==================== block 1
[config.mk]
export PLATFORM = sky130hd
export DESIGN_NAME = sseg_scan_ctrl_flat
export DESIGN_NICKNAME = d
export VERILOG_FILES = /design/src/rtl/sseg_scan_ctrl_pkg.sv /design/src/rtl/sseg_scan_ctrl_if.sv /design/src/rtl/sseg_scan_ctrl_hex_to_sseg.sv /design/src/rtl/sseg_scan_ctrl.sv /design/src/flat_wrapper.sv
export SDC_FILE = /design/constraint.sdc
export NUM_CORES = 1
export LEC_CHECK = 0
export CAP_MARGIN = 20
export CORE_ASPECT_RATIO = 0.7
export CORE_MARGIN = 2
export CORE_UTILIZATION = 35
export CTS_CLUSTER_SIZE = 40
export DETAILED_ROUTE_END_ITERATION = 16
export MAX_ROUTING_LAYER = met4
export PLACE_DENSITY = 0.59
export SYNTH_ARGS = -nofsm -noshare
export SYNTH_HDL_FRONTEND = slang
export SYNTH_SLANG_ARGS = --single-unit
[constraint.sdc]
create_clock -name clk -period 6.9 [get_ports clk]
set_clock_uncertainty 0.15 [all_clocks]
set_input_delay 2.07 -clock clk [delete_from_list [all_inputs] [get_ports clk]]
set_output_delay 2.07 -clock clk [all_outputs]
set_load 0.1 [all_outputs]
[src/rtl/sseg_scan_ctrl_pkg.sv]
// Shared types and constants for the 7-segment scan controller.
package sseg_scan_ctrl_pkg;

  // Segment vector {g,f,e,d,c,b,a}, active-low.
  typedef logic [6:0] seg_t;

  // All segments off.
  localparam seg_t SEG_BLANK = 7'h7F;

  // Hex glyphs 0..F, active-low; entry N is the pattern for nibble N.
  localparam logic [15:0][6:0] SEG_LUT = {
    7'h0E, 7'h06, 7'h21, 7'h46,   // F E d C
    7'h03, 7'h08, 7'h10, 7'h00,   // b A 9 8
    7'h78, 7'h02, 7'h12, 7'h19,   // 7 6 5 4
    7'h30, 7'h24, 7'h79, 7'h40    // 3 2 1 0
  };

  // Phase within one digit slot.
  typedef enum logic {
    PH_BLANK = 1'b0,
    PH_SHOW  = 1'b1
  } phase_t;

  // Nibble to segment pattern.
  function automatic seg_t seg_lookup(input logic [3:0] nib);
    return SEG_LUT[nib];
  endfunction

endpackage

[src/rtl/sseg_scan_ctrl_if.sv]
// Bus between the lab datapath and the scan controller / display pins.
interface sseg_scan_ctrl_if
  import sseg_scan_ctrl_pkg::*;
#(
  parameter int NUM_DIGITS = 4
);

  logic [4*NUM_DIGITS-1:0] digits;
  logic [NUM_DIGITS-1:0]   dp_in;
  logic [NUM_DIGITS-1:0]   digit_en;
  logic                    load;
  logic [NUM_DIGITS-1:0]   an;
  seg_t                    sseg;
  logic                    dp;
  logic                    frame_start;

  // Datapath side: supplies display data, observes the pins.
  modport master (
    output digits, dp_in, digit_en, load,
    input  an, sseg, dp, frame_start
  );

  // Controller side.
  modport slave (
    input  digits, dp_in, digit_en, load,
    output an, sseg, dp, frame_start
  );

endinterface

[src/rtl/sseg_scan_ctrl_hex_to_sseg.sv]
// Combinational hex nibble to 7-segment decoder.
module hex_to_sseg
  import sseg_scan_ctrl_pkg::*;
(
  input  logic [3:0] nib_i,
  output seg_t       seg_o
);

  assign seg_o = seg_lookup(nib_i);

endmodule

[src/rtl/sseg_scan_ctrl.sv]
// Time-multiplexed scan controller for a multi-digit 7-segment display.
// Each digit owns a fixed slot; the first BLANK_CYCLES of every slot keep all
// anodes off to avoid ghosting. Display data is double-buffered and only
// swapped in at the start of slot 0 so a frame never shows mixed data.
module sseg_scan_ctrl
  import sseg_scan_ctrl_pkg::*;
#(
  parameter int NUM_DIGITS   = 4,
  parameter int REFRESH_DIV  = 100000,
  parameter int BLANK_CYCLES = 1000
) (
  input  logic               clk,
  input  logic               rst_n,
  sseg_scan_ctrl_if.slave    bus
);

  localparam int SLOT_W = (NUM_DIGITS > 1) ? $clog2(NUM_DIGITS) : 1;
  localparam int CNT_W  = (REFRESH_DIV > 1) ? $clog2(REFRESH_DIV) : 1;

  localparam logic [CNT_W-1:0]  CNT_LAST  = CNT_W'(REFRESH_DIV - 1);
  localparam logic [CNT_W-1:0]  CNT_BLANK = CNT_W'(BLANK_CYCLES);
  localparam logic [SLOT_W-1:0] SLOT_LAST = SLOT_W'(NUM_DIGITS - 1);

  // Position of the cycle the next clock edge will present on the outputs.
  logic [CNT_W-1:0]          cnt_q, cnt_d;
  logic [SLOT_W-1:0]         slot_q, slot_d;

  // Pending buffer, written by load.
  logic                      pend_q, pend_d;
  logic [4*NUM_DIGITS-1:0]   pend_dig_q, pend_dig_d;
  logic [NUM_DIGITS-1:0]     pend_dp_q, pend_dp_d;
  logic [NUM_DIGITS-1:0]     pend_en_q, pend_en_d;

  // Active buffer, the one being displayed.
  logic [4*NUM_DIGITS-1:0]   act_dig_q, act_dig_d;
  logic [NUM_DIGITS-1:0]     act_dp_q, act_dp_d;
  logic [NUM_DIGITS-1:0]     act_en_q, act_en_d;

  // Registered pin drivers.
  logic [NUM_DIGITS-1:0]     an_q, an_d;
  seg_t                      sseg_q, sseg_d;
  logic                      dp_q, dp_d;
  logic                      fs_q, fs_d;

  phase_t                    phase;
  logic                      frame_first;
  logic [3:0]                cur_nib;
  seg_t                      cur_seg;

  assign frame_first = (cnt_q == '0) && (slot_q == '0);
  assign cur_nib     = act_dig_q[4*int'(slot_q) +: 4];

  hex_to_sseg u_dec (
    .nib_i (cur_nib),
    .seg_o (cur_seg)
  );

  // Slot phase from the position within the slot.
  always_comb begin
    phase = PH_SHOW;
    if (cnt_q < CNT_BLANK) begin
      phase = PH_BLANK;
    end
  end

  // Next position: cnt wraps each slot, slot wraps each frame.
  always_comb begin
    cnt_d  = cnt_q + CNT_W'(1);
    slot_d = slot_q;
    if (cnt_q == CNT_LAST) begin
      cnt_d  = '0;
      slot_d = (slot_q == SLOT_LAST) ? '0 : slot_q + SLOT_W'(1);
    end
  end

  // Double buffer: swap at the frame boundary, then let a same-cycle load refill pending.
  always_comb begin
    pend_d     = pend_q;
    pend_dig_d = pend_dig_q;
    pend_dp_d  = pend_dp_q;
    pend_en_d  = pend_en_q;
    act_dig_d  = act_dig_q;
    act_dp_d   = act_dp_q;
    act_en_d   = act_en_q;
    if (frame_first && pend_q) begin
      act_dig_d = pend_dig_q;
      act_dp_d  = pend_dp_q;
      act_en_d  = pend_en_q;
      pend_d    = 1'b0;
    end
    if (bus.load) begin
      pend_dig_d = bus.digits;
      pend_dp_d  = bus.dp_in;
      pend_en_d  = bus.digit_en;
      pend_d     = 1'b1;
    end
  end

  // Output decode for the position being presented; blank unless in SHOW.
  always_comb begin
    an_d   = '1;
    sseg_d = SEG_BLANK;
    dp_d   = 1'b1;
    fs_d   = frame_first;
    if (phase == PH_SHOW) begin
      if (act_en_q[slot_q]) begin
        an_d[slot_q] = 1'b0;
      end
      sseg_d = cur_seg;
      dp_d   = ~act_dp_q[slot_q];
    end
  end

  // Scan position and buffer state.
  always_ff @(posedge clk or negedge rst_n) begin
    if (!rst_n) begin
      cnt_q      <= '0;
      slot_q     <= '0;
      pend_q     <= 1'b0;
      pend_dig_q <= '0;
      pend_dp_q  <= '0;
      pend_en_q  <= '0;
      act_dig_q  <= '0;
      act_dp_q   <= '0;
      act_en_q   <= '0;
    end else begin
      cnt_q      <= cnt_d;
      slot_q     <= slot_d;
      pend_q     <= pend_d;
      pend_dig_q <= pend_dig_d;
      pend_dp_q  <= pend_dp_d;
      pend_en_q  <= pend_en_d;
      act_dig_q  <= act_dig_d;
      act_dp_q   <= act_dp_d;
      act_en_q   <= act_en_d;
    end
  end

  // Pin registers; reset forces everything dark immediately.
  always_ff @(posedge clk or negedge rst_n) begin
    if (!rst_n) begin
      an_q   <= '1;
      sseg_q <= SEG_BLANK;
      dp_q   <= 1'b1;
      fs_q   <= 1'b0;
    end else begin
      an_q   <= an_d;
      sseg_q <= sseg_d;
      dp_q   <= dp_d;
      fs_q   <= fs_d;
    end
  end

  assign bus.an          = an_q;
  assign bus.sseg        = sseg_q;
  assign bus.dp          = dp_q;
  assign bus.frame_start = fs_q;

endmodule
[src/flat_wrapper.sv]
// flat-port wrapper written by rule: the top's interface ports become plain ports
module sseg_scan_ctrl_flat import sseg_scan_ctrl_pkg::*;
#(
  parameter int NUM_DIGITS   = 4,
  parameter int REFRESH_DIV  = 100000,
  parameter int BLANK_CYCLES = 1000
)
  (clk, rst_n, bus_digits, bus_dp_in, bus_digit_en, bus_load, bus_an, bus_sseg, bus_dp, bus_frame_start);
  sseg_scan_ctrl_if #(.NUM_DIGITS(NUM_DIGITS)) bus_i ();
  input  logic clk;
  input  logic rst_n;
  input wire logic [$bits(bus_i.digits)-1:0] bus_digits;
  input wire logic [$bits(bus_i.dp_in)-1:0] bus_dp_in;
  input wire logic [$bits(bus_i.digit_en)-1:0] bus_digit_en;
  input wire logic [$bits(bus_i.load)-1:0] bus_load;
  output wire logic [$bits(bus_i.an)-1:0] bus_an;
  output wire logic [$bits(bus_i.sseg)-1:0] bus_sseg;
  output wire logic [$bits(bus_i.dp)-1:0] bus_dp;
  output wire logic [$bits(bus_i.frame_start)-1:0] bus_frame_start;
  assign bus_i.digits = bus_digits;
  assign bus_i.dp_in = bus_dp_in;
  assign bus_i.digit_en = bus_digit_en;
  assign bus_i.load = bus_load;
  assign bus_an = bus_i.an;
  assign bus_sseg = bus_i.sseg;
  assign bus_dp = bus_i.dp;
  assign bus_frame_start = bus_i.frame_start;
  sseg_scan_ctrl #(.NUM_DIGITS(NUM_DIGITS), .REFRESH_DIV(REFRESH_DIV), .BLANK_CYCLES(BLANK_CYCLES)) u_core (.clk(clk), .rst_n(rst_n), .bus(bus_i));
endmodule
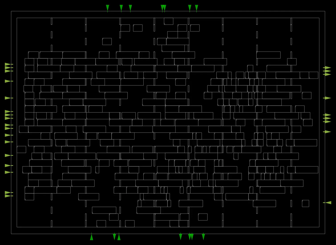
Block 1: cell outlines without signal wires
Filler cells: 928
num rows: 31

==> results_dict.tcl <==
# metrics dict for downstream scripts
set metrics [dict create \
    max_reg_flops 17 \
    synth.yosys.num_cells 255 \
    async_s_r_ff_share_synth_pct 100 \
    post-route-drc-count 0 \
    cp-end-kind "output pin" \
    postPlaceCellArea_um2 4180 \
    first_global_vias 2066 \
    yosys.area_share.adder_pct 4.08 \
    cts_setup_buffers 0 \
    drive_above_1_share_pct 31.1 \
    final_layout_top_logic_cells "dfrtp_1, clkdlybuf4s50_1, mux2_2" \
    synth-area-yosys_um2 3680 \
    cts.htree.levels 3 \
    cp_num_buf_inv 1 \
    max_slew_headroom_at_the_worst_pin_pct 35.2 \
    layout-area-overhead-vs-synth_pct 24.2 \
    globalRouteOverflowTotal 0 \
    vias 2111 \
    hold_path.startpoint "u_core.cnt_q[8]" \
    report.final.hold_viol_count 0 \
    lay_top_count "dfrtp_1" \
    wl_met1_um 3220 \
    timing.critical_path.required_ps 4680 \
    core_util_floorplan_pct 35.8 \
    synth-compound-area-share_pct 3.33 \
    number_of_cells_on_the_worst_hold_path 1 \
    sinks_on_clock_net 81 \
    timing.final.max_slew_violations 0 \
    relative_contribution_of_combinational_cells_to_total_power_pct 6.3 \
    syn_nets 294 \
    fin_tns_setup_ps 0 \
    initialDrtViolationCount 143 \
    grt.total_usage_pct 12.4 \
    post_synth_xor_area_fraction_pct 3.10 \
    drv.max_cap_violation_count 0 \
    critical_path.top_delay_family "buffers and inverters" \
    grt_pass1_wl_um 10700 \
    num_antenna_cells 0 \
    worst_hold_path_type "flip-flop to flip-flop" \
    status "completed" \
    openroad.warnings 35 \
    timing.critical_path.fanout_max 1 \
    yosys_register_bits 81 \
    power.clock.fraction_pct 47.8 \
    simple_gate_area_share_pct 9.39 \
    final_util_pct 44.4 \
    post_synth_inst_count 255 \
    power.leakage_uw 0.00200 \
    internal-power_uw 879 \
    maxClockFrequency_mhz 238 \
    startpoint "u_core.bus.an[1]" \
    route.antenna.remaining_nets 0 \
    ys_seq_share_pct 55.5 \
    postSynth.topFlopCell "dfrtp_1" \
    clock_tree_from_tritoncts "done" \
    pwr.group.combinational_uw 69.2 \
    cts-resized-gates 0 \
    routed_wl_um 6410 \
    timing.rr.end "u_core.act_dp_q[1]" \
    max_ir_drop_vdd_mv 0.114 \
    finalWorstSetupSlack_ps 2700 \
    worstHoldEndpoint "u_core.cnt_q[8]" \
    yosysTopAreaCellShare_pct 47.0 \
    crit_path_max_incr_delay_ps 1120 \
    final_cell_count_without_fillers 434 \
    postCtsHoldBufs 0 \
    dominant_power_group "the clock network" \
    design.final.nets 336 \
    timing.critical_path.arrival_ps 1980 \
    synth.mux.area_fraction_pct 22.2 \
]
-- metal layers --
| metal | track usage, % | up-vias |
|---|---|---|
| li1 | - | 1002 |
| met1 | 17.2 | 1060 |
| met2 | 16.8 | 44 |
| met3 | 5.83 | 5 |
| met4 | 2.20 | 0 |
| met5 | - | - |
-- area by class of cell --
class / instances / area (µm²) / area share [%]
flip-flops and latches: 81 / 2040 / 44.7
repair buffers: 41 / 443 / 9.70
inverters: 9 / 33.8 / 0.740
clock buffers: 11 / 253 / 5.53
well taps: 132 / 165 / 3.62
multi-input cells: 155 / 1550 / 33.9
clock inverters: 5 / 85.1 / 1.86

==================== block 2
### src/rtl/r4_car_queue_counter_if.sv
// Signal bundle between the road-4 queue counter and its environment: loop sensor
// and light-FSM status in, queue count and status flags out.
interface r4_car_queue_counter_if #(
  parameter int CNT_W = 4
);
  logic             i_car_sense;
  logic             i_r4_green_l;
  logic             i_r4_red;
  logic [CNT_W-1:0] o_r4_car_cnt;
  logic             o_arrive_pulse;
  logic             o_full;
  logic             o_ovf;
  logic             o_light_err;

  modport master (
    output i_car_sense,
    output i_r4_green_l,
    output i_r4_red,
    input  o_r4_car_cnt,
    input  o_arrive_pulse,
    input  o_full,
    input  o_ovf,
    input  o_light_err
  );

  modport slave (
    input  i_car_sense,
    input  i_r4_green_l,
    input  i_r4_red,
    output o_r4_car_cnt,
    output o_arrive_pulse,
    output o_full,
    output o_ovf,
    output o_light_err
  );
endinterface

### src/rtl/r4_car_queue_counter.sv
// Road-4 vehicle queue tracker: debounces the loop sensor into arrivals and retires
// one car per DEPART_CYC cycles of left-turn green.
//
// state     | meaning
// S_IDLE    | loop empty, waiting for a synchronised high
// S_RISE    | sensor high, counting samples before accepting a car
// S_PRESENT | car accepted and still over the loop
// S_FALL    | sensor low, counting samples before declaring the loop empty
module r4_car_queue_counter #(
  parameter int CNT_W        = 4,
  parameter int DEBOUNCE_CYC = 4,
  parameter int DEPART_CYC   = 5
) (
  input  logic                  i_clk,
  input  logic                  i_rst_n,
  r4_car_queue_counter_if.slave bus
);

  localparam int DB_W = (DEBOUNCE_CYC > 1) ? $clog2(DEBOUNCE_CYC + 1) : 1;
  localparam int DP_W = (DEPART_CYC > 1) ? $clog2(DEPART_CYC) : 1;
  localparam logic [CNT_W-1:0] CNT_MAX  = '1;
  localparam logic [DB_W-1:0]  DB_TERM  = DB_W'(DEBOUNCE_CYC);
  localparam logic [DP_W-1:0]  DP_TERM  = DP_W'(DEPART_CYC - 1);

  typedef enum logic [1:0] {
    S_IDLE    = 2'd0,
    S_RISE    = 2'd1,
    S_PRESENT = 2'd2,
    S_FALL    = 2'd3
  } state_t;

  // Reset asserts immediately but releases only on a clock edge.
  logic rst_meta_q;
  logic rst_sync_q;
  logic rst_int_n;

  always_ff @(posedge i_clk or negedge i_rst_n) begin
    if (!i_rst_n) begin
      rst_meta_q <= 1'b0;
      rst_sync_q <= 1'b0;
    end else begin
      rst_meta_q <= 1'b1;
      rst_sync_q <= rst_meta_q;
    end
  end

  assign rst_int_n = rst_sync_q;

  logic sense_meta_q;
  logic sense_s_q;

  always_ff @(posedge i_clk or negedge rst_int_n) begin
    if (!rst_int_n) begin
      sense_meta_q <= 1'b0;
      sense_s_q    <= 1'b0;
    end else begin
      sense_meta_q <= bus.i_car_sense;
      sense_s_q    <= sense_meta_q;
    end
  end

  state_t          state_q;
  state_t          state_d;
  logic [DB_W-1:0] db_cnt_q;
  logic [DB_W-1:0] db_cnt_d;
  logic            arrive;

  always_ff @(posedge i_clk or negedge rst_int_n) begin
    if (!rst_int_n) begin
      state_q  <= S_IDLE;
      db_cnt_q <= '0;
    end else begin
      state_q  <= state_d;
      db_cnt_q <= db_cnt_d;
    end
  end

  always_comb begin
    state_d  = state_q;
    db_cnt_d = db_cnt_q;
    arrive   = 1'b0;
    case (state_q)
      S_IDLE: begin
        if (sense_s_q) begin
          state_d  = S_RISE;
          db_cnt_d = DB_W'(1);
        end
      end
      S_RISE: begin
        if (!sense_s_q) begin
          state_d = S_IDLE;
        end else if (db_cnt_q == DB_TERM) begin
          state_d = S_PRESENT;
          arrive  = 1'b1;
        end else begin
          db_cnt_d = db_cnt_q + DB_W'(1);
        end
      end
      S_PRESENT: begin
        if (!sense_s_q) begin
          state_d  = S_FALL;
          db_cnt_d = DB_W'(1);
        end
      end
      S_FALL: begin
        if (sense_s_q) begin
          state_d = S_PRESENT;
        end else if (db_cnt_q == DB_TERM) begin
          state_d = S_IDLE;
        end else begin
          db_cnt_d = db_cnt_q + DB_W'(1);
        end
      end
      default: begin
        state_d  = S_IDLE;
        db_cnt_d = '0;
      end
    endcase
  end

  logic [CNT_W-1:0] cnt_q;
  logic [CNT_W-1:0] cnt_d;
  logic [DP_W-1:0]  dp_cnt_q;
  logic [DP_W-1:0]  dp_cnt_d;
  logic             dp_en;
  logic             depart;
  logic             light_clash;

  // A red/green clash blocks departures; the non-zero guard rules out underflow.
  assign light_clash = bus.i_r4_red & bus.i_r4_green_l;
  assign dp_en       = bus.i_r4_green_l & ~bus.i_r4_red & (cnt_q != '0);
  assign depart      = dp_en & (dp_cnt_q == DP_TERM);
  assign dp_cnt_d    = (dp_en && !depart) ? dp_cnt_q + DP_W'(1) : '0;

  logic ovf_q;
  logic ovf_d;
  logic err_q;
  logic err_d;
  logic pulse_q;

  always_comb begin
    cnt_d = cnt_q;
    ovf_d = ovf_q;
    err_d = err_q | light_clash;
    if (arrive && !depart) begin
      if (cnt_q == CNT_MAX) begin
        ovf_d = 1'b1;
      end else begin
        cnt_d = cnt_q + CNT_W'(1);
      end
    end else if (depart && !arrive) begin
      cnt_d = cnt_q - CNT_W'(1);
    end
  end

  always_ff @(posedge i_clk or negedge rst_int_n) begin
    if (!rst_int_n) begin
      cnt_q    <= '0;
      dp_cnt_q <= '0;
      ovf_q    <= 1'b0;
      err_q    <= 1'b0;
      pulse_q  <= 1'b0;
    end else begin
      cnt_q    <= cnt_d;
      dp_cnt_q <= dp_cnt_d;
      ovf_q    <= ovf_d;
      err_q    <= err_d;
      pulse_q  <= arrive;
    end
  end

  assign bus.o_r4_car_cnt   = cnt_q;
  assign bus.o_arrive_pulse = pulse_q;
  assign bus.o_full         = (cnt_q == CNT_MAX);
  assign bus.o_ovf          = ovf_q;
  assign bus.o_light_err    = err_q;

endmodule

### src/flat_wrapper.sv
// flat-port wrapper written by rule: the top's interface ports become plain ports
module r4_car_queue_counter_flat 
#(
  parameter int CNT_W        = 4,
  parameter int DEBOUNCE_CYC = 4,
  parameter int DEPART_CYC   = 5
)
  (i_clk, i_rst_n, bus_i_car_sense, bus_i_r4_green_l, bus_i_r4_red, bus_o_r4_car_cnt, bus_o_arrive_pulse, bus_o_full, bus_o_ovf, bus_o_light_err);
  r4_car_queue_counter_if #(.CNT_W(CNT_W)) bus_i ();
  input  logic i_clk;
  input  logic i_rst_n;
  input wire logic [$bits(bus_i.i_car_sense)-1:0] bus_i_car_sense;
  input wire logic [$bits(bus_i.i_r4_green_l)-1:0] bus_i_r4_green_l;
  input wire logic [$bits(bus_i.i_r4_red)-1:0] bus_i_r4_red;
  output wire logic [$bits(bus_i.o_r4_car_cnt)-1:0] bus_o_r4_car_cnt;
  output wire logic [$bits(bus_i.o_arrive_pulse)-1:0] bus_o_arrive_pulse;
  output wire logic [$bits(bus_i.o_full)-1:0] bus_o_full;
  output wire logic [$bits(bus_i.o_ovf)-1:0] bus_o_ovf;
  output wire logic [$bits(bus_i.o_light_err)-1:0] bus_o_light_err;
  assign bus_i.i_car_sense = bus_i_car_sense;
  assign bus_i.i_r4_green_l = bus_i_r4_green_l;
  assign bus_i.i_r4_red = bus_i_r4_red;
  assign bus_o_r4_car_cnt = bus_i.o_r4_car_cnt;
  assign bus_o_arrive_pulse = bus_i.o_arrive_pulse;
  assign bus_o_full = bus_i.o_full;
  assign bus_o_ovf = bus_i.o_ovf;
  assign bus_o_light_err = bus_i.o_light_err;
  r4_car_queue_counter #(.CNT_W(CNT_W), .DEBOUNCE_CYC(DEBOUNCE_CYC), .DEPART_CYC(DEPART_CYC)) u_core (.i_clk(i_clk), .i_rst_n(i_rst_n), .bus(bus_i));
endmodule
### config.mk
export PLATFORM = sky130hd
export DESIGN_NAME = r4_car_queue_counter_flat
export DESIGN_NICKNAME = d
export VERILOG_FILES = /design/src/rtl/r4_car_queue_counter_if.sv /design/src/rtl/r4_car_queue_counter.sv /design/src/flat_wrapper.sv
export SDC_FILE = /design/constraint.sdc
export NUM_CORES = 1
export LEC_CHECK = 0
export ABC_AREA = 1
export CAP_MARGIN = 20
export CORE_ASPECT_RATIO = 0.9
export CORE_UTILIZATION = 30
export CTS_CLUSTER_SIZE = 20
export DETAILED_ROUTE_END_ITERATION = 7
export GPL_ROUTABILITY_DRIVEN = 1
export PLACE_DENSITY = 0.54
export SYNTH_ARGS = -nofsm -noshare
export SYNTH_HDL_FRONTEND = slang
export SYNTH_SLANG_ARGS = --single-unit
### constraint.sdc
create_clock -name i_clk -period 1.65 [get_ports i_clk]
set_clock_uncertainty 0.05 [all_clocks]
set_input_delay 0.33 -clock i_clk [delete_from_list [all_inputs] [get_ports i_clk]]
set_output_delay 0.33 -clock i_clk [all_outputs]
set_load 0.005 [all_outputs]
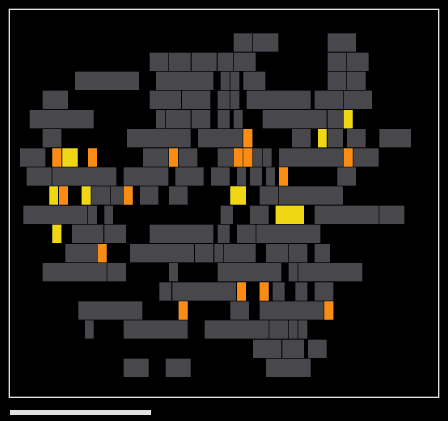
Block 2: gate families picked out
The bar under the picture is 20 µm long.
legend:
  yellow:
    family: NOR gates
    cells: 8
    most_used: nor2_1
  orange:
    family: inverters
    cells: 15
    most_used: inv_1

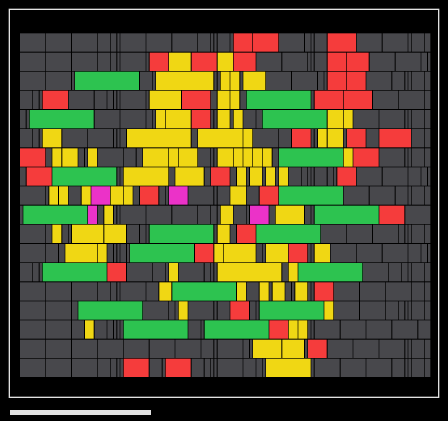
Block 2: cell classes on the final placement
The bar under the picture is 20 µm long. Fill, decap, tap and diode cells in grey.
legend:
  magenta:
    class: clock drivers and dummy loads
    cells: 4
    share_of_their_area: 2.0%
  yellow:
    class: combinational and other logic
    cells: 74
    share_of_their_area: 39%
  red:
    class: other buffers and delay cells
    cells: 36
    share_of_their_area: 24%
  green:
    class: flops
    cells: 19
    share_of_their_area: 36%

worst reg2reg max path: stages (launching register included):
cell	delay (ps)
dfrtp_1	410
inv_2	90
ha_4	150
nand3_4	80
nor2_4	130
nand2_4	80
ha_4	280
nand3_2	70
nand3_2	70
nand4_1	100
nand2_1	80
nand2_1	40
nand2_1	50
inv_1	30
repair_timing:
| item | in CTS | in global routing |
|---|---|---|
| pin swaps | 10 | 1 |
| resized | 16 | 3 |
| endpoints found under the setup margin | 7 | 6 |
| cloned | 0 | 0 |
| setup buffers | 6 | 2 |
==> results_dict.tcl <==
# metrics dict for downstream scripts
set metrics [dict create \
    detailedPlacementHpwl_um 1280 \
    nNonClkInverters 15 \
    comb_share_pct 33.0 \
    clock_buffer_count 4 \
    power.leakage_uw 0.000677 \
    worstSetupPathType "flip-flop to flip-flop" \
    lay_top_count "buf_4" \
    seq-cell-share_pct 34.5 \
    gr-usage-met3_pct 4.88 \
    fp.dieArea_um2 3340 \
    yosys.area_share.adder_pct 10.2 \
    final_setup_violating_endpoints 3 \
    largest_cell_class "flip-flops and latches" \
    syn_nets 105 \
    reg2reg_from "u_core.db_cnt_q[1]" \
    max_ir_drop_vdd_mv 0.575 \
    globalRoute.busiestLayer "met2" \
    topCombFamilyByArea "simple AND/OR/NAND/NOR gates" \
    synth-compound-area-share_pct 3.21 \
    grt.total_usage_pct 12.0 \
    dieHeight_um 55.0 \
    num_antenna_cells 0 \
    grt_pass1_wl_um 2780 \
    core_util_floorplan_pct 32.7 \
    finalCritPeriodShare_pct 109 \
    routed_wl_um 1630 \
    status "complete, but fails checks" \
    sw_frac_of_total_pct 33.7 \
    numCtsBuffers 3 \
    wl_per_cell_um 9.43 \
    die_width_um 60.8 \
    post-route-drc-count 0 \
    violations "setup timing" \
    synth.cell_area_um2 935 \
    finalWorstSetupSlack_ps -156 \
    sw_power_uw 555 \
]

==================== block 3
File: config.mk
export PLATFORM = sky130hd
export DESIGN_NAME = instr_sequencer
export DESIGN_NICKNAME = d
export VERILOG_FILES = /design/src/rtl/instr_seq_pkg.sv /design/src/rtl/instr_sequencer_fifo.sv /design/src/rtl/instr_sequencer.sv
export SDC_FILE = /design/constraint.sdc
export NUM_CORES = 1
export LEC_CHECK = 0
export CORE_MARGIN = 8
export CORE_UTILIZATION = 54
export DETAILED_ROUTE_END_ITERATION = 12
export PLACE_DENSITY_LB_ADDON = 0.1
export SETUP_SLACK_MARGIN = 0.1
export SYNTH_ARGS = -nofsm -noshare
export SYNTH_HDL_FRONTEND = slang
export SYNTH_SLANG_ARGS = --single-unit
File: constraint.sdc
create_clock -name clk -period 4 [get_ports clk]
set_input_delay 1 -clock clk [delete_from_list [all_inputs] [get_ports clk]]
set_output_delay 1 -clock clk [all_outputs]
set_load 0.1 [all_outputs]
File: src/rtl/instr_seq_pkg.sv
// Shared opcodes, state_signal encodings and FSM states for the instruction sequencer.
package instr_seq_pkg;

    localparam logic [4:0] OP_NOP0      = 5'b00000;
    localparam logic [4:0] OP_MAC       = 5'b00001;
    localparam logic [4:0] OP_SEND_WT   = 5'b00010;
    localparam logic [4:0] OP_STORE_OUT = 5'b00011;
    localparam logic [4:0] OP_RX_INP    = 5'b00100;
    localparam logic [4:0] OP_RX_WT     = 5'b00101;
    localparam logic [4:0] OP_TX_OUT    = 5'b00110;
    localparam logic [4:0] OP_ACC_RST   = 5'b00111;
    localparam logic [4:0] OP_NOP1      = 5'b11111;

    localparam logic [1:0] SS_NOP    = 2'b00;
    localparam logic [1:0] SS_WE     = 2'b01;
    localparam logic [1:0] SS_STREAM = 2'b10;

    typedef enum logic [1:0] {
        ST_IDLE   = 2'b00,
        ST_ISSUE  = 2'b01,
        ST_STREAM = 2'b10
    } seq_state_e;

    function automatic logic op_is_illegal(input logic [4:0] op);
        return (op > OP_ACC_RST) && (op != OP_NOP1);
    endfunction

endpackage

File: src/rtl/instr_sequencer_fifo.sv
// instr_fifo: synchronous FIFO with combinational head read; push ignored when full, pop ignored when empty.
module instr_fifo #(
    parameter int WIDTH = 64,
    parameter int DEPTH = 4
) (
    input  logic                     clk,
    input  logic                     rst_n,
    input  logic                     push,
    input  logic                     pop,
    input  logic [WIDTH-1:0]         wdata,
    output logic [WIDTH-1:0]         rdata,
    output logic                     full,
    output logic                     empty,
    output logic [$clog2(DEPTH):0]   count
);
    localparam int AW = $clog2(DEPTH);

    logic [WIDTH-1:0] mem_r [DEPTH];
    logic [AW-1:0]    wr_ptr_r;
    logic [AW-1:0]    rd_ptr_r;
    logic [AW:0]      count_r;
    logic             push_ok_s;
    logic             pop_ok_s;

    assign full      = (count_r == (AW+1)'(DEPTH));
    assign empty     = (count_r == {(AW+1){1'b0}});
    assign count     = count_r;
    assign rdata     = mem_r[rd_ptr_r];
    assign push_ok_s = push & ~full;
    assign pop_ok_s  = pop & ~empty;

    // Pointers wrap naturally because DEPTH is a power of two
    always_ff @(posedge clk) begin
        if (!rst_n) begin
            wr_ptr_r <= {AW{1'b0}};
            rd_ptr_r <= {AW{1'b0}};
            count_r  <= {(AW+1){1'b0}};
        end else begin
            if (push_ok_s) begin
                wr_ptr_r <= wr_ptr_r + 1'b1;
            end
            if (pop_ok_s) begin
                rd_ptr_r <= rd_ptr_r + 1'b1;
            end
            count_r <= count_r + (AW+1)'(push_ok_s) - (AW+1)'(pop_ok_s);
        end
    end

    // Storage array, deliberately not reset
    always_ff @(posedge clk) begin
        if (push_ok_s) begin
            mem_r[wr_ptr_r] <= wdata;
        end
    end

endmodule

File: src/rtl/instr_sequencer.sv
// Buffered instruction sequencer: queues host instructions and issues registered buffer/accumulator strobes.
// Optional macro INSTR_SEQ_ILLEGAL_CHK_EN builds the sticky err_illegal check.
module instr_sequencer
    import instr_seq_pkg::*;
#(
    parameter int INSTR_W    = 64,
    parameter int ADDR_W     = 15,
    parameter int DATA_W     = 32,
    parameter int OBUF_AW    = 4,
    parameter int LEN_W      = 8,
    parameter int FIFO_DEPTH = 4
) (
    input  logic                clk,
    input  logic                rst_n,
    input  logic                instr_valid,
    output logic                instr_ready,
    input  logic [INSTR_W-1:0]  instr,
    output logic                inp_buf_we,
    output logic [ADDR_W-1:0]   inp_buf_addr,
    output logic [DATA_W-1:0]   inp_buf_data,
    output logic                wt_buf_we,
    output logic [ADDR_W-1:0]   wt_buf_addr,
    output logic [DATA_W-1:0]   wt_buf_data,
    output logic [OBUF_AW-1:0]  acc_to_op_buf_addr,
    output logic                acc_result_to_op_buf,
    output logic [OBUF_AW-1:0]  out_buf_addr,
    output logic                op_buffer_instr_for_sending_data,
    output logic                instr_for_accum_to_reset,
    output logic [1:0]          state_signal,
    output logic                i_mode,
    output logic                busy,
    output logic                err_illegal
);
    localparam int USED_W = 5 + ADDR_W + DATA_W + LEN_W;
    localparam int CNT_W  = $clog2(FIFO_DEPTH) + 1;

    seq_state_e         state_r;
    seq_state_e         state_nxt_s;
    logic [LEN_W-1:0]   cnt_r;
    logic [LEN_W-1:0]   cnt_nxt_s;
    logic               push_s;
    logic               pop_s;
    logic               load_s;
    logic               hold_s;
    logic               full_s;
    logic               empty_s;
    logic [CNT_W-1:0]   count_s;
    logic [CNT_W-1:0]   count_nxt_s;
    logic [USED_W-1:0]  head_s;
    logic [4:0]         head_op_s;
    logic [ADDR_W-1:0]  head_addr_s;
    logic [DATA_W-1:0]  head_data_s;
    logic [LEN_W-1:0]   head_len_s;

    logic               inp_we_nxt_s;
    logic               wt_we_nxt_s;
    logic [ADDR_W-1:0]  inp_addr_nxt_s;
    logic [DATA_W-1:0]  inp_data_nxt_s;
    logic [ADDR_W-1:0]  wt_addr_nxt_s;
    logic [DATA_W-1:0]  wt_data_nxt_s;
    logic [OBUF_AW-1:0] acc_addr_nxt_s;
    logic               acc_st_nxt_s;
    logic [OBUF_AW-1:0] out_addr_nxt_s;
    logic               tx_nxt_s;
    logic               acc_rst_nxt_s;
    logic [1:0]         ss_nxt_s;
    logic               i_mode_nxt_s;

    // Only the decoded fields are queued; the ignored LSBs never enter the FIFO
    if (INSTR_W > USED_W) begin : g_pad
        logic unused_pad_s;
        assign unused_pad_s = ^instr[INSTR_W-USED_W-1:0];
    end

    assign push_s      = instr_valid & instr_ready & ~full_s;
    assign count_nxt_s = count_s + CNT_W'(push_s) - CNT_W'(pop_s);
    assign head_op_s   = head_s[USED_W-1 -: 5];
    assign head_addr_s = head_s[ADDR_W+DATA_W+LEN_W-1 -: ADDR_W];
    assign head_data_s = head_s[DATA_W+LEN_W-1 -: DATA_W];
    assign head_len_s  = head_s[LEN_W-1:0];

    instr_fifo #(
        .WIDTH (USED_W),
        .DEPTH (FIFO_DEPTH)
    ) u_fifo (
        .clk   (clk),
        .rst_n (rst_n),
        .push  (push_s),
        .pop   (pop_s),
        .wdata (instr[INSTR_W-1 -: USED_W]),
        .rdata (head_s),
        .full  (full_s),
        .empty (empty_s),
        .count (count_s)
    );

    // Next state: a stream holds while its counter is non-zero, otherwise the next entry is popped
    always_comb begin
        state_nxt_s = state_r;
        cnt_nxt_s   = cnt_r;
        pop_s       = 1'b0;
        load_s      = 1'b0;
        hold_s      = 1'b0;
        case (state_r)
            ST_IDLE: begin
                if (!empty_s) begin
                    pop_s       = 1'b1;
                    load_s      = 1'b1;
                    cnt_nxt_s   = head_len_s;
                    state_nxt_s = ST_ISSUE;
                end else begin
                    state_nxt_s = ST_IDLE;
                end
            end
            ST_ISSUE, ST_STREAM: begin
                if ((state_signal == SS_STREAM) && (cnt_r != {LEN_W{1'b0}})) begin
                    hold_s      = 1'b1;
                    cnt_nxt_s   = cnt_r - LEN_W'(1);
                    state_nxt_s = ST_STREAM;
                end else if (!empty_s) begin
                    pop_s       = 1'b1;
                    load_s      = 1'b1;
                    cnt_nxt_s   = head_len_s;
                    state_nxt_s = ST_ISSUE;
                end else begin
                    state_nxt_s = ST_IDLE;
                end
            end
            default: begin
                state_nxt_s = ST_IDLE;
            end
        endcase
    end

    // Decode of the entry being popped, or hold of the running stream
    always_comb begin
        inp_we_nxt_s   = 1'b0;
        wt_we_nxt_s    = 1'b0;
        inp_addr_nxt_s = {ADDR_W{1'b0}};
        inp_data_nxt_s = {DATA_W{1'b0}};
        wt_addr_nxt_s  = {ADDR_W{1'b0}};
        wt_data_nxt_s  = {DATA_W{1'b0}};
        acc_addr_nxt_s = {OBUF_AW{1'b0}};
        acc_st_nxt_s   = 1'b0;
        out_addr_nxt_s = {OBUF_AW{1'b0}};
        tx_nxt_s       = 1'b0;
        acc_rst_nxt_s  = 1'b0;
        ss_nxt_s       = SS_NOP;
        i_mode_nxt_s   = 1'b0;
        if (hold_s) begin
            ss_nxt_s     = state_signal;
            i_mode_nxt_s = i_mode;
        end else if (load_s) begin
            case (head_op_s)
                OP_MAC: begin
                    ss_nxt_s = SS_STREAM;
                end
                OP_SEND_WT: begin
                    ss_nxt_s     = SS_STREAM;
                    i_mode_nxt_s = 1'b1;
                end
                OP_STORE_OUT: begin
                    ss_nxt_s       = SS_WE;
                    acc_addr_nxt_s = head_addr_s[OBUF_AW-1:0];
                    acc_st_nxt_s   = 1'b1;
                end
                OP_RX_INP: begin
                    ss_nxt_s       = SS_WE;
                    inp_we_nxt_s   = 1'b1;
                    inp_addr_nxt_s = head_addr_s;
                    inp_data_nxt_s = head_data_s;
                end
                OP_RX_WT: begin
                    ss_nxt_s      = SS_WE;
                    wt_we_nxt_s   = 1'b1;
                    wt_addr_nxt_s = head_addr_s;
                    wt_data_nxt_s = head_data_s;
                end
                OP_TX_OUT: begin
                    ss_nxt_s       = SS_WE;
                    out_addr_nxt_s = head_addr_s[OBUF_AW-1:0];
                    tx_nxt_s       = 1'b1;
                end
                OP_ACC_RST: begin
                    ss_nxt_s      = SS_WE;
                    acc_rst_nxt_s = 1'b1;
                end
                default: begin
                    ss_nxt_s = SS_NOP;
                end
            endcase
        end else begin
            ss_nxt_s = SS_NOP;
        end
    end

    // State and registered outputs; busy/ready reflect post-edge FSM and FIFO occupancy
    always_ff @(posedge clk) begin
        if (!rst_n) begin
            state_r                          <= ST_IDLE;
            cnt_r                            <= {LEN_W{1'b0}};
            instr_ready                      <= 1'b0;
            busy                             <= 1'b0;
            inp_buf_we                       <= 1'b0;
            inp_buf_addr                     <= {ADDR_W{1'b0}};
            inp_buf_data                     <= {DATA_W{1'b0}};
            wt_buf_we                        <= 1'b0;
            wt_buf_addr                      <= {ADDR_W{1'b0}};
            wt_buf_data                      <= {DATA_W{1'b0}};
            acc_to_op_buf_addr               <= {OBUF_AW{1'b0}};
            acc_result_to_op_buf             <= 1'b0;
            out_buf_addr                     <= {OBUF_AW{1'b0}};
            op_buffer_instr_for_sending_data <= 1'b0;
            instr_for_accum_to_reset         <= 1'b0;
            state_signal                     <= SS_NOP;
            i_mode                           <= 1'b0;
        end else begin
            state_r                          <= state_nxt_s;
            cnt_r                            <= cnt_nxt_s;
            instr_ready                      <= (count_nxt_s != CNT_W'(FIFO_DEPTH));
            busy                             <= (state_nxt_s != ST_IDLE) || (count_nxt_s != {CNT_W{1'b0}});
            inp_buf_we                       <= inp_we_nxt_s;
            inp_buf_addr                     <= inp_addr_nxt_s;
            inp_buf_data                     <= inp_data_nxt_s;
            wt_buf_we                        <= wt_we_nxt_s;
            wt_buf_addr                      <= wt_addr_nxt_s;
            wt_buf_data                      <= wt_data_nxt_s;
            acc_to_op_buf_addr               <= acc_addr_nxt_s;
            acc_result_to_op_buf             <= acc_st_nxt_s;
            out_buf_addr                     <= out_addr_nxt_s;
            op_buffer_instr_for_sending_data <= tx_nxt_s;
            instr_for_accum_to_reset         <= acc_rst_nxt_s;
            state_signal                     <= ss_nxt_s;
            i_mode                           <= i_mode_nxt_s;
        end
    end

`ifdef INSTR_SEQ_ILLEGAL_CHK_EN
    // Sticky until reset; raised in the same cycle the offending entry issues
    always_ff @(posedge clk) begin
        if (!rst_n) begin
            err_illegal <= 1'b0;
        end else if (load_s && op_is_illegal(head_op_s)) begin
            err_illegal <= 1'b1;
        end else begin
            err_illegal <= err_illegal;
        end
    end
`else
    assign err_illegal = 1'b0;
`endif

endmodule

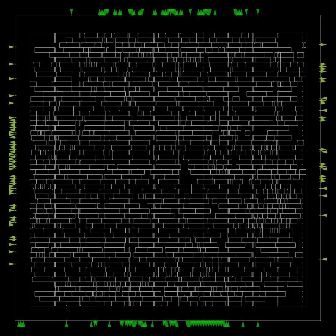
Block 3: cell outlines without signal wires
num rows: 56
share of the final layout cell area in sequential cells: 60.2%
tap cell count: 319

==> results_dict.tcl <==
# metrics dict for downstream scripts
set metrics [dict create \
    global_route.usage.met1_pct 21.7 \
    cp-end-kind "output pin" \
    globalRoute.busiestLayer "met2" \
    yosys_warnings 0 \
    max_slew_headroom_at_the_worst_pin_pct 31.9 \
    critical_path.slowest_cell "clkdlybuf4s50_1" \
    cts.htree.levels 2 \
    status "completed" \
    synth-area-yosys_um2 12900 \
    fill_cells 1549 \
    antenna_found_initial 2 \
    finalCritPeriodShare_pct 76.1 \
    timing.critical_path.fanout_max 3 \
    cp_num_buf_inv 1 \
    globalRouteOverflowTotal 0 \
    maxClockFrequency_mhz 329 \
    ioPinCount 180 \
    synth-edff-count 240 \
    cts-resized-gates 0 \
    finalWorstSetupSlack_ps 957 \
    post-route-drc-count 0 \
    initialDrtViolationCount 501 \
    postSynth.topFlopCell "edfxtp_1" \
]
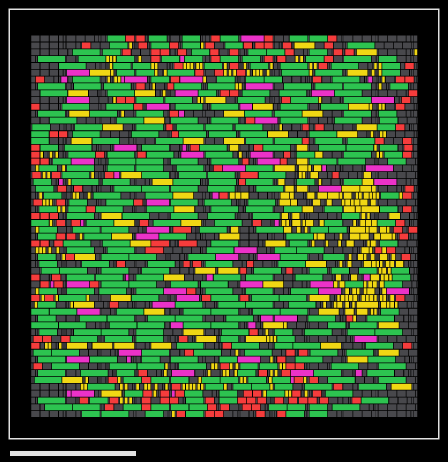
Block 3: cell classes on the final placement
The bar under the picture is 50 µm long. Fill, decap, tap and diode cells in grey.
legend:
  yellow:
    class: combinational and other logic
    cells: 366
    share_of_their_area: 18%
  magenta:
    class: clock drivers and dummy loads
    cells: 68
    share_of_their_area: 7.8%
  green:
    class: flops
    cells: 371
    share_of_their_area: 62%
  red:
    class: other buffers and delay cells
    cells: 195
    share_of_their_area: 12%

==> area by class of cell <==
cell class	instances	area [µm²]	share of cell area [%]
sequential	371	9840	60.2
multi-input combinational	352	2850	17.5
timing repair buffer	195	1960	12.0
clock buffer	52	1100	6.76
tap	319	399	2.44
clock inverter	16	144	0.880
inverter	14	52.6	0.321
==> where the power goes <==
part	switching (µW)	internal (µW)	total, µW
sequential	214	4420	4630
clock	1390	2070	3460
combinational	1300	965	2260

==================== block 4
### config.mk
export PLATFORM = sky130hd
export DESIGN_NAME = watch_time_setter
export DESIGN_NICKNAME = d
export VERILOG_FILES = /design/src/rtl/watch_pkg.sv /design/src/rtl/tick_gen.sv /design/src/rtl/watch_time_setter.sv
export SDC_FILE = /design/constraint.sdc
export NUM_CORES = 1
export LEC_CHECK = 0
export CAP_MARGIN = 10
export CORE_UTILIZATION = 50
export DETAILED_ROUTE_END_ITERATION = 7
export PLACE_DENSITY_LB_ADDON = 0.3
export SYNTH_ARGS = -nofsm -noshare
export SYNTH_HDL_FRONTEND = slang
export SYNTH_SLANG_ARGS = --single-unit
### constraint.sdc
create_clock -name userclock -period 2 [get_ports userclock]
set_input_delay 0.2 -clock userclock [delete_from_list [all_inputs] [get_ports userclock]]
set_output_delay 0.2 -clock userclock [all_outputs]
set_load 0.005 [all_outputs]
### src/rtl/watch_pkg.sv
// Shared encodings, field widths and limits for the watch time-keeping path.
package watch_pkg;

  localparam int HOUR_W = 5;
  localparam int MIN_W  = 6;
  localparam int SEC_W  = 6;

  localparam logic [HOUR_W-1:0] HOURS_MAX = 5'd23;
  localparam logic [MIN_W-1:0]  MIN_MAX   = 6'd59;
  localparam logic [SEC_W-1:0]  SEC_MAX   = 6'd59;

  typedef enum logic [1:0] {
    MODE_RUN      = 2'd0,
    MODE_SET_HOUR = 2'd1,
    MODE_SET_MIN  = 2'd2
  } mode_t;

endpackage

### src/rtl/tick_gen.sv
// Prescaler: one-cycle tick every CLK_HZ cycles, tick is combinational on the terminal count.
// clear restarts the count at 0 on the next edge and takes priority over the wrap.
module tick_gen #(
  parameter int CLK_HZ = 50000000
) (
  input  logic clk,
  input  logic rst_n,
  input  logic clear,
  output logic tick
);

  localparam int CW = (CLK_HZ > 1) ? $clog2(CLK_HZ) : 1;
  localparam logic [CW-1:0] TERM = CW'(CLK_HZ - 1);

  logic [CW-1:0] count;

  assign tick = (count == TERM);

  always_ff @(posedge clk or negedge rst_n) begin
    if (!rst_n)
      count <= '0;
    else if (clear || tick)
      count <= '0;
    else
      count <= count + CW'(1);
  end

endmodule

### src/rtl/watch_time_setter.sv
// Wall-clock hh:mm:ss with button-driven set FSM; all outputs registered, 1 cycle after the
// causing tick/pulse. No backpressure: every pulse is consumed in the cycle it arrives.
module watch_time_setter
  import watch_pkg::*;
#(
  parameter int CLK_HZ    = 50000000,
  parameter int BLINK_DIV = 2
) (
  input  logic              userclock,
  input  logic              reset_n,
  input  logic              mode_pulse,
  input  logic              inc_pulse,
  output logic [HOUR_W-1:0] hours,
  output logic [MIN_W-1:0]  minutes,
  output logic [SEC_W-1:0]  seconds,
  output logic [1:0]        set_mode,
  output logic              blink,
  output logic              sec_tick
);

  localparam int BCW = (BLINK_DIV > 1) ? $clog2(BLINK_DIV) : 1;
  localparam logic [BCW-1:0] BLINK_TERM = BCW'(BLINK_DIV - 1);

  mode_t          state;
  logic [BCW-1:0] blink_cnt;
  logic           tick;
  logic           exit_set;

  assign set_mode = state;
  // Leaving SET_MIN restarts the second so time resumes exactly one second later.
  assign exit_set = mode_pulse && (state == MODE_SET_MIN);

  tick_gen #(.CLK_HZ(CLK_HZ)) u_tick_gen (
    .clk   (userclock),
    .rst_n (reset_n),
    .clear (exit_set),
    .tick  (tick)
  );

  always_ff @(posedge userclock or negedge reset_n) begin
    if (!reset_n) begin
      state     <= MODE_RUN;
      hours     <= '0;
      minutes   <= '0;
      seconds   <= '0;
      blink     <= 1'b0;
      blink_cnt <= '0;
      sec_tick  <= 1'b0;
    end else begin
      sec_tick <= 1'b0;
      if (mode_pulse) begin
        // Mode wins over inc and over a coincident tick.
        blink     <= 1'b0;
        blink_cnt <= '0;
        case (state)
          MODE_RUN:      state <= MODE_SET_HOUR;
          MODE_SET_HOUR: state <= MODE_SET_MIN;
          MODE_SET_MIN: begin
            state   <= MODE_RUN;
            seconds <= '0;
          end
          default:       state <= MODE_RUN;
        endcase
      end else begin
        case (state)
          MODE_RUN: begin
            if (tick) begin
              sec_tick <= 1'b1;
              if (seconds == SEC_MAX) begin
                seconds <= '0;
                if (minutes == MIN_MAX) begin
                  minutes <= '0;
                  hours   <= (hours == HOURS_MAX) ? '0 : hours + HOUR_W'(1);
                end else begin
                  minutes <= minutes + MIN_W'(1);
                end
              end else begin
                seconds <= seconds + SEC_W'(1);
              end
            end
          end
          MODE_SET_HOUR, MODE_SET_MIN: begin
            if (tick) begin
              if (blink_cnt == BLINK_TERM) begin
                blink_cnt <= '0;
                blink     <= ~blink;
              end else begin
                blink_cnt <= blink_cnt + BCW'(1);
              end
            end
            if (inc_pulse) begin
              blink <= 1'b0;
              if (state == MODE_SET_HOUR)
                hours <= (hours == HOURS_MAX) ? '0 : hours + HOUR_W'(1);
              else
                minutes <= (minutes == MIN_MAX) ? '0 : minutes + MIN_W'(1);
            end
          end
          default: begin
            state     <= MODE_RUN;
            blink     <= 1'b0;
            blink_cnt <= '0;
          end
        endcase
      end
    end
  end

endmodule

==> results_dict.tcl <==
# metrics dict for downstream scripts
set metrics [dict create \
    status "completed" \
    cp_num_buf_inv 0 \
    n_tap_cell 67 \
    timing.rr.end "hours[4]" \
    synth-area-yosys_um2 2550 \
    rsz0062_at_grt "true" \
    worst_hold_path_type "primary input to asynchronous set/reset pin" \
    top_layer_used "met4" \
    async_s_r_ff_share_synth_pct 100 \
    routed_wl_um 5340 \
    max_ir_drop_vdd_mv 0.721 \
    cp_num_cells 6 \
    globalRouteOverflowTotal 0 \
    yosys_warnings 0 \
    lay_top_count "dfrtp_1" \
    vias_per_cell 5.44 \
    first_global_vias 1991 \
    seq-cell-share_pct 36.6 \
    num-nonclk-buffers 61 \
    first_pass_iters 4 \
    synth.yosys.num_cells 258 \
    ys_seq_share_pct 47.0 \
    drv.max_cap_violation_count 0 \
    dr_wl_met3_um 142 \
    pwr.group.combinational_uw 1270 \
    total_power_uw 3210 \
    final_cell_count_without_fillers 387 \
    num_antenna_cells 0 \
    critical_path.top_delay_family "simple AND/OR/NAND/NOR gates" \
    postPlaceCellArea_um2 3100 \
    max_reg_flops 26 \
    grt.total_usage_pct 21.4 \
    final_layout_top_logic_cells "dfrtp_1, buf_4, nor2_1" \
    fp.dieArea_um2 5400 \
    area_of_the_core_region_um2 4820 \
    report.final.hold_viol_count 0 \
    cts-resized-gates 0 \
    area_share_nonclk_buffers_pct 16.5 \
    post_synth_inst_count 258 \
    sw_frac_of_total_pct 34.1 \
    dominant_power_group "registers" \
    cp_cell_sequence "nor4b_2 -> and3_4 -> nand4_4 -> a211oi_4 -> nand3_2 -> mux2_4" \
    yosys_register_bits 48 \
    avgSynthCellArea_um2 9.90 \
    internal-power_uw 2120 \
    die_width_um 73.5 \
    sinks_on_clock_net 48 \
    reg2reg_slack_ps 40 \
    synth-compound-area-share_pct 11.0 \
    grt_pass1_wl_um 8690 \
    finalCritPeriodShare_pct 98.2 \
    postSynth.topFlopCell "dfrtp_1" \
    gr-usage-met3_pct 4.80 \
    clock_tree_from_tritoncts "done" \
    p_seq_uw 1350 \
    design.final.nets 332 \
    worstSetupEndpoint "hours[4]" \
    critical_path.slowest_cell "dfrtp_1" \
    wl_per_cell_um 13.8 \
    power.density_cell_area_nw_per_um2 979 \
    initialDrtViolationCount 166 \
    tightest_slew_ps 491 \
    largest_cell_class "multi-input combinational cells" \
]
[synth_stat cells, types with 8 or more instances]
| master | number | share of area, % |
|---|---|---|
| xor2_1 | 14 | 4.8 |
| xnor2_1 | 8 | 2.7 |
| nand3_1 | 10 | 2.0 |
| nand2_1 | 29 | 4.3 |
| dfrtp_1 | 48 | 47 |
| nor2_1 | 34 | 5.0 |
| a21oi_1 | 8 | 1.6 |
| and3_1 | 8 | 2.0 |
| o21ai_0 | 15 | 2.9 |
| inv_1 | 9 | 1.3 |
| ha_1 | 9 | 4.4 |
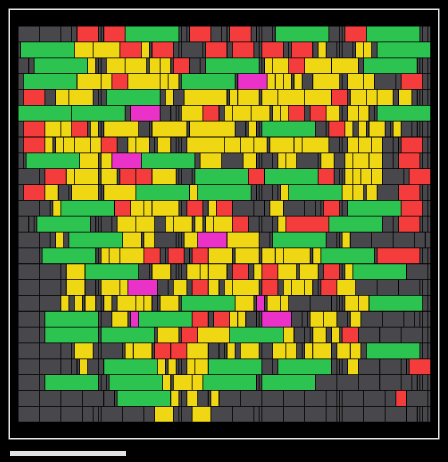
Block 4: cell classes on the final placement
The bar under the picture is 20 µm long. Fill, decap, tap and diode cells in grey.
legend:
  magenta:
    class: clock drivers and dummy loads
    cells: 8
    share_of_their_area: 2.8%
  red:
    class: other buffers and delay cells
    cells: 61
    share_of_their_area: 17%
  yellow:
    class: combinational and other logic
    cells: 203
    share_of_their_area: 43%
  green:
    class: flops
    cells: 48
    share_of_their_area: 38%

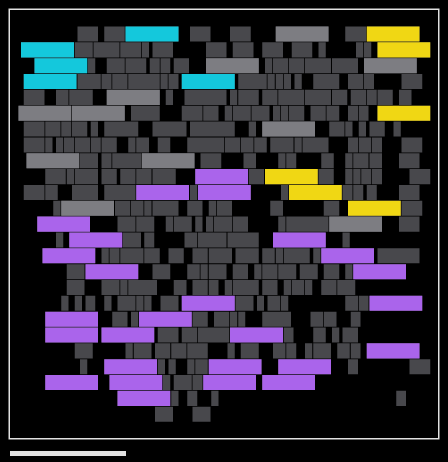
Block 4: sequential cells grouped by signal name
The bar under the picture is 20 µm long.
legend:
  yellow:
    netlist_name: seconds
    placed_flops: 6
  purple:
    netlist_name: u_tick_gen.count
    placed_flops: 26
  cyan:
    netlist_name: hours
    placed_flops: 5
    where: north-west
not coloured: 11


==================== block 5
===== config.mk =====
export PLATFORM = sky130hd
export DESIGN_NAME = sqrt_iter
export DESIGN_NICKNAME = d
export VERILOG_FILES = /design/src/rtl/sqrt_pkg.sv /design/src/rtl/sqrt_step.sv /design/src/rtl/sqrt_iter.sv
export SDC_FILE = /design/constraint.sdc
export NUM_CORES = 1
export LEC_CHECK = 0
export CORE_UTILIZATION = 45
export DETAILED_ROUTE_END_ITERATION = 8
export GPL_TIMING_DRIVEN = 1
export HOLD_SLACK_MARGIN = 0.05
export PLACE_DENSITY = 0.73
export RECOVER_POWER = 25
export SLEW_MARGIN = 20
export SYNTH_ARGS = -nofsm -noshare
export SYNTH_HDL_FRONTEND = slang
export SYNTH_HIERARCHICAL = 1
export SYNTH_SLANG_ARGS = --single-unit

===== constraint.sdc =====
create_clock -name clk -period 2.55 [get_ports clk]
set_input_delay 0.255 -clock clk [delete_from_list [all_inputs] [get_ports clk]]
set_output_delay 0.255 -clock clk [all_outputs]
set_load 0.05 [all_outputs]

===== src/rtl/sqrt_pkg.sv =====
// Shared types and width helpers for the
// iterative square-root unit.
package sqrt_pkg;

  localparam int RAD_W_DEF = 16;
  localparam int ROOT_W_DEF = RAD_W_DEF / 2;

  typedef enum logic [1:0] {
    IDLE,
    CALC,
    DONE
  } state_t;

  function automatic int root_w(input int rad_w);
    return rad_w / 2;
  endfunction

endpackage


===== src/rtl/sqrt_step.sv =====
// One restoring square-root iteration:
// trial subtract and restore select.
module sqrt_step #(
  parameter int ROOT_W = 8
) (
  input  logic [ROOT_W:0]   rem,
  input  logic [ROOT_W-1:0] root,
  input  logic [1:0]        bits,
  output logic [ROOT_W:0]   rem_nxt,
  output logic              root_bit,
  output logic              neg
);

  localparam int W = ROOT_W + 3;

  logic [W-1:0] cat;
  logic [W-1:0] sub;
  logic [W-1:0] trial;

  assign cat   = {rem, bits};
  assign sub   = W'({root, 2'b01});
  assign trial = cat - sub;

  assign neg      = trial[W-1];
  assign root_bit = ~neg;
  // restored or trial value always fits ROOT_W+1 bits
  assign rem_nxt  = (ROOT_W + 1)'(neg ? cat : trial);

endmodule


===== src/rtl/sqrt_iter.sv =====
// Iterative integer square root, one root
// bit per clock, MSB first.
module sqrt_iter
  import sqrt_pkg::*;
#(
  parameter int RAD_W = RAD_W_DEF
) (
  input  logic               clk,
  input  logic               rst_n,
  input  logic               start,
  input  logic [RAD_W-1:0]   radicand,
  output logic [RAD_W/2-1:0] root,
  output logic [RAD_W/2:0]   remainder,
  output logic               busy,
  output logic               done
);

  localparam int ROOT_W = root_w(RAD_W);
  localparam int CNT_W =
    (ROOT_W > 1) ? $clog2(ROOT_W) : 1;
  localparam logic [CNT_W-1:0] LAST =
    CNT_W'(ROOT_W - 1);

  state_t             state;
  logic [RAD_W-1:0]   sr;
  logic [CNT_W-1:0]   cnt;
  logic [ROOT_W:0]    rem_nxt;
  logic               bit_nxt;
  logic               neg;

  sqrt_step #(
    .ROOT_W (ROOT_W)
  ) u_step (
    .rem      (remainder),
    .root     (root),
    .bits     (sr[RAD_W-1 -: 2]),
    .rem_nxt  (rem_nxt),
    .root_bit (bit_nxt),
    .neg      (neg)
  );

  always_comb begin
    assert (bit_nxt == !neg);
  end

  always_ff @(posedge clk) begin
    if (!rst_n) begin
      state     <= IDLE;
      sr        <= '0;
      cnt       <= '0;
      root      <= '0;
      remainder <= '0;
      busy      <= 1'b0;
      done      <= 1'b0;
    end else begin
      done <= 1'b0;
      unique case (state)
        IDLE: begin
          if (start) begin
            state     <= CALC;
            busy      <= 1'b1;
            sr        <= radicand;
            cnt       <= '0;
            root      <= '0;
            remainder <= '0;
          end
        end
        CALC: begin
          sr        <= {sr[RAD_W-3:0], 2'b00};
          root      <= ROOT_W'({root, bit_nxt});
          remainder <= rem_nxt;
          cnt       <= cnt + 1'b1;
          if (cnt == LAST) begin
            state <= DONE;
            busy  <= 1'b0;
            done  <= 1'b1;
          end
        end
        DONE: begin
          state <= IDLE;
        end
        default: begin
          state <= IDLE;
        end
      endcase
    end
  end

endmodule


==> results_dict.tcl <==
# metrics dict for downstream scripts
set metrics [dict create \
    wl_per_cell_um 13.7 \
    area_share_clock_buf_inv_pct 3.53 \
    yosys_warnings 6 \
    initialDrtViolationCount 69 \
    ys_seq_share_pct 37.3 \
    synth.yosys.num_cells 216 \
    yosys.area_share.adder_pct 6.99 \
    finalCritPeriodShare_pct 94.6 \
    cts-resized-gates 0 \
    status "completed" \
    r2r.worst_path.cells 9 \
    post_synth_xor_area_fraction_pct 2.45 \
    postPlaceCellArea_um2 2570 \
    critical_path.top_delay_family "AND-OR/OR-AND gates" \
    cp_num_cells 9 \
    num-nonclk-buffers 44 \
    antenna_found_initial 0 \
    dieHeight_um 71.1 \
    synth-compound-area-share_pct 22.9 \
    largest_cell_class "multi-input combinational cells" \
    timing.critical_path.arrival_ps 2590 \
    grt.total_usage_pct 18.6 \
    postSynth.topFlopCell "dfxtp_1" \
    max_ir_drop_vdd_mv 0.897 \
    top_layer_used "met4" \
    globalRouteOverflowTotal 0 \
    sw_frac_of_total_pct 39.0 \
    p_seq_share_pct 24.4 \
    first_pass_iters 6 \
    timing.rr.end "remainder[5]" \
]
[registers in the layout, summed over array words and instances (netlist names)]
register,count
busy,1
state,2
cnt,3
root,8
done,1
sr,16
remainder,9
[metrics by stage]
| step | utilization (%) | total power [µW] | std cells | hold WS (ps) |
|---|---|---|---|---|
| 2_1_floorplan | - | 2340 | 216 | 399 |
| 3_3_place_gp | 57.4 | 2860 | 301 | 461 |
| 3_5_place_dp | 57.4 | 2890 | 301 | 480 |
| 4_1_cts | 59.5 | 3330 | 309 | 492 |
| 5_1_grt | 59.5 | 3570 | 309 | 520 |
| 6_report | 59.5 | 3310 | 309 | 485 |
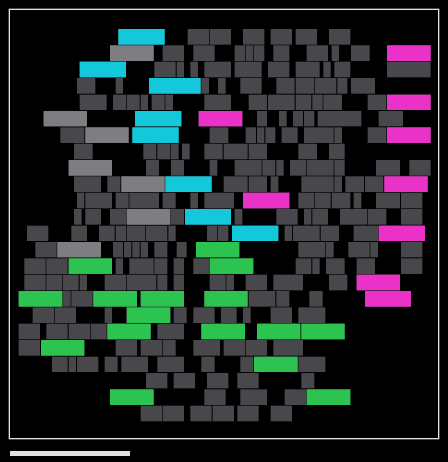
Block 5: sequential cells grouped by signal name
The bar under the picture is 20 µm long.
legend:
  cyan:
    netlist_name: root
    placed_flops: 8
  green:
    netlist_name: sr
    placed_flops: 16
  magenta:
    netlist_name: remainder
    placed_flops: 9

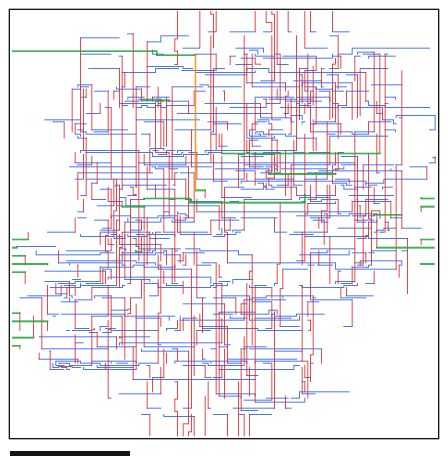
Block 5: routed metal, one colour a layer
The bar under the picture is 20 µm long.
legend:
  blue:
    layer: metal 1
    wire_length: 2,160 µm
  orange:
    layer: metal 4
    wire_length: 22.4 µm
  green:
    layer: metal 3
    wire_length: 155 µm
  red:
    layer: metal 2
    wire_length: 1,880 µm

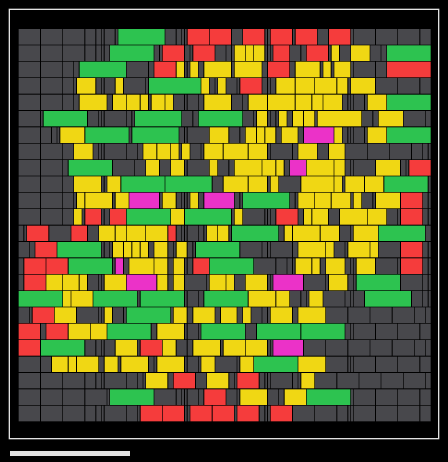
Block 5: cell classes on the final placement
The bar under the picture is 20 µm long. Fill, decap, tap and diode cells in grey.
legend:
  red:
    class: other buffers and delay cells
    cells: 44
    share_of_their_area: 17%
  green:
    class: flops
    cells: 40
    share_of_their_area: 31%
  magenta:
    class: clock drivers and dummy loads
    cells: 8
    share_of_their_area: 3.6%
  yellow:
    class: combinational and other logic
    cells: 165
    share_of_their_area: 48%


==================== block 6
Block 6, cell classes on the final placement:
The bar under the picture is 10 µm long. Fill, decap, tap and diode cells in grey.
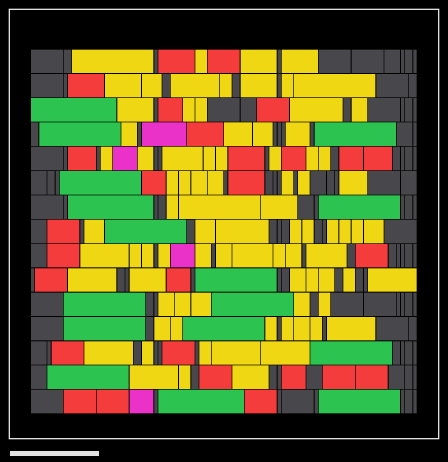
Block 6, routed metal, one colour a layer:
The bar under the picture is 10 µm long.
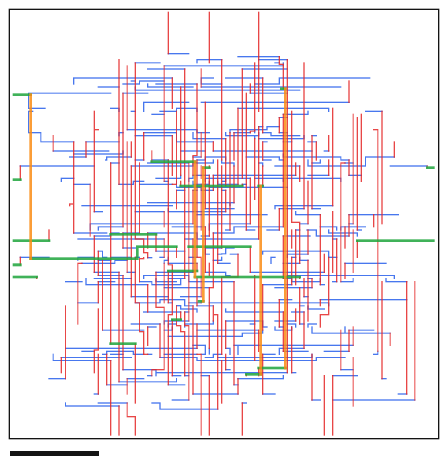
--- src/rtl/nt_serializer.sv ---
// nt_serializer: parallel-to-serial transmitter, MSB-first, programmable field length.
// Ports: clk, rst (async active-low), ld_cnt/parin/init load, cnt shift enable,
//   out serial data, busy frame-in-flight, done one-cycle end pulse.
// Optional even-parity trailer bit: define NT_SER_PARITY_EN.
module nt_serializer #(
  parameter int DATA_W = 8,
  parameter int CNT_W  = 3
) (
  input  logic              clk,
  input  logic              rst,
  input  logic              ld_cnt,
  input  logic [DATA_W-1:0] parin,
  input  logic [CNT_W-1:0]  init,
  input  logic              cnt,
  output logic              out,
  output logic              busy,
  output logic              done
);

`ifdef NT_SER_PARITY_EN
  typedef enum logic [1:0] {
    IDLE   = 2'd0,
    SHIFT  = 2'd1,
    PARITY = 2'd2,
    DONE   = 2'd3
  } state_t;
`else
  typedef enum logic [1:0] {
    IDLE  = 2'd0,
    SHIFT = 2'd1,
    DONE  = 2'd3
  } state_t;
`endif

  state_t            state_q;
  logic [DATA_W-1:0] sreg_q;
  logic [CNT_W-1:0]  idx_q;
  logic [CNT_W-1:0]  idx_d;
  logic              out_q;
  logic              busy_q;
  logic              done_q;
  logic              bit_cur;

`ifdef NT_SER_PARITY_EN
  logic par_q;
`endif

  assign bit_cur = sreg_q[idx_q];
  assign idx_d   = idx_q - CNT_W'(1);

  assign out  = out_q;
  assign busy = busy_q;
  assign done = done_q;

  always_ff @(posedge clk or negedge rst) begin
    if (!rst) begin
      state_q <= IDLE;
      sreg_q  <= '0;
      idx_q   <= '0;
      out_q   <= 1'b0;
      busy_q  <= 1'b0;
      done_q  <= 1'b0;
`ifdef NT_SER_PARITY_EN
      par_q   <= 1'b0;
`endif
    end else begin
      unique case (state_q)
        IDLE: begin
          out_q  <= 1'b0;
          done_q <= 1'b0;
          if (ld_cnt) begin
            sreg_q  <= parin;
            idx_q   <= init;
            busy_q  <= 1'b1;
            state_q <= SHIFT;
`ifdef NT_SER_PARITY_EN
            par_q   <= 1'b0;
`endif
          end
        end
        SHIFT: begin
          if (cnt) begin
            out_q <= bit_cur;
`ifdef NT_SER_PARITY_EN
            par_q <= par_q ^ bit_cur;
`endif
            if (idx_q == '0) begin
`ifdef NT_SER_PARITY_EN
              state_q <= PARITY;
`else
              state_q <= DONE;
`endif
            end else begin
              idx_q <= idx_d;
            end
          end
        end
`ifdef NT_SER_PARITY_EN
        PARITY: begin
          if (cnt) begin
            out_q   <= par_q;
            state_q <= DONE;
          end
        end
`endif
        DONE: begin
          // First DONE cycle still shows the last bit; the
          // pulse cycle follows so a load then is ignored.
          if (!done_q) begin
            done_q <= 1'b1;
            busy_q <= 1'b0;
            out_q  <= 1'b0;
          end else begin
            done_q  <= 1'b0;
            state_q <= IDLE;
          end
        end
        default: begin
          state_q <= IDLE;
        end
      endcase
    end
  end

endmodule

--- config.mk ---
export PLATFORM = sky130hd
export DESIGN_NAME = nt_serializer
export DESIGN_NICKNAME = d
export VERILOG_FILES = /design/src/rtl/nt_serializer.sv
export SDC_FILE = /design/constraint.sdc
export NUM_CORES = 1
export LEC_CHECK = 0
export ABC_AREA = 1
export CAP_MARGIN = 40
export CORE_MARGIN = 2
export CORE_UTILIZATION = 47
export CTS_BUF_LIST = sky130_fd_sc_hd__clkbuf_4 sky130_fd_sc_hd__clkbuf_8
export DETAILED_ROUTE_END_ITERATION = 7
export GPL_TIMING_DRIVEN = 0
export PLACE_DENSITY = 0.77
export SLEW_MARGIN = 10
export SYNTH_ARGS = -nofsm -noshare
export SYNTH_HDL_FRONTEND = slang
export SYNTH_SLANG_ARGS = --single-unit
--- constraint.sdc ---
create_clock -name clk -period 1.4 [get_ports clk]
set_clock_uncertainty 0.2 [all_clocks]
set_input_delay 0.14 -clock clk [delete_from_list [all_inputs] [get_ports clk]]
set_output_delay 0.14 -clock clk [all_outputs]
set_load 0.02 [all_outputs]
==> results_dict.tcl <==
# metrics dict for downstream scripts
set metrics [dict create \
    report.final.hold_viol_count 0 \
    vias 823 \
    clock_tree_from_tritoncts "done" \
    global_route.usage.met1_pct 27.5 \
    route.antenna.remaining_nets 0 \
    cp_cell_sequence "buf_6 -> buf_6 -> ha_4 -> inv_2 -> nor2_4 -> nor2_4 -> nand2_2 -> nand2_2 -> nand2_2" \
    wl_met2_um 1180 \
    synth.mux.area_fraction_pct 11.2 \
    grt.total_usage_pct 22.1 \
    internal-power_uw 1860 \
    total_power_uw 3260 \
    rsz0062_at_grt "true" \
    grt_pass1_wl_um 3310 \
    tightest_slew_ps 723 \
    final_cell_count_without_fillers 156 \
    dominant_power_group "combinational logic" \
    gr-usage-met3_pct 3.40 \
    cts_root_buf "clkbuf_4" \
    cts.htree.levels 1 \
    synth_top_cell_by_count "nand2_1" \
    die_width_um 47.9 \
    synth.area.top_cells "dfrtp_1, nand2_1, mux2_1" \
    avgSynthCellArea_um2 9.15 \
    postSynth.topFlopCell "dfrtp_1" \
    critical_path.top_delay_family "flip-flops" \
    async_s_r_ff_share_synth_pct 100 \
    status "complete, but fails checks" \
    largest_registers "sreg_q (8), idx_q (3), state_q (2)" \
    first_global_vias 743 \
    final_setup_violating_endpoints 16 \
    relative_contribution_of_combinational_cells_to_total_power_pct 62.9 \
    finalWorstSetupSlack_ps -214 \
    worstSetupEndpoint "state_q[1]" \
    area_of_the_core_region_um2 1760 \
    finalCritPeriodShare_pct 115 \
    openroad.warnings 34 \
    violations "setup timing" \
    ioPinCount 18 \
    r2r.worst_path.cells 9 \
    yosys_cell_types 19 \
    fill_cells 111 \
    fp.dieArea_um2 2290 \
    worstSetupPathType "flip-flop to flip-flop" \
    reg2reg_slack_ps -210 \
    first_pass_iters 4 \
    timing.critical_path.required_ps 1390 \
    wl_met1_um 1050 \
    sw_power_uw 1400 \
    synth-edff-count 0 \
    numPlacedInstances 141 \
    postCtsHoldBufs 0 \
    design.final.nets 154 \
    startpoint "state_q[0]" \
    yosys-top-cells-count "nand2_1, dfrtp_1, nand3_1, mux2_1" \
    post-route-drc-count 0 \
    timing.rr.end "state_q[1]" \
    grt_max_degree 17 \
    final_instance_area_um2 1370 \
    post_synth_xor_area_fraction_pct 0 \
    cp-end-kind "flip-flop" \
    drive_above_1_share_pct 40.5 \
    timing.critical_path.arrival_ps 1610 \
    worst_setup_slack_after_placement_ps -179 \
    antenna_found_initial 0 \
]
About 'cell classes on the final placement' of block 6:
legend:
  magenta:
    class: clock drivers and dummy loads
    cells: 4
    share_of_their_area: 2.7%
  green:
    class: flops
    cells: 16
    share_of_their_area: 30%
  yellow:
    class: combinational and other logic
    cells: 84
    share_of_their_area: 48%
  red:
    class: other buffers and delay cells
    cells: 27
    share_of_their_area: 19%

About 'routed metal, one colour a layer' of block 6:
legend:
  red:
    layer: metal 2
    wire_length: 1,180 µm
  green:
    layer: metal 3
    wire_length: 84.8 µm
  orange:
    layer: metal 4
    wire_length: 98.6 µm
  blue:
    layer: metal 1
    wire_length: 1,050 µm

[final cells by class]
type,count,area (µm²),share of cell area (%)
multi-input cells,73,591,43.1
flip-flops and latches,16,404,29.5
repair buffers,27,259,18.9
inverters,11,48.8,3.56
clock buffers,4,36.3,2.65
well taps,25,31.3,2.28
[worst min path at each step]
stage          startpoint   endpoint  slack, ps  cells after the start
6_report              rst  sreg_q[5]         70                      1
5_1_grt               rst  sreg_q[4]        100                      1
4_1_cts               rst  sreg_q[4]         80                      1
3_5_place_dp          out        out        270                      2
3_3_place_gp          out        out        260                      2
2_1_floorplan         rst       busy       -360                      0

==================== block 7
**src/rtl/ebox_pkg.sv**
```systemverilog
// rtl/ebox_pkg.sv - shared EBOX types: IR dispatch states and IR source encodings
package ebox_pkg;

  typedef enum logic [2:0] {
    ST_IDLE      = 3'd0,
    ST_WAITCACHE = 3'd1,
    ST_LOADIR    = 3'd2,
    ST_SETTLE    = 3'd3,
    ST_LOADDRAM  = 3'd4,
    ST_READY     = 3'd5
  } irDispState_t;

  localparam logic [1:0] IRSRC_NONE  = 2'b00;
  localparam logic [1:0] IRSRC_CACHE = 2'b01;
  localparam logic [1:0] IRSRC_AD    = 2'b10;
  localparam logic [1:0] IRSRC_DIAG  = 2'b11;

endpackage

```
**src/rtl/ir_dispatch_ctl.sv**
```systemverilog
// rtl/ir_dispatch_ctl.sv - IR/DRAM load sequencer for the EBOX instruction-dispatch path
module ir_dispatch_ctl
  import ebox_pkg::*;
#(
  parameter int TIMEOUT = 15,
  parameter int SETTLE  = 1
) (
  input  logic       eboxClk,
  input  logic       eboxReset,
  input  logic       fetchReq,
  input  logic       cacheValid,
  input  logic       adLoadReq,
  input  logic       diagLoadReq,
  input  logic       diagHold,
  input  logic       dispatchAck,
  output logic       loadIR,
  output logic       mbXfer,
  output logic       loadDRAM,
  output logic       dispatchValid,
  output logic       busy,
  output logic [1:0] irSource,
  output logic       fetchTimeout
);

  // Last count value of each wait; the compare leaves the state before the counter could wrap.
  localparam logic [7:0] WAIT_LAST   = 8'(TIMEOUT - 1);
  localparam logic [2:0] SETTLE_LAST = 3'((SETTLE > 0) ? (SETTLE - 1) : 0);

  irDispState_t state, state_nxt;
  logic [7:0]   wait_cnt, wait_cnt_nxt;
  logic [2:0]   settle_cnt, settle_cnt_nxt;
  logic [1:0]   src_nxt;
  logic         tmo_nxt;

  // State, counters, source and timeout pulse registers.
  always_ff @(posedge eboxClk or posedge eboxReset) begin
    if (eboxReset) begin
      state        <= ST_IDLE;
      wait_cnt     <= 8'd0;
      settle_cnt   <= 3'd0;
      irSource     <= IRSRC_NONE;
      fetchTimeout <= 1'b0;
    end else begin
      state        <= state_nxt;
      wait_cnt     <= wait_cnt_nxt;
      settle_cnt   <= settle_cnt_nxt;
      irSource     <= src_nxt;
      fetchTimeout <= tmo_nxt;
    end
  end

  // Next-state logic; diagHold freezes everything, so a held state re-executes on release.
  always_comb begin
    state_nxt      = state;
    wait_cnt_nxt   = wait_cnt;
    settle_cnt_nxt = settle_cnt;
    src_nxt        = irSource;
    tmo_nxt        = 1'b0;
    if (!diagHold) begin
      case (state)
        ST_IDLE: begin
          if (diagLoadReq) begin
            state_nxt = ST_LOADIR;
            src_nxt   = IRSRC_DIAG;
          end else if (adLoadReq) begin
            state_nxt = ST_LOADIR;
            src_nxt   = IRSRC_AD;
          end else if (fetchReq && cacheValid) begin
            state_nxt = ST_LOADIR;
            src_nxt   = IRSRC_CACHE;
          end else if (fetchReq) begin
            state_nxt    = ST_WAITCACHE;
            wait_cnt_nxt = 8'd0;
          end
        end
        ST_WAITCACHE: begin
          if (diagLoadReq) begin
            state_nxt = ST_LOADIR;
            src_nxt   = IRSRC_DIAG;
          end else if (cacheValid) begin
            state_nxt = ST_LOADIR;
            src_nxt   = IRSRC_CACHE;
          end else if (wait_cnt == WAIT_LAST) begin
            state_nxt = ST_IDLE;
            src_nxt   = IRSRC_NONE;
            tmo_nxt   = 1'b1;
          end else begin
            wait_cnt_nxt = wait_cnt + 8'd1;
          end
        end
        ST_LOADIR: begin
          settle_cnt_nxt = 3'd0;
          state_nxt      = (SETTLE == 0) ? ST_LOADDRAM : ST_SETTLE;
        end
        ST_SETTLE: begin
          if (settle_cnt == SETTLE_LAST) begin
            state_nxt = ST_LOADDRAM;
          end else begin
            settle_cnt_nxt = settle_cnt + 3'd1;
          end
        end
        ST_LOADDRAM: begin
          state_nxt = ST_READY;
        end
        ST_READY: begin
          if (dispatchAck) begin
            state_nxt = ST_IDLE;
            src_nxt   = IRSRC_NONE;
          end
        end
        default: begin
          state_nxt = ST_IDLE;
          src_nxt   = IRSRC_NONE;
        end
      endcase
    end
  end

  // Moore output decode; strobes are suppressed while held, the AD select follows the latched source.
  always_comb begin
    loadIR        = (state == ST_LOADIR) && !diagHold;
    loadDRAM      = (state == ST_LOADDRAM) && !diagHold;
    dispatchValid = (state == ST_READY);
    busy          = (state != ST_IDLE);
    mbXfer        = irSource[1] &&
                    ((state == ST_LOADIR) || (state == ST_SETTLE) ||
                     (state == ST_LOADDRAM) || (state == ST_READY));
  end

endmodule

```
**config.mk**
```make
export PLATFORM = sky130hd
export DESIGN_NAME = ir_dispatch_ctl
export DESIGN_NICKNAME = d
export VERILOG_FILES = /design/src/rtl/ebox_pkg.sv /design/src/rtl/ir_dispatch_ctl.sv
export SDC_FILE = /design/constraint.sdc
export NUM_CORES = 1
export LEC_CHECK = 0
export CAP_MARGIN = 0
export CORE_ASPECT_RATIO = 0.5
export CORE_MARGIN = 4
export CORE_UTILIZATION = 40
export DETAILED_ROUTE_END_ITERATION = 8
export SYNTH_ARGS = -nofsm -noshare
export SYNTH_HDL_FRONTEND = slang
export SYNTH_SLANG_ARGS = --single-unit
```
**constraint.sdc**
```tcl
create_clock -name eboxClk -period 1.9 [get_ports eboxClk]
set_input_delay 0.285 -clock eboxClk [delete_from_list [all_inputs] [get_ports eboxClk]]
set_output_delay 0.285 -clock eboxClk [all_outputs]
set_load 0.02 [all_outputs]
```
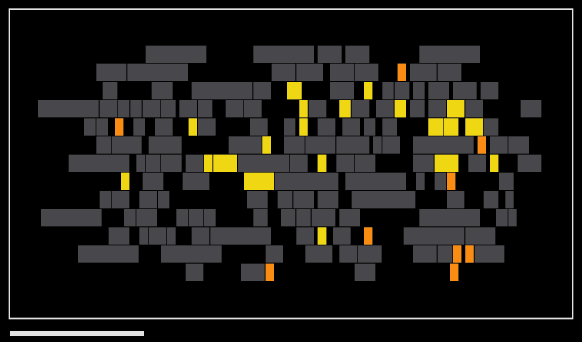
Block 7: gate families picked out
The bar under the picture is 20 µm long.
legend:
  yellow:
    family: NOR gates
    cells: 20
    most_used: nor2_1
  orange:
    family: inverters
    cells: 9
    most_used: inv_1

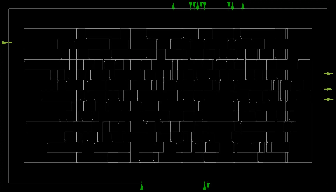
Block 7: cell outlines without signal wires
num rows: 13
Layout Utilization: 56.7%
final cell count without fillers: 198
tap cell count: 37

cells by family after synthesis:
kind of cell | share of synthesized area (%)
AND-OR/OR-AND | 23.4
adder cells (fa/ha/maj) | 4.32
buffers and inverters | 4.86
flip-flops | 36.7
multiplexers | 3.78
AND/OR/NAND/NOR | 26.9
sequential cells by signal, summed over array words and instances, names as in the netlist:
register and count:
state 3, wait_cnt 8, fetchTimeout 1, irSource 2, settle_cnt 3
final cells by class:
class | instances | share of cell area, %
repair buffers | 34 | 18.9
well taps | 37 | 3.04
clock buffers | 4 | 2.96
inverters | 9 | 2.22
multi-input cells | 97 | 44.8
flip-flops and latches | 17 | 28.1
==> results_dict.tcl <==
# metrics dict for downstream scripts
set metrics [dict create \
    status "completed" \
    report.final.hold_viol_count 0 \
    sinks_on_clock_net 17 \
    numPlacedInstances 194 \
    layout-area-overhead-vs-synth_pct 31.4 \
    synth-area-yosys_um2 1160 \
    fp.dieArea_um2 3870 \
    timing.critical_path.fanout_max 6 \
    tightest_slew_ps 441 \
    comb_gate_area_um2 682 \
    cts-resized-gates 6 \
    fin_crit_ps 1790 \
    cp_num_cells 3 \
    detailedPlacementHpwl_um 2040 \
    global_route.usage.met1_pct 19.0 \
    syn_nets 140 \
    cp-end-kind "output pin" \
    yosys_warnings 0 \
    dr_wl_met3_um 133 \
    pwr.group.combinational_uw 897 \
    critical_path.slowest_cell "clkdlybuf4s50_1" \
    routed_wl_um 2680 \
    fill_cells 255 \
    first_global_vias 945 \
    max_ir_drop_vdd_mv 0.710 \
]

==================== block 8
Block 8, cell classes on the final placement:
The bar under the picture is 20 µm long. Fill, decap, tap and diode cells in grey.
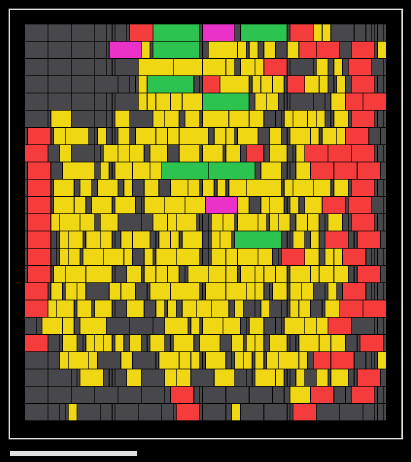
Block 8, routed metal, one colour a layer:
The bar under the picture is 20 µm long.
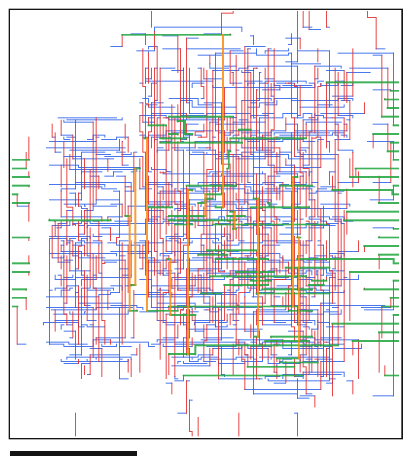
$ cat config.mk
export PLATFORM = sky130hd
export DESIGN_NAME = control_unit
export DESIGN_NICKNAME = d
export VERILOG_FILES = /design/src/rtl/control_pkg.sv /design/src/rtl/control_decode.sv /design/src/rtl/control_unit.sv
export SDC_FILE = /design/constraint.sdc
export NUM_CORES = 1
export LEC_CHECK = 0
export ABC_CLOCK_PERIOD_IN_PS = 7400
export CORE_ASPECT_RATIO = 1.1
export CORE_MARGIN = 2
export CORE_UTILIZATION = 52
export CTS_CLUSTER_SIZE = 40
export DETAILED_ROUTE_END_ITERATION = 12
export GPL_ROUTABILITY_DRIVEN = 1
export PLACE_DENSITY = 0.9
export SYNTH_ARGS = -nofsm -noshare
export SYNTH_HDL_FRONTEND = slang
export SYNTH_HIERARCHICAL = 1
export SYNTH_SLANG_ARGS = --single-unit
export TNS_END_PERCENT = 100
$ cat constraint.sdc
create_clock -name clk -period 7.4 [get_ports clk]
set_input_delay 1.48 -clock clk [delete_from_list [all_inputs] [get_ports clk]]
set_output_delay 1.48 -clock clk [all_outputs]
set_load 0.005 [all_outputs]
$ cat src/rtl/control_pkg.sv
// ============================================================================
// Module      : control_pkg
// Description : Shared encodings for the multicycle MIPS control unit.
// Revision    : 1.0 - initial release
// ============================================================================
`default_nettype none

package control_pkg;

    typedef enum logic [4:0] {
        ST_RESET, ST_FETCH, ST_DECODE,
        ST_EX_ADD, ST_EX_SUB, ST_EX_AND, ST_EX_SLT, ST_EX_ADDI,
        ST_WB_RD, ST_WB_SLT, ST_WB_RT, ST_LUI,
        ST_SH_LD, ST_SH_SLL, ST_SH_SRL, ST_SH_SRA, ST_WB_SH,
        ST_JR, ST_BEQ, ST_BNE, ST_J, ST_JAL_LINK, ST_JAL_JUMP,
        ST_ADDR, ST_MEMRD, ST_WB_LW, ST_WB_LB, ST_MEM_SW, ST_MEM_SB,
        ST_EXC_SAVE, ST_EXC_READ, ST_EXC_JUMP
    } state_t;

    localparam logic [5:0] OP_RTYPE = 6'h00;
    localparam logic [5:0] OP_J     = 6'h02;
    localparam logic [5:0] OP_JAL   = 6'h03;
    localparam logic [5:0] OP_BEQ   = 6'h04;
    localparam logic [5:0] OP_BNE   = 6'h05;
    localparam logic [5:0] OP_ADDI  = 6'h08;
    localparam logic [5:0] OP_LUI   = 6'h0F;
    localparam logic [5:0] OP_LB    = 6'h20;
    localparam logic [5:0] OP_LW    = 6'h23;
    localparam logic [5:0] OP_SB    = 6'h28;
    localparam logic [5:0] OP_SW    = 6'h2B;

    localparam logic [5:0] FN_SLL = 6'h00;
    localparam logic [5:0] FN_SRL = 6'h02;
    localparam logic [5:0] FN_SRA = 6'h03;
    localparam logic [5:0] FN_JR  = 6'h08;
    localparam logic [5:0] FN_ADD = 6'h20;
    localparam logic [5:0] FN_SUB = 6'h22;
    localparam logic [5:0] FN_AND = 6'h24;
    localparam logic [5:0] FN_SLT = 6'h2A;

    typedef enum logic [2:0] {IORD_PC = 3'd0, IORD_CAUSE = 3'd1, IORD_A = 3'd2,
                              IORD_B = 3'd3, IORD_RESULT = 3'd4} iord_e;
    typedef enum logic [1:0] {CAUSE_OPCODE = 2'd0, CAUSE_OVERFLOW = 2'd1} cause_e;
    typedef enum logic [2:0] {PCSRC_RESULT = 3'd0, PCSRC_ALUOUT = 3'd1, PCSRC_JUMP = 3'd2,
                              PCSRC_MEMBYTE = 3'd3, PCSRC_EPC = 3'd4} pcsrc_e;
    typedef enum logic [1:0] {REGDST_RT = 2'd0, REGDST_RD = 2'd1,
                              REGDST_RA = 2'd2, REGDST_SP = 2'd3} regdst_e;
    typedef enum logic [2:0] {DSRC_ALUOUT = 3'd0, DSRC_LOAD = 3'd1, DSRC_LT = 3'd4,
                              DSRC_IMM = 3'd5, DSRC_SHIFT = 3'd6, DSRC_SP_INIT = 3'd7} dsrc_e;
    typedef enum logic [1:0] {ALUA_PC = 2'd0, ALUA_MEM = 2'd1, ALUA_A = 2'd2} alua_e;
    typedef enum logic [1:0] {ALUB_B = 2'd0, ALUB_FOUR = 2'd1,
                              ALUB_IMM = 2'd2, ALUB_IMM_SL2 = 2'd3} alub_e;
    typedef enum logic [2:0] {ALU_PASS = 3'b000, ALU_ADD = 3'b001, ALU_SUB = 3'b010,
                              ALU_AND = 3'b011, ALU_CMP = 3'b111} aluop_e;
    typedef enum logic [1:0] {LS_HALF = 2'd0, LS_BYTE = 2'd1, LS_WORD = 2'd2} lsize_e;
    typedef enum logic [2:0] {SH_NOP = 3'b000, SH_LOAD = 3'b001, SH_SLL = 3'b010,
                              SH_SRL = 3'b011, SH_SRA = 3'b100} shop_e;
    typedef enum logic [1:0] {SAMT_B = 2'd0, SAMT_16 = 2'd1, SAMT_SHAMT = 2'd2} samt_e;
    typedef enum logic [1:0] {SSRC_A = 2'd0, SSRC_IMM = 2'd1, SSRC_B = 2'd2} ssrc_e;

    typedef struct packed {
        logic    pc_write;
        logic    ir_write;
        logic    write_reg;
        logic    wr_a;
        logic    wr_b;
        logic    alu_out_ctrl;
        logic    write_epc;
        logic    mem_data_reg_wr;
        logic    wr_mem;
        iord_e   iord;
        cause_e  cause;
        pcsrc_e  pc_source;
        regdst_e reg_dst;
        dsrc_e   data_src;
        alua_e   alu_a;
        alub_e   alu_b;
        aluop_e  alu_op;
        lsize_e  load_ctl;
        lsize_e  store_ctl;
        shop_e   shift;
        samt_e   shamt;
        ssrc_e   shift_src;
    } ctrl_t;

endpackage

`default_nettype wire

$ cat src/rtl/control_decode.sv
// ============================================================================
// Module      : control_decode
// Description : Maps OpCode/Funct to the first post-DECODE state.
// Revision    : 1.0 - initial release
// ============================================================================
`default_nettype none

module control_decode import control_pkg::*; (
    input  logic [5:0] opcode,
    input  logic [5:0] funct,
    output state_t     dispatch,
    output logic       illegal
);

    always_comb begin
        dispatch = ST_EXC_SAVE;
        illegal  = 1'b0;
        case (opcode)
            OP_RTYPE: begin
                case (funct)
                    FN_ADD:                 dispatch = ST_EX_ADD;
                    FN_SUB:                 dispatch = ST_EX_SUB;
                    FN_AND:                 dispatch = ST_EX_AND;
                    FN_SLT:                 dispatch = ST_EX_SLT;
                    FN_SLL, FN_SRL, FN_SRA: dispatch = ST_SH_LD;
                    FN_JR:                  dispatch = ST_JR;
                    default:                illegal  = 1'b1;
                endcase
            end
            OP_J:                      dispatch = ST_J;
            OP_JAL:                    dispatch = ST_JAL_LINK;
            OP_BEQ:                    dispatch = ST_BEQ;
            OP_BNE:                    dispatch = ST_BNE;
            OP_ADDI:                   dispatch = ST_EX_ADDI;
            OP_LUI:                    dispatch = ST_LUI;
            OP_LB, OP_LW, OP_SB, OP_SW: dispatch = ST_ADDR;
            default:                   illegal  = 1'b1;
        endcase
    end

endmodule

`default_nettype wire

$ cat src/rtl/control_unit.sv
// ============================================================================
// Module      : control_unit
// Description : Multicycle FSM sequencing the MIPS datapath, with exceptions.
// Revision    : 1.0 - initial release
// ============================================================================
`default_nettype none

module control_unit import control_pkg::*; #(
    parameter int MEM_WAIT = 2,
    parameter int SP_INIT  = 227
) (
    input  logic       clk,
    input  logic       reset,
    input  logic [5:0] OpCode,
    input  logic [5:0] Funct,
    input  logic       Overflow,
    input  logic       Zero,
    input  logic       LT,
    output logic       PCWrite,
    output logic       IR_write,
    output logic       WriteReg,
    output logic       WR_A,
    output logic       WR_B,
    output logic       AluOutCtrl,
    output logic       WriteEPC,
    output logic       MemDataRegWR,
    output logic       WRmem,
    output logic [2:0] IorD,
    output logic [1:0] cause_control,
    output logic [2:0] PCSource_control,
    output logic [1:0] RegDst_control,
    output logic [2:0] DataSrc_control,
    output logic [1:0] AluA_control,
    output logic [1:0] AluB_control,
    output logic [2:0] ALU_op,
    output logic [1:0] load_control,
    output logic [1:0] Store_control,
    output logic [2:0] Shift_Control,
    output logic [1:0] Control_ShiftAmt,
    output logic [1:0] Control_mux_ShiftSrc
);

    localparam int             CNT_W        = (MEM_WAIT > 0) ? $clog2(MEM_WAIT + 1) : 1;
    localparam logic [CNT_W-1:0] CNT_LAST   = CNT_W'(MEM_WAIT);
    localparam logic [7:0]     SP_INIT_BYTE = 8'(SP_INIT);

    state_t           state, state_next, dispatch;
    cause_e           cause, cause_next;
    logic [CNT_W-1:0] cnt;
    logic             cnt_last, illegal;
    ctrl_t            ctrl;

    // LT reaches the slt mux and SP_INIT the constant mux inside the datapath;
    // neither influences sequencing.
    logic unused_inputs;
    assign unused_inputs = ^{LT, SP_INIT_BYTE};

    assign cnt_last = (cnt == CNT_LAST);

    control_decode u_decode (
        .opcode   (OpCode),
        .funct    (Funct),
        .dispatch (dispatch),
        .illegal  (illegal)
    );

    always_ff @(posedge clk) begin
        if (reset) begin
            state <= ST_RESET;
            cnt   <= '0;
            cause <= CAUSE_OPCODE;
        end else begin
            state <= state_next;
            cause <= cause_next;
            if (state_next != state)
                cnt <= '0;
            else if (!cnt_last)
                cnt <= cnt + CNT_W'(1);
        end
    end

    always_comb begin
        state_next = state;
        cause_next = cause;
        case (state)
            ST_RESET:  state_next = ST_FETCH;
            ST_FETCH:  if (cnt_last) state_next = ST_DECODE;
            ST_DECODE: begin
                state_next = dispatch;
                if (illegal) cause_next = CAUSE_OPCODE;
            end
            ST_EX_ADD, ST_EX_SUB, ST_EX_ADDI: begin
                if (Overflow) begin
                    state_next = ST_EXC_SAVE;
                    cause_next = CAUSE_OVERFLOW;
                end else begin
                    state_next = (state == ST_EX_ADDI) ? ST_WB_RT : ST_WB_RD;
                end
            end
            ST_EX_AND:   state_next = ST_WB_RD;
            ST_EX_SLT:   state_next = ST_WB_SLT;
            ST_SH_LD: begin
                case (Funct)
                    FN_SRL:  state_next = ST_SH_SRL;
                    FN_SRA:  state_next = ST_SH_SRA;
                    default: state_next = ST_SH_SLL;
                endcase
            end
            ST_SH_SLL, ST_SH_SRL, ST_SH_SRA: state_next = ST_WB_SH;
            ST_JAL_LINK: state_next = ST_JAL_JUMP;
            ST_ADDR:     state_next = ST_MEMRD;
            ST_MEMRD: begin
                if (cnt_last) begin
                    case (OpCode)
                        OP_LW:   state_next = ST_WB_LW;
                        OP_LB:   state_next = ST_WB_LB;
                        OP_SW:   state_next = ST_MEM_SW;
                        default: state_next = ST_MEM_SB;
                    endcase
                end
            end
            ST_EXC_SAVE: state_next = ST_EXC_READ;
            ST_EXC_READ: if (cnt_last) state_next = ST_EXC_JUMP;
            ST_WB_RD, ST_WB_SLT, ST_WB_RT, ST_LUI, ST_WB_SH, ST_JR, ST_BEQ, ST_BNE,
            ST_J, ST_JAL_JUMP, ST_WB_LW, ST_WB_LB, ST_MEM_SW, ST_MEM_SB,
            ST_EXC_JUMP: state_next = ST_FETCH;
            default:     state_next = ST_RESET;
        endcase
    end

    // Reset gates every output so an aborted instruction cannot write anything.
    always_comb begin
        ctrl = '0;
        if (!reset) begin
            case (state)
                ST_RESET: begin
                    ctrl.write_reg = 1'b1;
                    ctrl.reg_dst   = REGDST_SP;
                    ctrl.data_src  = DSRC_SP_INIT;
                end
                ST_FETCH: begin
                    if (cnt == '0) begin
                        ctrl.iord      = IORD_PC;
                        ctrl.alu_a     = ALUA_PC;
                        ctrl.alu_b     = ALUB_FOUR;
                        ctrl.alu_op    = ALU_ADD;
                        ctrl.pc_source = PCSRC_RESULT;
                        ctrl.pc_write  = 1'b1;
                    end
                    ctrl.ir_write = cnt_last;
                end
                ST_DECODE: begin
                    ctrl.wr_a         = 1'b1;
                    ctrl.wr_b         = 1'b1;
                    ctrl.alu_a        = ALUA_PC;
                    ctrl.alu_b        = ALUB_IMM_SL2;
                    ctrl.alu_op       = ALU_ADD;
                    ctrl.alu_out_ctrl = 1'b1;
                end
                ST_EX_ADD, ST_EX_SUB, ST_EX_AND, ST_EX_SLT: begin
                    ctrl.alu_a        = ALUA_A;
                    ctrl.alu_b        = ALUB_B;
                    ctrl.alu_out_ctrl = 1'b1;
                    case (state)
                        ST_EX_SUB: ctrl.alu_op = ALU_SUB;
                        ST_EX_AND: ctrl.alu_op = ALU_AND;
                        ST_EX_SLT: ctrl.alu_op = ALU_CMP;
                        default:   ctrl.alu_op = ALU_ADD;
                    endcase
                end
                ST_EX_ADDI, ST_ADDR: begin
                    ctrl.alu_a        = ALUA_A;
                    ctrl.alu_b        = ALUB_IMM;
                    ctrl.alu_op       = ALU_ADD;
                    ctrl.alu_out_ctrl = 1'b1;
                end
                ST_WB_RD: begin
                    ctrl.write_reg = 1'b1;
                    ctrl.reg_dst   = REGDST_RD;
                    ctrl.data_src  = DSRC_ALUOUT;
                end
                ST_WB_SLT: begin
                    ctrl.write_reg = 1'b1;
                    ctrl.reg_dst   = REGDST_RD;
                    ctrl.data_src  = DSRC_LT;
                end
                ST_WB_RT: begin
                    ctrl.write_reg = 1'b1;
                    ctrl.reg_dst   = REGDST_RT;
                    ctrl.data_src  = DSRC_ALUOUT;
                end
                ST_LUI: begin
                    ctrl.write_reg = 1'b1;
                    ctrl.reg_dst   = REGDST_RT;
                    ctrl.data_src  = DSRC_IMM;
                end
                ST_SH_LD: begin
                    ctrl.shift_src = SSRC_B;
                    ctrl.shift     = SH_LOAD;
                end
                ST_SH_SLL: begin ctrl.shamt = SAMT_SHAMT; ctrl.shift = SH_SLL; end
                ST_SH_SRL: begin ctrl.shamt = SAMT_SHAMT; ctrl.shift = SH_SRL; end
                ST_SH_SRA: begin ctrl.shamt = SAMT_SHAMT; ctrl.shift = SH_SRA; end
                ST_WB_SH: begin
                    ctrl.write_reg = 1'b1;
                    ctrl.reg_dst   = REGDST_RD;
                    ctrl.data_src  = DSRC_SHIFT;
                end
                ST_JR: begin
                    ctrl.alu_a     = ALUA_A;
                    ctrl.alu_op    = ALU_PASS;
                    ctrl.pc_source = PCSRC_RESULT;
                    ctrl.pc_write  = 1'b1;
                end
                ST_BEQ, ST_BNE: begin
                    ctrl.alu_a    = ALUA_A;
                    ctrl.alu_b    = ALUB_B;
                    ctrl.alu_op   = ALU_SUB;
                    ctrl.pc_write = (state == ST_BEQ) ? Zero : !Zero;
                    if (ctrl.pc_write) ctrl.pc_source = PCSRC_ALUOUT;
                end
                ST_J, ST_JAL_JUMP: begin
                    ctrl.pc_source = PCSRC_JUMP;
                    ctrl.pc_write  = 1'b1;
                end
                ST_JAL_LINK: begin
                    ctrl.write_reg    = 1'b1;
                    ctrl.reg_dst      = REGDST_RA;
                    ctrl.data_src     = DSRC_ALUOUT;
                    ctrl.alu_a        = ALUA_PC;
                    ctrl.alu_op       = ALU_PASS;
                    ctrl.alu_out_ctrl = 1'b1;
                end
                ST_MEMRD: begin
                    ctrl.iord            = IORD_RESULT;
                    ctrl.mem_data_reg_wr = cnt_last;
                end
                ST_WB_LW, ST_WB_LB: begin
                    ctrl.write_reg = 1'b1;
                    ctrl.reg_dst   = REGDST_RT;
                    ctrl.data_src  = DSRC_LOAD;
                    ctrl.load_ctl  = (state == ST_WB_LW) ? LS_WORD : LS_BYTE;
                end
                ST_MEM_SW, ST_MEM_SB: begin
                    ctrl.iord      = IORD_RESULT;
                    ctrl.wr_mem    = 1'b1;
                    ctrl.store_ctl = (state == ST_MEM_SW) ? LS_WORD : LS_BYTE;
                end
                ST_EXC_SAVE: begin
                    ctrl.alu_a     = ALUA_PC;
                    ctrl.alu_b     = ALUB_FOUR;
                    ctrl.alu_op    = ALU_SUB;
                    ctrl.write_epc = 1'b1;
                    ctrl.cause     = cause;
                end
                ST_EXC_READ: begin
                    ctrl.iord            = IORD_CAUSE;
                    ctrl.cause           = cause;
                    ctrl.mem_data_reg_wr = cnt_last;
                end
                ST_EXC_JUMP: begin
                    ctrl.pc_source = PCSRC_MEMBYTE;
                    ctrl.pc_write  = 1'b1;
                    ctrl.cause     = cause;
                end
                default: ;
            endcase
        end
    end

    assign PCWrite              = ctrl.pc_write;
    assign IR_write             = ctrl.ir_write;
    assign WriteReg             = ctrl.write_reg;
    assign WR_A                 = ctrl.wr_a;
    assign WR_B                 = ctrl.wr_b;
    assign AluOutCtrl           = ctrl.alu_out_ctrl;
    assign WriteEPC             = ctrl.write_epc;
    assign MemDataRegWR         = ctrl.mem_data_reg_wr;
    assign WRmem                = ctrl.wr_mem;
    assign IorD                 = ctrl.iord;
    assign cause_control        = ctrl.cause;
    assign PCSource_control     = ctrl.pc_source;
    assign RegDst_control       = ctrl.reg_dst;
    assign DataSrc_control      = ctrl.data_src;
    assign AluA_control         = ctrl.alu_a;
    assign AluB_control         = ctrl.alu_b;
    assign ALU_op               = ctrl.alu_op;
    assign load_control         = ctrl.load_ctl;
    assign Store_control        = ctrl.store_ctl;
    assign Shift_Control        = ctrl.shift;
    assign Control_ShiftAmt     = ctrl.shamt;
    assign Control_mux_ShiftSrc = ctrl.shift_src;

endmodule

`default_nettype wire

==> results_dict.tcl <==
# metrics dict for downstream scripts
set metrics [dict create \
    status "completed" \
    finalCritPeriodShare_pct 62.4 \
    max-clock-path-buffers 2 \
    synth.yosys.num_cells 295 \
    die_width_um 61.7 \
    vias 2346 \
    ioPinCount 57 \
    worst_hold_path_type "flip-flop to flip-flop" \
    number_of_cells_on_the_worst_hold_path 2 \
    worstSetupEndpoint "AluB_control[1]" \
    layout-area-overhead-vs-synth_pct 23.4 \
    first_global_vias 2085 \
    worstSetupPathType "primary input to output pin" \
    synth.cell_area_um2 1910 \
    ys_seq_share_pct 8.40 \
    topCombFamilyByArea "simple AND/OR/NAND/NOR gates" \
    detailedPlacementHpwl_um 4050 \
    dr_wl_met3_um 521 \
    worst_setup_slack_after_placement_ps 2780 \
    first_pass_iters 5 \
    drive_above_1_share_pct 8.78 \
    avgSynthCellArea_um2 6.46 \
    finalWorstSetupSlack_ps 2780 \
    async_s_r_ff_share_synth_pct 0 \
    seq-cell-share_pct 6.81 \
    nNonClkInverters 10 \
    cp-end-kind "output pin" \
    wl_per_cell_um 15.3 \
    area_share_nonclk_buffers_pct 22.8 \
    fin_crit_ps 4620 \
    design.final.nets 340 \
    final_weighted_congestion_of_routability_driven_global_placement 0.897 \
    route.antenna.remaining_nets 0 \
    timing.final.max_slew_violations 0 \
    report.final.hold_viol_count 0 \
    buffer_ports.inserted 49 \
    simple_gate_area_share_pct 40.9 \
]
Notes on 'cell classes on the final placement' of block 8 above:
legend:
  yellow:
    class: combinational and other logic
    cells: 253
    share_of_their_area: 68%
  red:
    class: other buffers and delay cells
    cells: 55
    share_of_their_area: 23%
  magenta:
    class: clock drivers
    cells: 3
    share_of_their_area: 1.8%
  green:
    class: flops
    cells: 8
    share_of_their_area: 7.0%

Notes on 'routed metal, one colour a layer' of block 8 above:
legend:
  red:
    layer: metal 2
    wire_length: 2,640 µm
  orange:
    layer: metal 4
    wire_length: 190 µm
  blue:
    layer: metal 1
    wire_length: 2,290 µm
  green:
    layer: metal 3
    wire_length: 522 µm

==> where the power goes <==
group | switching, µW | internal, µW | total (µW)
logic | 133 | 99.8 | 233
clock network | 18.6 | 35.3 | 53.9
registers | 9.18 | 49.7 | 58.8
total | 161 | 185 | 346
==> critical path, cell delays in order <==
cell and delay [ps]:
clkdlybuf4s50_1 400, buf_4 250, a2111oi_0 390, clkdlybuf4s50_1 610
==> state kept, by name, summed over array words and instances (netlist names) <==
name   count
cause      1
cnt        2
state      5
==> metal layers <==
metal	up-vias	global-route usage, %
met5	-	0
li1	1129	-
met2	153	45.5
met1	1042	34.9
met3	22	3.07
met4	0	12.5

==================== block 9
### src/rtl/spi_slave_rx_if.sv
// Signal bundle between the SPI slave receiver and its surroundings: the 4-wire SPI
// pins plus the register-write and status side.
interface spi_slave_rx_if #(
    parameter int unsigned FRAME_BITS = 24
);
    logic                  spi_cs;
    logic                  spi_sck;
    logic                  spi_mosi;
    logic                  spi_miso;
    logic [FRAME_BITS-1:0] tx_data;
    logic [FRAME_BITS-1:0] rx_data;
    logic                  rx_valid;
    logic                  wr_en;
    logic [3:0]            wr_addr;
    logic [15:0]           wr_data;
    logic                  frame_err;
    logic                  busy;

    modport slave (
        input  spi_cs, spi_sck, spi_mosi, tx_data,
        output spi_miso, rx_data, rx_valid, wr_en, wr_addr, wr_data, frame_err, busy
    );

    modport master (
        output spi_cs, spi_sck, spi_mosi, tx_data,
        input  spi_miso, rx_data, rx_valid, wr_en, wr_addr, wr_data, frame_err, busy
    );
endinterface

### src/rtl/spi_slave_rx.sv
// Oversampling SPI slave: decodes {cmd, addr, data} frames into a register-write strobe
// and shifts a reply word out on MISO. All logic runs in the sys_clk domain.
module spi_slave_rx #(
    parameter int unsigned FRAME_BITS  = 24,
    parameter logic [3:0]  WR_CMD      = 4'b1000,
    parameter int unsigned SYNC_STAGES = 2
) (
    input logic           sys_clk,
    input logic           sys_rst_n,
    spi_slave_rx_if.slave bus
);

    localparam int unsigned CntW = $clog2(FRAME_BITS + 2);
    localparam logic [CntW-1:0] CntFull = CntW'(FRAME_BITS);
    localparam logic [CntW-1:0] CntMax  = CntW'(FRAME_BITS + 1);

    typedef enum logic [1:0] {StIdle, StShift, StDone, StWaitCs} state_e;

    logic [SYNC_STAGES-1:0] cs_sync_q, sck_sync_q, mosi_sync_q;
    logic                   cs_dly_q, sck_dly_q;
    logic [SYNC_STAGES:0]   fill_q;
    logic                   cs_s, sck_s, mosi_s, sync_ok;
    logic                   cs_fall, cs_rise, sck_rise, sck_fall;

    state_e                 state_q, state_d;
    logic [FRAME_BITS-1:0]  tx_shift_q, rx_shift_q, rx_data_q;
    logic [CntW-1:0]        bit_cnt_q;
    logic                   busy_q, rx_valid_q, wr_en_q, frame_err_q;
    logic [3:0]             wr_addr_q;
    logic [15:0]            wr_data_q;

    logic start, sample, tx_shift_en, commit, err, done, is_wr;

    always_ff @(posedge sys_clk or negedge sys_rst_n) begin
        if (!sys_rst_n) begin
            cs_sync_q   <= '1;
            sck_sync_q  <= '0;
            mosi_sync_q <= '0;
            cs_dly_q    <= 1'b1;
            sck_dly_q   <= 1'b0;
            fill_q      <= '0;
        end else begin
            cs_sync_q   <= {cs_sync_q[SYNC_STAGES-2:0], bus.spi_cs};
            sck_sync_q  <= {sck_sync_q[SYNC_STAGES-2:0], bus.spi_sck};
            mosi_sync_q <= {mosi_sync_q[SYNC_STAGES-2:0], bus.spi_mosi};
            cs_dly_q    <= cs_s;
            sck_dly_q   <= sck_s;
            fill_q      <= {fill_q[SYNC_STAGES-1:0], 1'b1};
        end
    end

    assign cs_s   = cs_sync_q[SYNC_STAGES-1];
    assign sck_s  = sck_sync_q[SYNC_STAGES-1];
    assign mosi_s = mosi_sync_q[SYNC_STAGES-1];

    // Edges are masked until the pipeline holds real pin values, so a CS held low through
    // reset is seen as a level (WAIT_CS) rather than a fresh falling edge.
    assign sync_ok  = fill_q[SYNC_STAGES];
    assign cs_fall  = sync_ok & cs_dly_q & ~cs_s;
    assign cs_rise  = sync_ok & ~cs_dly_q & cs_s;
    assign sck_rise = sync_ok & ~sck_dly_q & sck_s;
    assign sck_fall = sync_ok & sck_dly_q & ~sck_s;

    always_comb begin
        state_d     = state_q;
        start       = 1'b0;
        sample      = 1'b0;
        tx_shift_en = 1'b0;
        commit      = 1'b0;
        err         = 1'b0;
        done        = 1'b0;
        case (state_q)
            StIdle: begin
                if (cs_fall) begin
                    start   = 1'b1;
                    state_d = StShift;
                end else if (sync_ok && !cs_s) begin
                    state_d = StWaitCs;
                end
            end
            StShift: begin
                sample      = sck_fall;
                // The first rising edge keeps bit 23 on MISO for the master's first sample.
                tx_shift_en = sck_rise && (bit_cnt_q != '0);
                if (cs_rise) state_d = StDone;
            end
            StDone: begin
                done    = 1'b1;
                commit  = (bit_cnt_q == CntFull);
                err     = (bit_cnt_q != CntFull);
                state_d = StIdle;
            end
            StWaitCs: begin
                if (cs_rise) state_d = StIdle;
            end
            default: state_d = StIdle;
        endcase
    end

    assign is_wr = (rx_shift_q[FRAME_BITS-1 -: 4] == WR_CMD);

    always_ff @(posedge sys_clk or negedge sys_rst_n) begin
        if (!sys_rst_n) begin
            state_q <= StIdle;
        end else begin
            state_q <= state_d;
        end
    end

    always_ff @(posedge sys_clk or negedge sys_rst_n) begin
        if (!sys_rst_n) begin
            tx_shift_q  <= '0;
            rx_shift_q  <= '0;
            bit_cnt_q   <= '0;
            busy_q      <= 1'b0;
            rx_data_q   <= '0;
            rx_valid_q  <= 1'b0;
            wr_en_q     <= 1'b0;
            wr_addr_q   <= '0;
            wr_data_q   <= '0;
            frame_err_q <= 1'b0;
        end else begin
            if (start) begin
                tx_shift_q <= bus.tx_data;
                rx_shift_q <= '0;
                bit_cnt_q  <= '0;
                busy_q     <= 1'b1;
            end else begin
                if (sample) begin
                    rx_shift_q <= {rx_shift_q[FRAME_BITS-2:0], mosi_s};
                    if (bit_cnt_q != CntMax) bit_cnt_q <= bit_cnt_q + 1'b1;
                end
                if (tx_shift_en) tx_shift_q <= {tx_shift_q[FRAME_BITS-2:0], 1'b0};
                if (done) busy_q <= 1'b0;
            end
            rx_valid_q  <= commit;
            wr_en_q     <= commit & is_wr;
            frame_err_q <= err;
            if (commit) rx_data_q <= rx_shift_q;
            if (commit && is_wr) begin
                wr_addr_q <= rx_shift_q[FRAME_BITS-5 -: 4];
                wr_data_q <= rx_shift_q[15:0];
            end
        end
    end

    assign bus.spi_miso  = (state_q == StShift) & tx_shift_q[FRAME_BITS-1];
    assign bus.rx_data   = rx_data_q;
    assign bus.rx_valid  = rx_valid_q;
    assign bus.wr_en     = wr_en_q;
    assign bus.wr_addr   = wr_addr_q;
    assign bus.wr_data   = wr_data_q;
    assign bus.frame_err = frame_err_q;
    assign bus.busy      = busy_q;

endmodule

### src/flat_wrapper.sv
// flat-port wrapper written by rule: the top's interface ports become plain ports
module spi_slave_rx_flat 
#(
    parameter int unsigned FRAME_BITS  = 24,
    parameter logic [3:0]  WR_CMD      = 4'b1000,
    parameter int unsigned SYNC_STAGES = 2
)
  (sys_clk, sys_rst_n, bus_spi_cs, bus_spi_sck, bus_spi_mosi, bus_tx_data, bus_spi_miso, bus_rx_data, bus_rx_valid, bus_wr_en, bus_wr_addr, bus_wr_data, bus_frame_err, bus_busy);
  spi_slave_rx_if #(.FRAME_BITS(FRAME_BITS)) bus_i ();
  input logic sys_clk;
  input logic sys_rst_n;
  input wire logic [$bits(bus_i.spi_cs)-1:0] bus_spi_cs;
  input wire logic [$bits(bus_i.spi_sck)-1:0] bus_spi_sck;
  input wire logic [$bits(bus_i.spi_mosi)-1:0] bus_spi_mosi;
  input wire logic [$bits(bus_i.tx_data)-1:0] bus_tx_data;
  output wire logic [$bits(bus_i.spi_miso)-1:0] bus_spi_miso;
  output wire logic [$bits(bus_i.rx_data)-1:0] bus_rx_data;
  output wire logic [$bits(bus_i.rx_valid)-1:0] bus_rx_valid;
  output wire logic [$bits(bus_i.wr_en)-1:0] bus_wr_en;
  output wire logic [$bits(bus_i.wr_addr)-1:0] bus_wr_addr;
  output wire logic [$bits(bus_i.wr_data)-1:0] bus_wr_data;
  output wire logic [$bits(bus_i.frame_err)-1:0] bus_frame_err;
  output wire logic [$bits(bus_i.busy)-1:0] bus_busy;
  assign bus_i.spi_cs = bus_spi_cs;
  assign bus_i.spi_sck = bus_spi_sck;
  assign bus_i.spi_mosi = bus_spi_mosi;
  assign bus_i.tx_data = bus_tx_data;
  assign bus_spi_miso = bus_i.spi_miso;
  assign bus_rx_data = bus_i.rx_data;
  assign bus_rx_valid = bus_i.rx_valid;
  assign bus_wr_en = bus_i.wr_en;
  assign bus_wr_addr = bus_i.wr_addr;
  assign bus_wr_data = bus_i.wr_data;
  assign bus_frame_err = bus_i.frame_err;
  assign bus_busy = bus_i.busy;
  spi_slave_rx #(.FRAME_BITS(FRAME_BITS), .WR_CMD(WR_CMD), .SYNC_STAGES(SYNC_STAGES)) u_core (.sys_clk(sys_clk), .sys_rst_n(sys_rst_n), .bus(bus_i));
endmodule
### config.mk
export PLATFORM = sky130hd
export DESIGN_NAME = spi_slave_rx_flat
export DESIGN_NICKNAME = d
export VERILOG_FILES = /design/src/rtl/spi_slave_rx_if.sv /design/src/rtl/spi_slave_rx.sv /design/src/flat_wrapper.sv
export SDC_FILE = /design/constraint.sdc
export NUM_CORES = 1
export LEC_CHECK = 0
export CAP_MARGIN = 20
export CORE_MARGIN = 5
export CORE_UTILIZATION = 55
export CTS_CLUSTER_SIZE = 12
export DETAILED_ROUTE_END_ITERATION = 8
export PLACE_DENSITY = 0.81
export SKIP_CTS_REPAIR_TIMING = 1
export SYNTH_ARGS = -nofsm -noshare
export SYNTH_HDL_FRONTEND = slang
export SYNTH_SLANG_ARGS = --single-unit
export TNS_END_PERCENT = 50
### constraint.sdc
create_clock -name sys_clk -period 2.9 [get_ports sys_clk]
set_input_delay 0.58 -clock sys_clk [delete_from_list [all_inputs] [get_ports sys_clk]]
set_output_delay 0.58 -clock sys_clk [all_outputs]
set_load 0.02 [all_outputs]
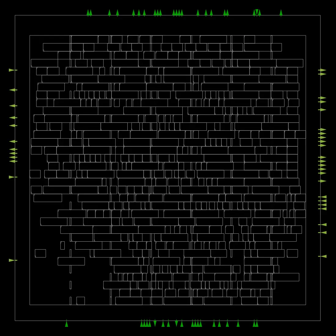
Block 9: cell outlines without signal wires
share of the final layout cell area in sequential cells: 44.9%
num rows: 34
Layout Utilization: 72.6%
final cell count without fillers: 608
Flops: 114

==> results_dict.tcl <==
# metrics dict for downstream scripts
set metrics [dict create \
    status "completed" \
    postPlaceCellArea_um2 5790 \
    antenna_found_initial 0 \
    first_global_vias 3843 \
    vias_per_cell 6.05 \
    p_seq_share_pct 41.4 \
    drive_above_1_share_pct 23.2 \
    synth-area-yosys_um2 4950 \
    yosys_warnings 0 \
    design.final.nets 519 \
    simple_gate_area_share_pct 9.66 \
    worst_setup_slack_after_placement_ps 742 \
    initialDrtViolationCount 294 \
    power.leakage_uw 0.00283 \
    buffer_ports.inserted 77 \
    global_route.usage.met1_pct 27.2 \
    synth.mux.area_fraction_pct 10.2 \
    area_share_nonclk_buffers_pct 13.8 \
    postSynth.topFlopCell "dfrtp_1" \
]
## critical path: stages, from the launching register on
cell and delay (ps):
dfrtp_1 510, buf_4 310, and3_1 180, clkdlybuf4s50_1 600
## placed cells by master, fill, tap and decap left out, drive strengths merged, types with 2 or more instances in the layout
cell type / n
nand4: 25
o221ai: 23
clkdlybuf4s50: 76
mux2: 44
nand2b: 3
dfstp: 3
o31ai: 4
and4b: 2
a21oi: 5
dfrtp: 111
bufinv: 2
nor2: 4
buf: 12
clkinvlp: 4
or4: 2
clkinv: 6
o21ai: 73
and3: 2
clkbuf: 17
inv: 31
ha: 3
nand2: 2
nand3: 27
nor2b: 3

==================== block 10
Block 10, cell classes on the final placement:
The bar under the picture is 50 µm long. Fill, decap, tap and diode cells in grey.
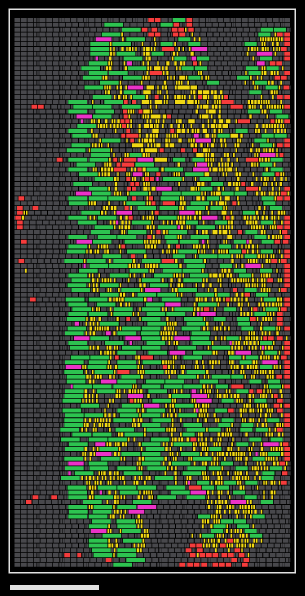
Block 10, cell outlines without signal wires:
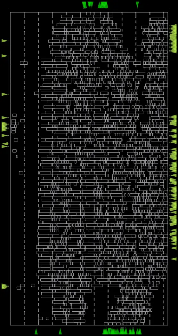
**config.mk**
```make
export PLATFORM = sky130hd
export DESIGN_NAME = ternary_stream_tx
export DESIGN_NICKNAME = d
export VERILOG_FILES = /design/src/rtl/ternary_stream_tx.sv
export SDC_FILE = /design/constraint.sdc
export NUM_CORES = 1
export LEC_CHECK = 0
export ABC_AREA = 1
export CAP_MARGIN = 20
export CORE_ASPECT_RATIO = 2
export CORE_MARGIN = 2
export CORE_UTILIZATION = 40
export DETAILED_ROUTE_END_ITERATION = 12
export PLACE_DENSITY = 0.66
export REMOVE_ABC_BUFFERS = 1
export SLEW_MARGIN = 20
export SYNTH_ARGS = -nofsm -noshare
export SYNTH_HDL_FRONTEND = slang
export SYNTH_SLANG_ARGS = --single-unit
```
**constraint.sdc**
```tcl
create_clock -name clk -period 3.2 [get_ports clk]
set_input_delay 0.48 -clock clk [delete_from_list [all_inputs] [get_ports clk]]
set_output_delay 0.48 -clock clk [all_outputs]
set_load 0.02 [all_outputs]
```
**src/rtl/ternary_stream_tx.sv**
```systemverilog
// Session transmitter for the tiny-ternary core: buffers one weight set, then streams header, weights and bit-plane frames.
// Define TERNARY_TX_WEIGHT_REUSE_EN to add start_reuse, which replays the held weight set without refilling.
//   state  | meaning
//   S_DRST | core held in reset for 2 cycles
//   S_IDLE | waiting for start, bus idle
//   S_FILL | accepting the weight set into the buffer
//   S_HDR  | header word {bsel, 4'h1}
//   S_LOAD | weight burst replayed from the buffer
//   S_MULT | bit-serial activation frames, LSB plane first
module ternary_stream_tx #(
    parameter int MAX_IN_LEN   = 12,
    parameter int MAX_OUT_LEN  = 12,
    parameter int WEIGHT_WIDTH = 2,
    parameter int ACT_WIDTH    = 8
) (
    input  logic                            clk,
    input  logic                            rst_n,
    input  logic                            start,
    input  logic                            stop,
`ifdef TERNARY_TX_WEIGHT_REUSE_EN
    input  logic                            start_reuse,
`endif
    input  logic [7:0]                      cfg_bit_select,
    input  logic [MAX_IN_LEN-1:0]           w_data,
    input  logic                            w_valid,
    output logic                            w_ready,
    input  logic [MAX_IN_LEN*ACT_WIDTH-1:0] a_data,
    input  logic                            a_valid,
    output logic                            a_ready,
    output logic [MAX_IN_LEN-1:0]           tx_word,
    output logic                            dut_rst_n,
    output logic                            frame_start,
    output logic                            frame_valid,
    output logic                            busy
);

    localparam int NW = WEIGHT_WIDTH * MAX_OUT_LEN;
    localparam int CW = 5;
    localparam int PW = $clog2(ACT_WIDTH);
    localparam int VW = MAX_IN_LEN * ACT_WIDTH;
    localparam logic [CW-1:0] LAST_IDX = CW'(NW - 1);
    localparam logic [7:0]    BSEL_MAX = 8'(ACT_WIDTH - 1);

    typedef enum logic [2:0] {
        S_DRST,
        S_IDLE,
        S_FILL,
        S_HDR,
        S_LOAD,
        S_MULT
    } state_t;

    state_t                state_q, state_d;
    logic [CW-1:0]         cnt_q, cnt_d;
    logic [7:0]            plane_q, plane_d;
    logic [7:0]            bsel_q, bsel_d;
    logic [VW-1:0]         vec_q, vec_d;
    logic                  stop_q, stop_d;
    logic [MAX_IN_LEN-1:0] tx_word_q, tx_word_d;
    logic                  dut_rst_n_q, dut_rst_n_d;
    logic                  w_ready_q, w_ready_d;
    logic                  a_ready_q, a_ready_d;
    logic                  frame_start_q, frame_start_d;
    logic                  frame_valid_q, frame_valid_d;
    logic                  busy_q, busy_d;
`ifdef TERNARY_TX_WEIGHT_REUSE_EN
    logic                  buf_valid_q, buf_valid_d;
`endif

    logic [MAX_IN_LEN-1:0] wbuf_q [NW];
    logic                  wbuf_we;
    logic                  w_hs, a_hs, stop_now, go_start, go_reuse;
    logic [ACT_WIDTH-1:0]  act;

    always_comb begin
        state_d       = state_q;
        cnt_d         = cnt_q;
        plane_d       = plane_q;
        bsel_d        = bsel_q;
        vec_d         = vec_q;
        frame_valid_d = frame_valid_q;
        wbuf_we       = 1'b0;
        act           = '0;
        w_hs          = w_valid & w_ready_q;
        a_hs          = a_valid & a_ready_q;
        stop_now      = stop_q | (stop & busy_q);
`ifdef TERNARY_TX_WEIGHT_REUSE_EN
        buf_valid_d   = buf_valid_q;
        go_start      = start | start_reuse;
        go_reuse      = !start && start_reuse && buf_valid_q;
`else
        go_start      = start;
        go_reuse      = 1'b0;
`endif

        case (state_q)
            S_DRST: begin
                if (cnt_q == CW'(1)) begin
                    state_d = S_IDLE;
                    cnt_d   = '0;
                end else begin
                    cnt_d = cnt_q + CW'(1);
                end
            end
            S_IDLE: begin
                if (go_start) begin
                    bsel_d  = (cfg_bit_select > BSEL_MAX) ? BSEL_MAX : cfg_bit_select;
                    cnt_d   = '0;
                    state_d = go_reuse ? S_HDR : S_FILL;
                end
            end
            S_FILL: begin
                if (w_hs) begin
                    wbuf_we = 1'b1;
                    if (cnt_q == LAST_IDX) begin
                        state_d = S_HDR;
`ifdef TERNARY_TX_WEIGHT_REUSE_EN
                        buf_valid_d = 1'b1;
`endif
                    end else begin
                        cnt_d = cnt_q + CW'(1);
                    end
                end
            end
            S_HDR: begin
                state_d = S_LOAD;
                cnt_d   = '0;
            end
            S_LOAD: begin
                if (cnt_q == LAST_IDX) begin
                    if (stop_now) begin
                        state_d = S_DRST;
                        cnt_d   = '0;
                    end else begin
                        state_d       = S_MULT;
                        plane_d       = '0;
                        vec_d         = a_hs ? a_data : '0;
                        frame_valid_d = a_hs;
                    end
                end else begin
                    cnt_d = cnt_q + CW'(1);
                end
            end
            S_MULT: begin
                // Frame boundary: either a fresh vector or a zero bubble keeps the core's plane counter aligned.
                if (plane_q == bsel_q) begin
                    if (stop_now) begin
                        state_d = S_DRST;
                        cnt_d   = '0;
                    end else begin
                        plane_d       = '0;
                        vec_d         = a_hs ? a_data : '0;
                        frame_valid_d = a_hs;
                    end
                end else begin
                    plane_d = plane_q + 8'd1;
                end
            end
            default: begin
                state_d = S_DRST;
                cnt_d   = '0;
            end
        endcase

        stop_d = (state_d == S_DRST || state_d == S_IDLE) ? 1'b0 : stop_now;
        if (state_d != S_MULT) frame_valid_d = 1'b0;

        tx_word_d = '0;
        case (state_d)
            S_HDR:  tx_word_d = MAX_IN_LEN'({bsel_d, 4'h1});
            S_LOAD: tx_word_d = wbuf_q[cnt_d];
            S_MULT: begin
                for (int i = 0; i < MAX_IN_LEN; i++) begin
                    act          = vec_d[i*ACT_WIDTH +: ACT_WIDTH];
                    tx_word_d[i] = act[plane_d[PW-1:0]];
                end
            end
            default: tx_word_d = '0;
        endcase

        dut_rst_n_d   = (state_d != S_DRST);
        busy_d        = (state_d != S_IDLE);
        w_ready_d     = (state_d == S_FILL);
        a_ready_d     = !stop_d && (((state_d == S_LOAD) && (cnt_d == LAST_IDX)) ||
                                    ((state_d == S_MULT) && (plane_d == bsel_d)));
        frame_start_d = (state_d == S_MULT) && (plane_d == 8'd0);
    end

    always_ff @(posedge clk) begin
        if (!rst_n) begin
            state_q       <= S_DRST;
            cnt_q         <= '0;
            plane_q       <= '0;
            bsel_q        <= '0;
            vec_q         <= '0;
            stop_q        <= 1'b0;
            tx_word_q     <= '0;
            dut_rst_n_q   <= 1'b0;
            w_ready_q     <= 1'b0;
            a_ready_q     <= 1'b0;
            frame_start_q <= 1'b0;
            frame_valid_q <= 1'b0;
            busy_q        <= 1'b1;
`ifdef TERNARY_TX_WEIGHT_REUSE_EN
            buf_valid_q   <= 1'b0;
`endif
        end else begin
            state_q       <= state_d;
            cnt_q         <= cnt_d;
            plane_q       <= plane_d;
            bsel_q        <= bsel_d;
            vec_q         <= vec_d;
            stop_q        <= stop_d;
            tx_word_q     <= tx_word_d;
            dut_rst_n_q   <= dut_rst_n_d;
            w_ready_q     <= w_ready_d;
            a_ready_q     <= a_ready_d;
            frame_start_q <= frame_start_d;
            frame_valid_q <= frame_valid_d;
            busy_q        <= busy_d;
`ifdef TERNARY_TX_WEIGHT_REUSE_EN
            buf_valid_q   <= buf_valid_d;
`endif
        end
    end

    always_ff @(posedge clk) begin
        if (wbuf_we) wbuf_q[cnt_q] <= w_data;
    end

    assign tx_word     = tx_word_q;
    assign dut_rst_n   = dut_rst_n_q;
    assign w_ready     = w_ready_q;
    assign a_ready     = a_ready_q;
    assign frame_start = frame_start_q;
    assign frame_valid = frame_valid_q;
    assign busy        = busy_q;

endmodule

```
==> results_dict.tcl <==
# metrics dict for downstream scripts
set metrics [dict create \
    top_layer_used "met4" \
    startpoint "cnt_q[1]" \
    comb_gate_area_um2 6290 \
    number_of_cells_on_the_worst_hold_path 2 \
    first_global_vias 15100 \
    cp_cell_sequence "ha_1 -> nand2_4 -> nor2_8 -> o21ai_1 -> nor2_1 -> nand2_4 -> nand3_2 -> inv_2 -> buf_12 -> nand2_1 -> nand3_1 -> nand3_1 -> nand2_1 -> a21oi_1 -> a21oi_1" \
    routed_wl_um 52500 \
    yosys_register_bits 427 \
    worstHoldEndpoint "vec_q[80]" \
    area_of_the_core_region_um2 48400 \
    num_rows 114 \
    report.final.hold_viol_count 0 \
    power.clock.fraction_pct 27.6 \
    yosys-top-cells-count "nand2_1, inv_1, edfxtp_1, nand3_1, nor2_1" \
    detailedPlacementHpwl_um 36400 \
    grt_pass1_wl_um 81800 \
    pwr.group.combinational_uw 5600 \
    crit_path_max_incr_delay_ps 410 \
    status "completed" \
    ff_latch_area_um2 11400 \
    tightest_slew_ps 1050 \
    avgSynthCellArea_um2 8.49 \
    fin_crit_ps 2880 \
    post-route-drc-count 0 \
    max_ir_drop_vdd_mv 0.459 \
    rsz0062_at_grt "false" \
    die_width_um 161 \
    worstSetupPathType "flip-flop to flip-flop" \
    worst_setup_slack_after_placement_ps 82.7 \
    synth_top_cell_by_count "nand2_1" \
    vias_per_cell 4.90 \
]
About 'cell classes on the final placement' of block 10:
legend:
  magenta:
    class: clock drivers and dummy loads
    cells: 68
    share_of_their_area: 5.3%
  red:
    class: other buffers and delay cells
    cells: 217
    share_of_their_area: 9.8%
  green:
    class: flops
    cells: 427
    share_of_their_area: 51%
  yellow:
    class: combinational and other logic
    cells: 1,772
    share_of_their_area: 34%

About 'cell outlines without signal wires' of block 10:
Flops: 427
final cell count without fillers: 3,122

## area by class of cell
cell class                      instances  share of cell area (%)
Clock inverter                         21                   0.792
Timing Repair Buffer                  217                    9.43
Multi-Input combinational cell       1420                    27.1
Tap cell                              638                    3.44
Sequential cell                       427                    49.3
Clock buffer                           47                    4.29
Inverter                              352                    5.70
## flip-flops by register name, summed over array words and instances (netlist names)
signal	flops
wbuf_q	288
vec_q	96
tx_word	12
bsel_q	8
plane_q	8
cnt_q	5
state_q	3
a_ready	1
busy	1
dut_rst_n	1
frame_start	1
frame_valid	1
stop_q	1
w_ready	1


==> notes/layouts.md <==
Pictures saved along the way, in no particular order.

Gate families picked out.
shot_01.png
The bar under the picture is 10 µm long.
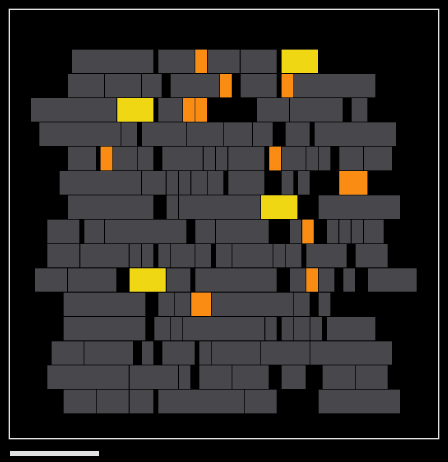
shot_02.png
The bar under the picture is 20 µm long.
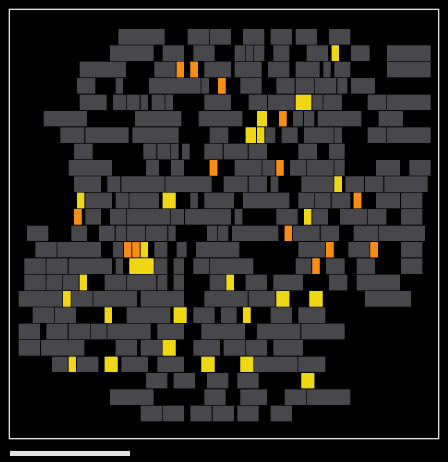
shot_03.png
The bar under the picture is 20 µm long.
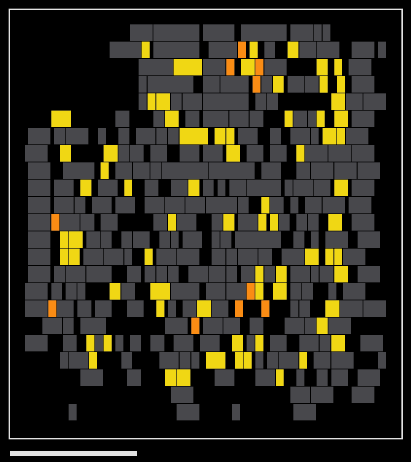
shot_04.png
The bar under the picture is 20 µm long.
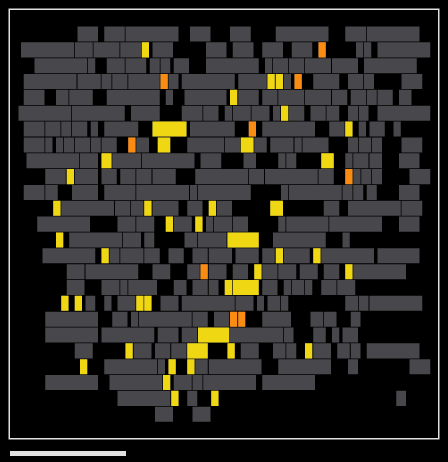
shot_05.png
The bar under the picture is 50 µm long.
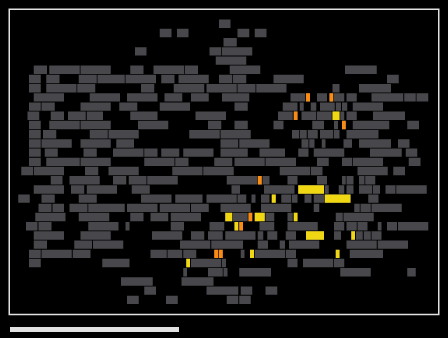
shot_06.png
The bar under the picture is 50 µm long.
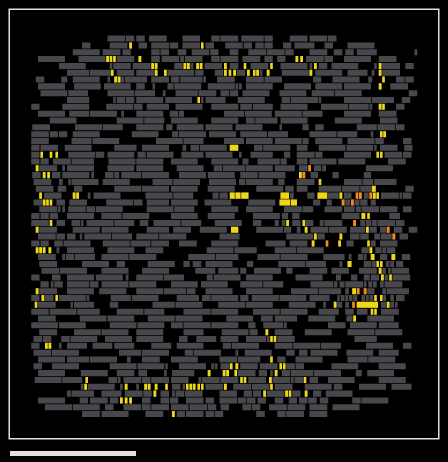
Of these, fewest cells: shot_01.png
shot_01.png comes from block 6.
shot_06.png comes from block 3.
shot_05.png comes from block 1.
shot_02.png comes from block 5.
shot_04.png comes from block 4.
shot_03.png comes from block 8.


==> layout pictures side by side <==
Cell outlines without signal wires.
panel A
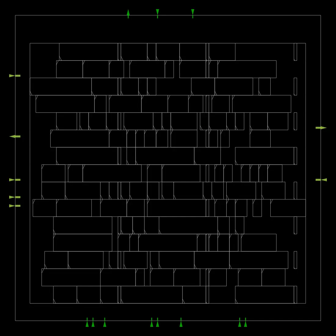
panel B
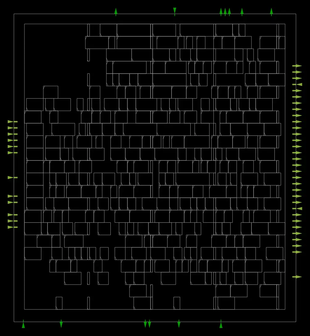
panel C
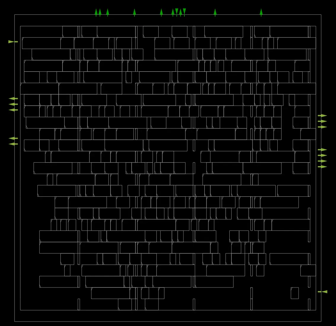
panel D
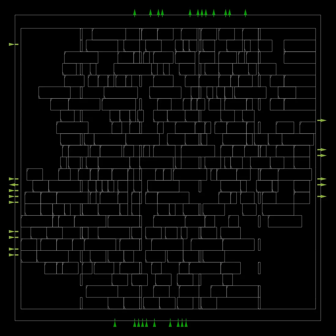
panel E
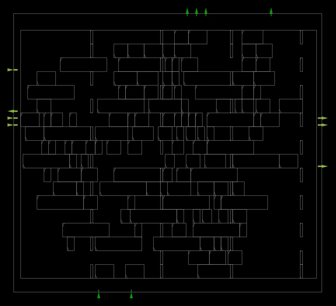
Panel A is block 6.
Panel D is block 5.
Panel E is block 2.
Panel C is block 4.
Panel B is block 8.
The one with the lowest utilization is panel E.

Power and IR drop assume default switching activity.
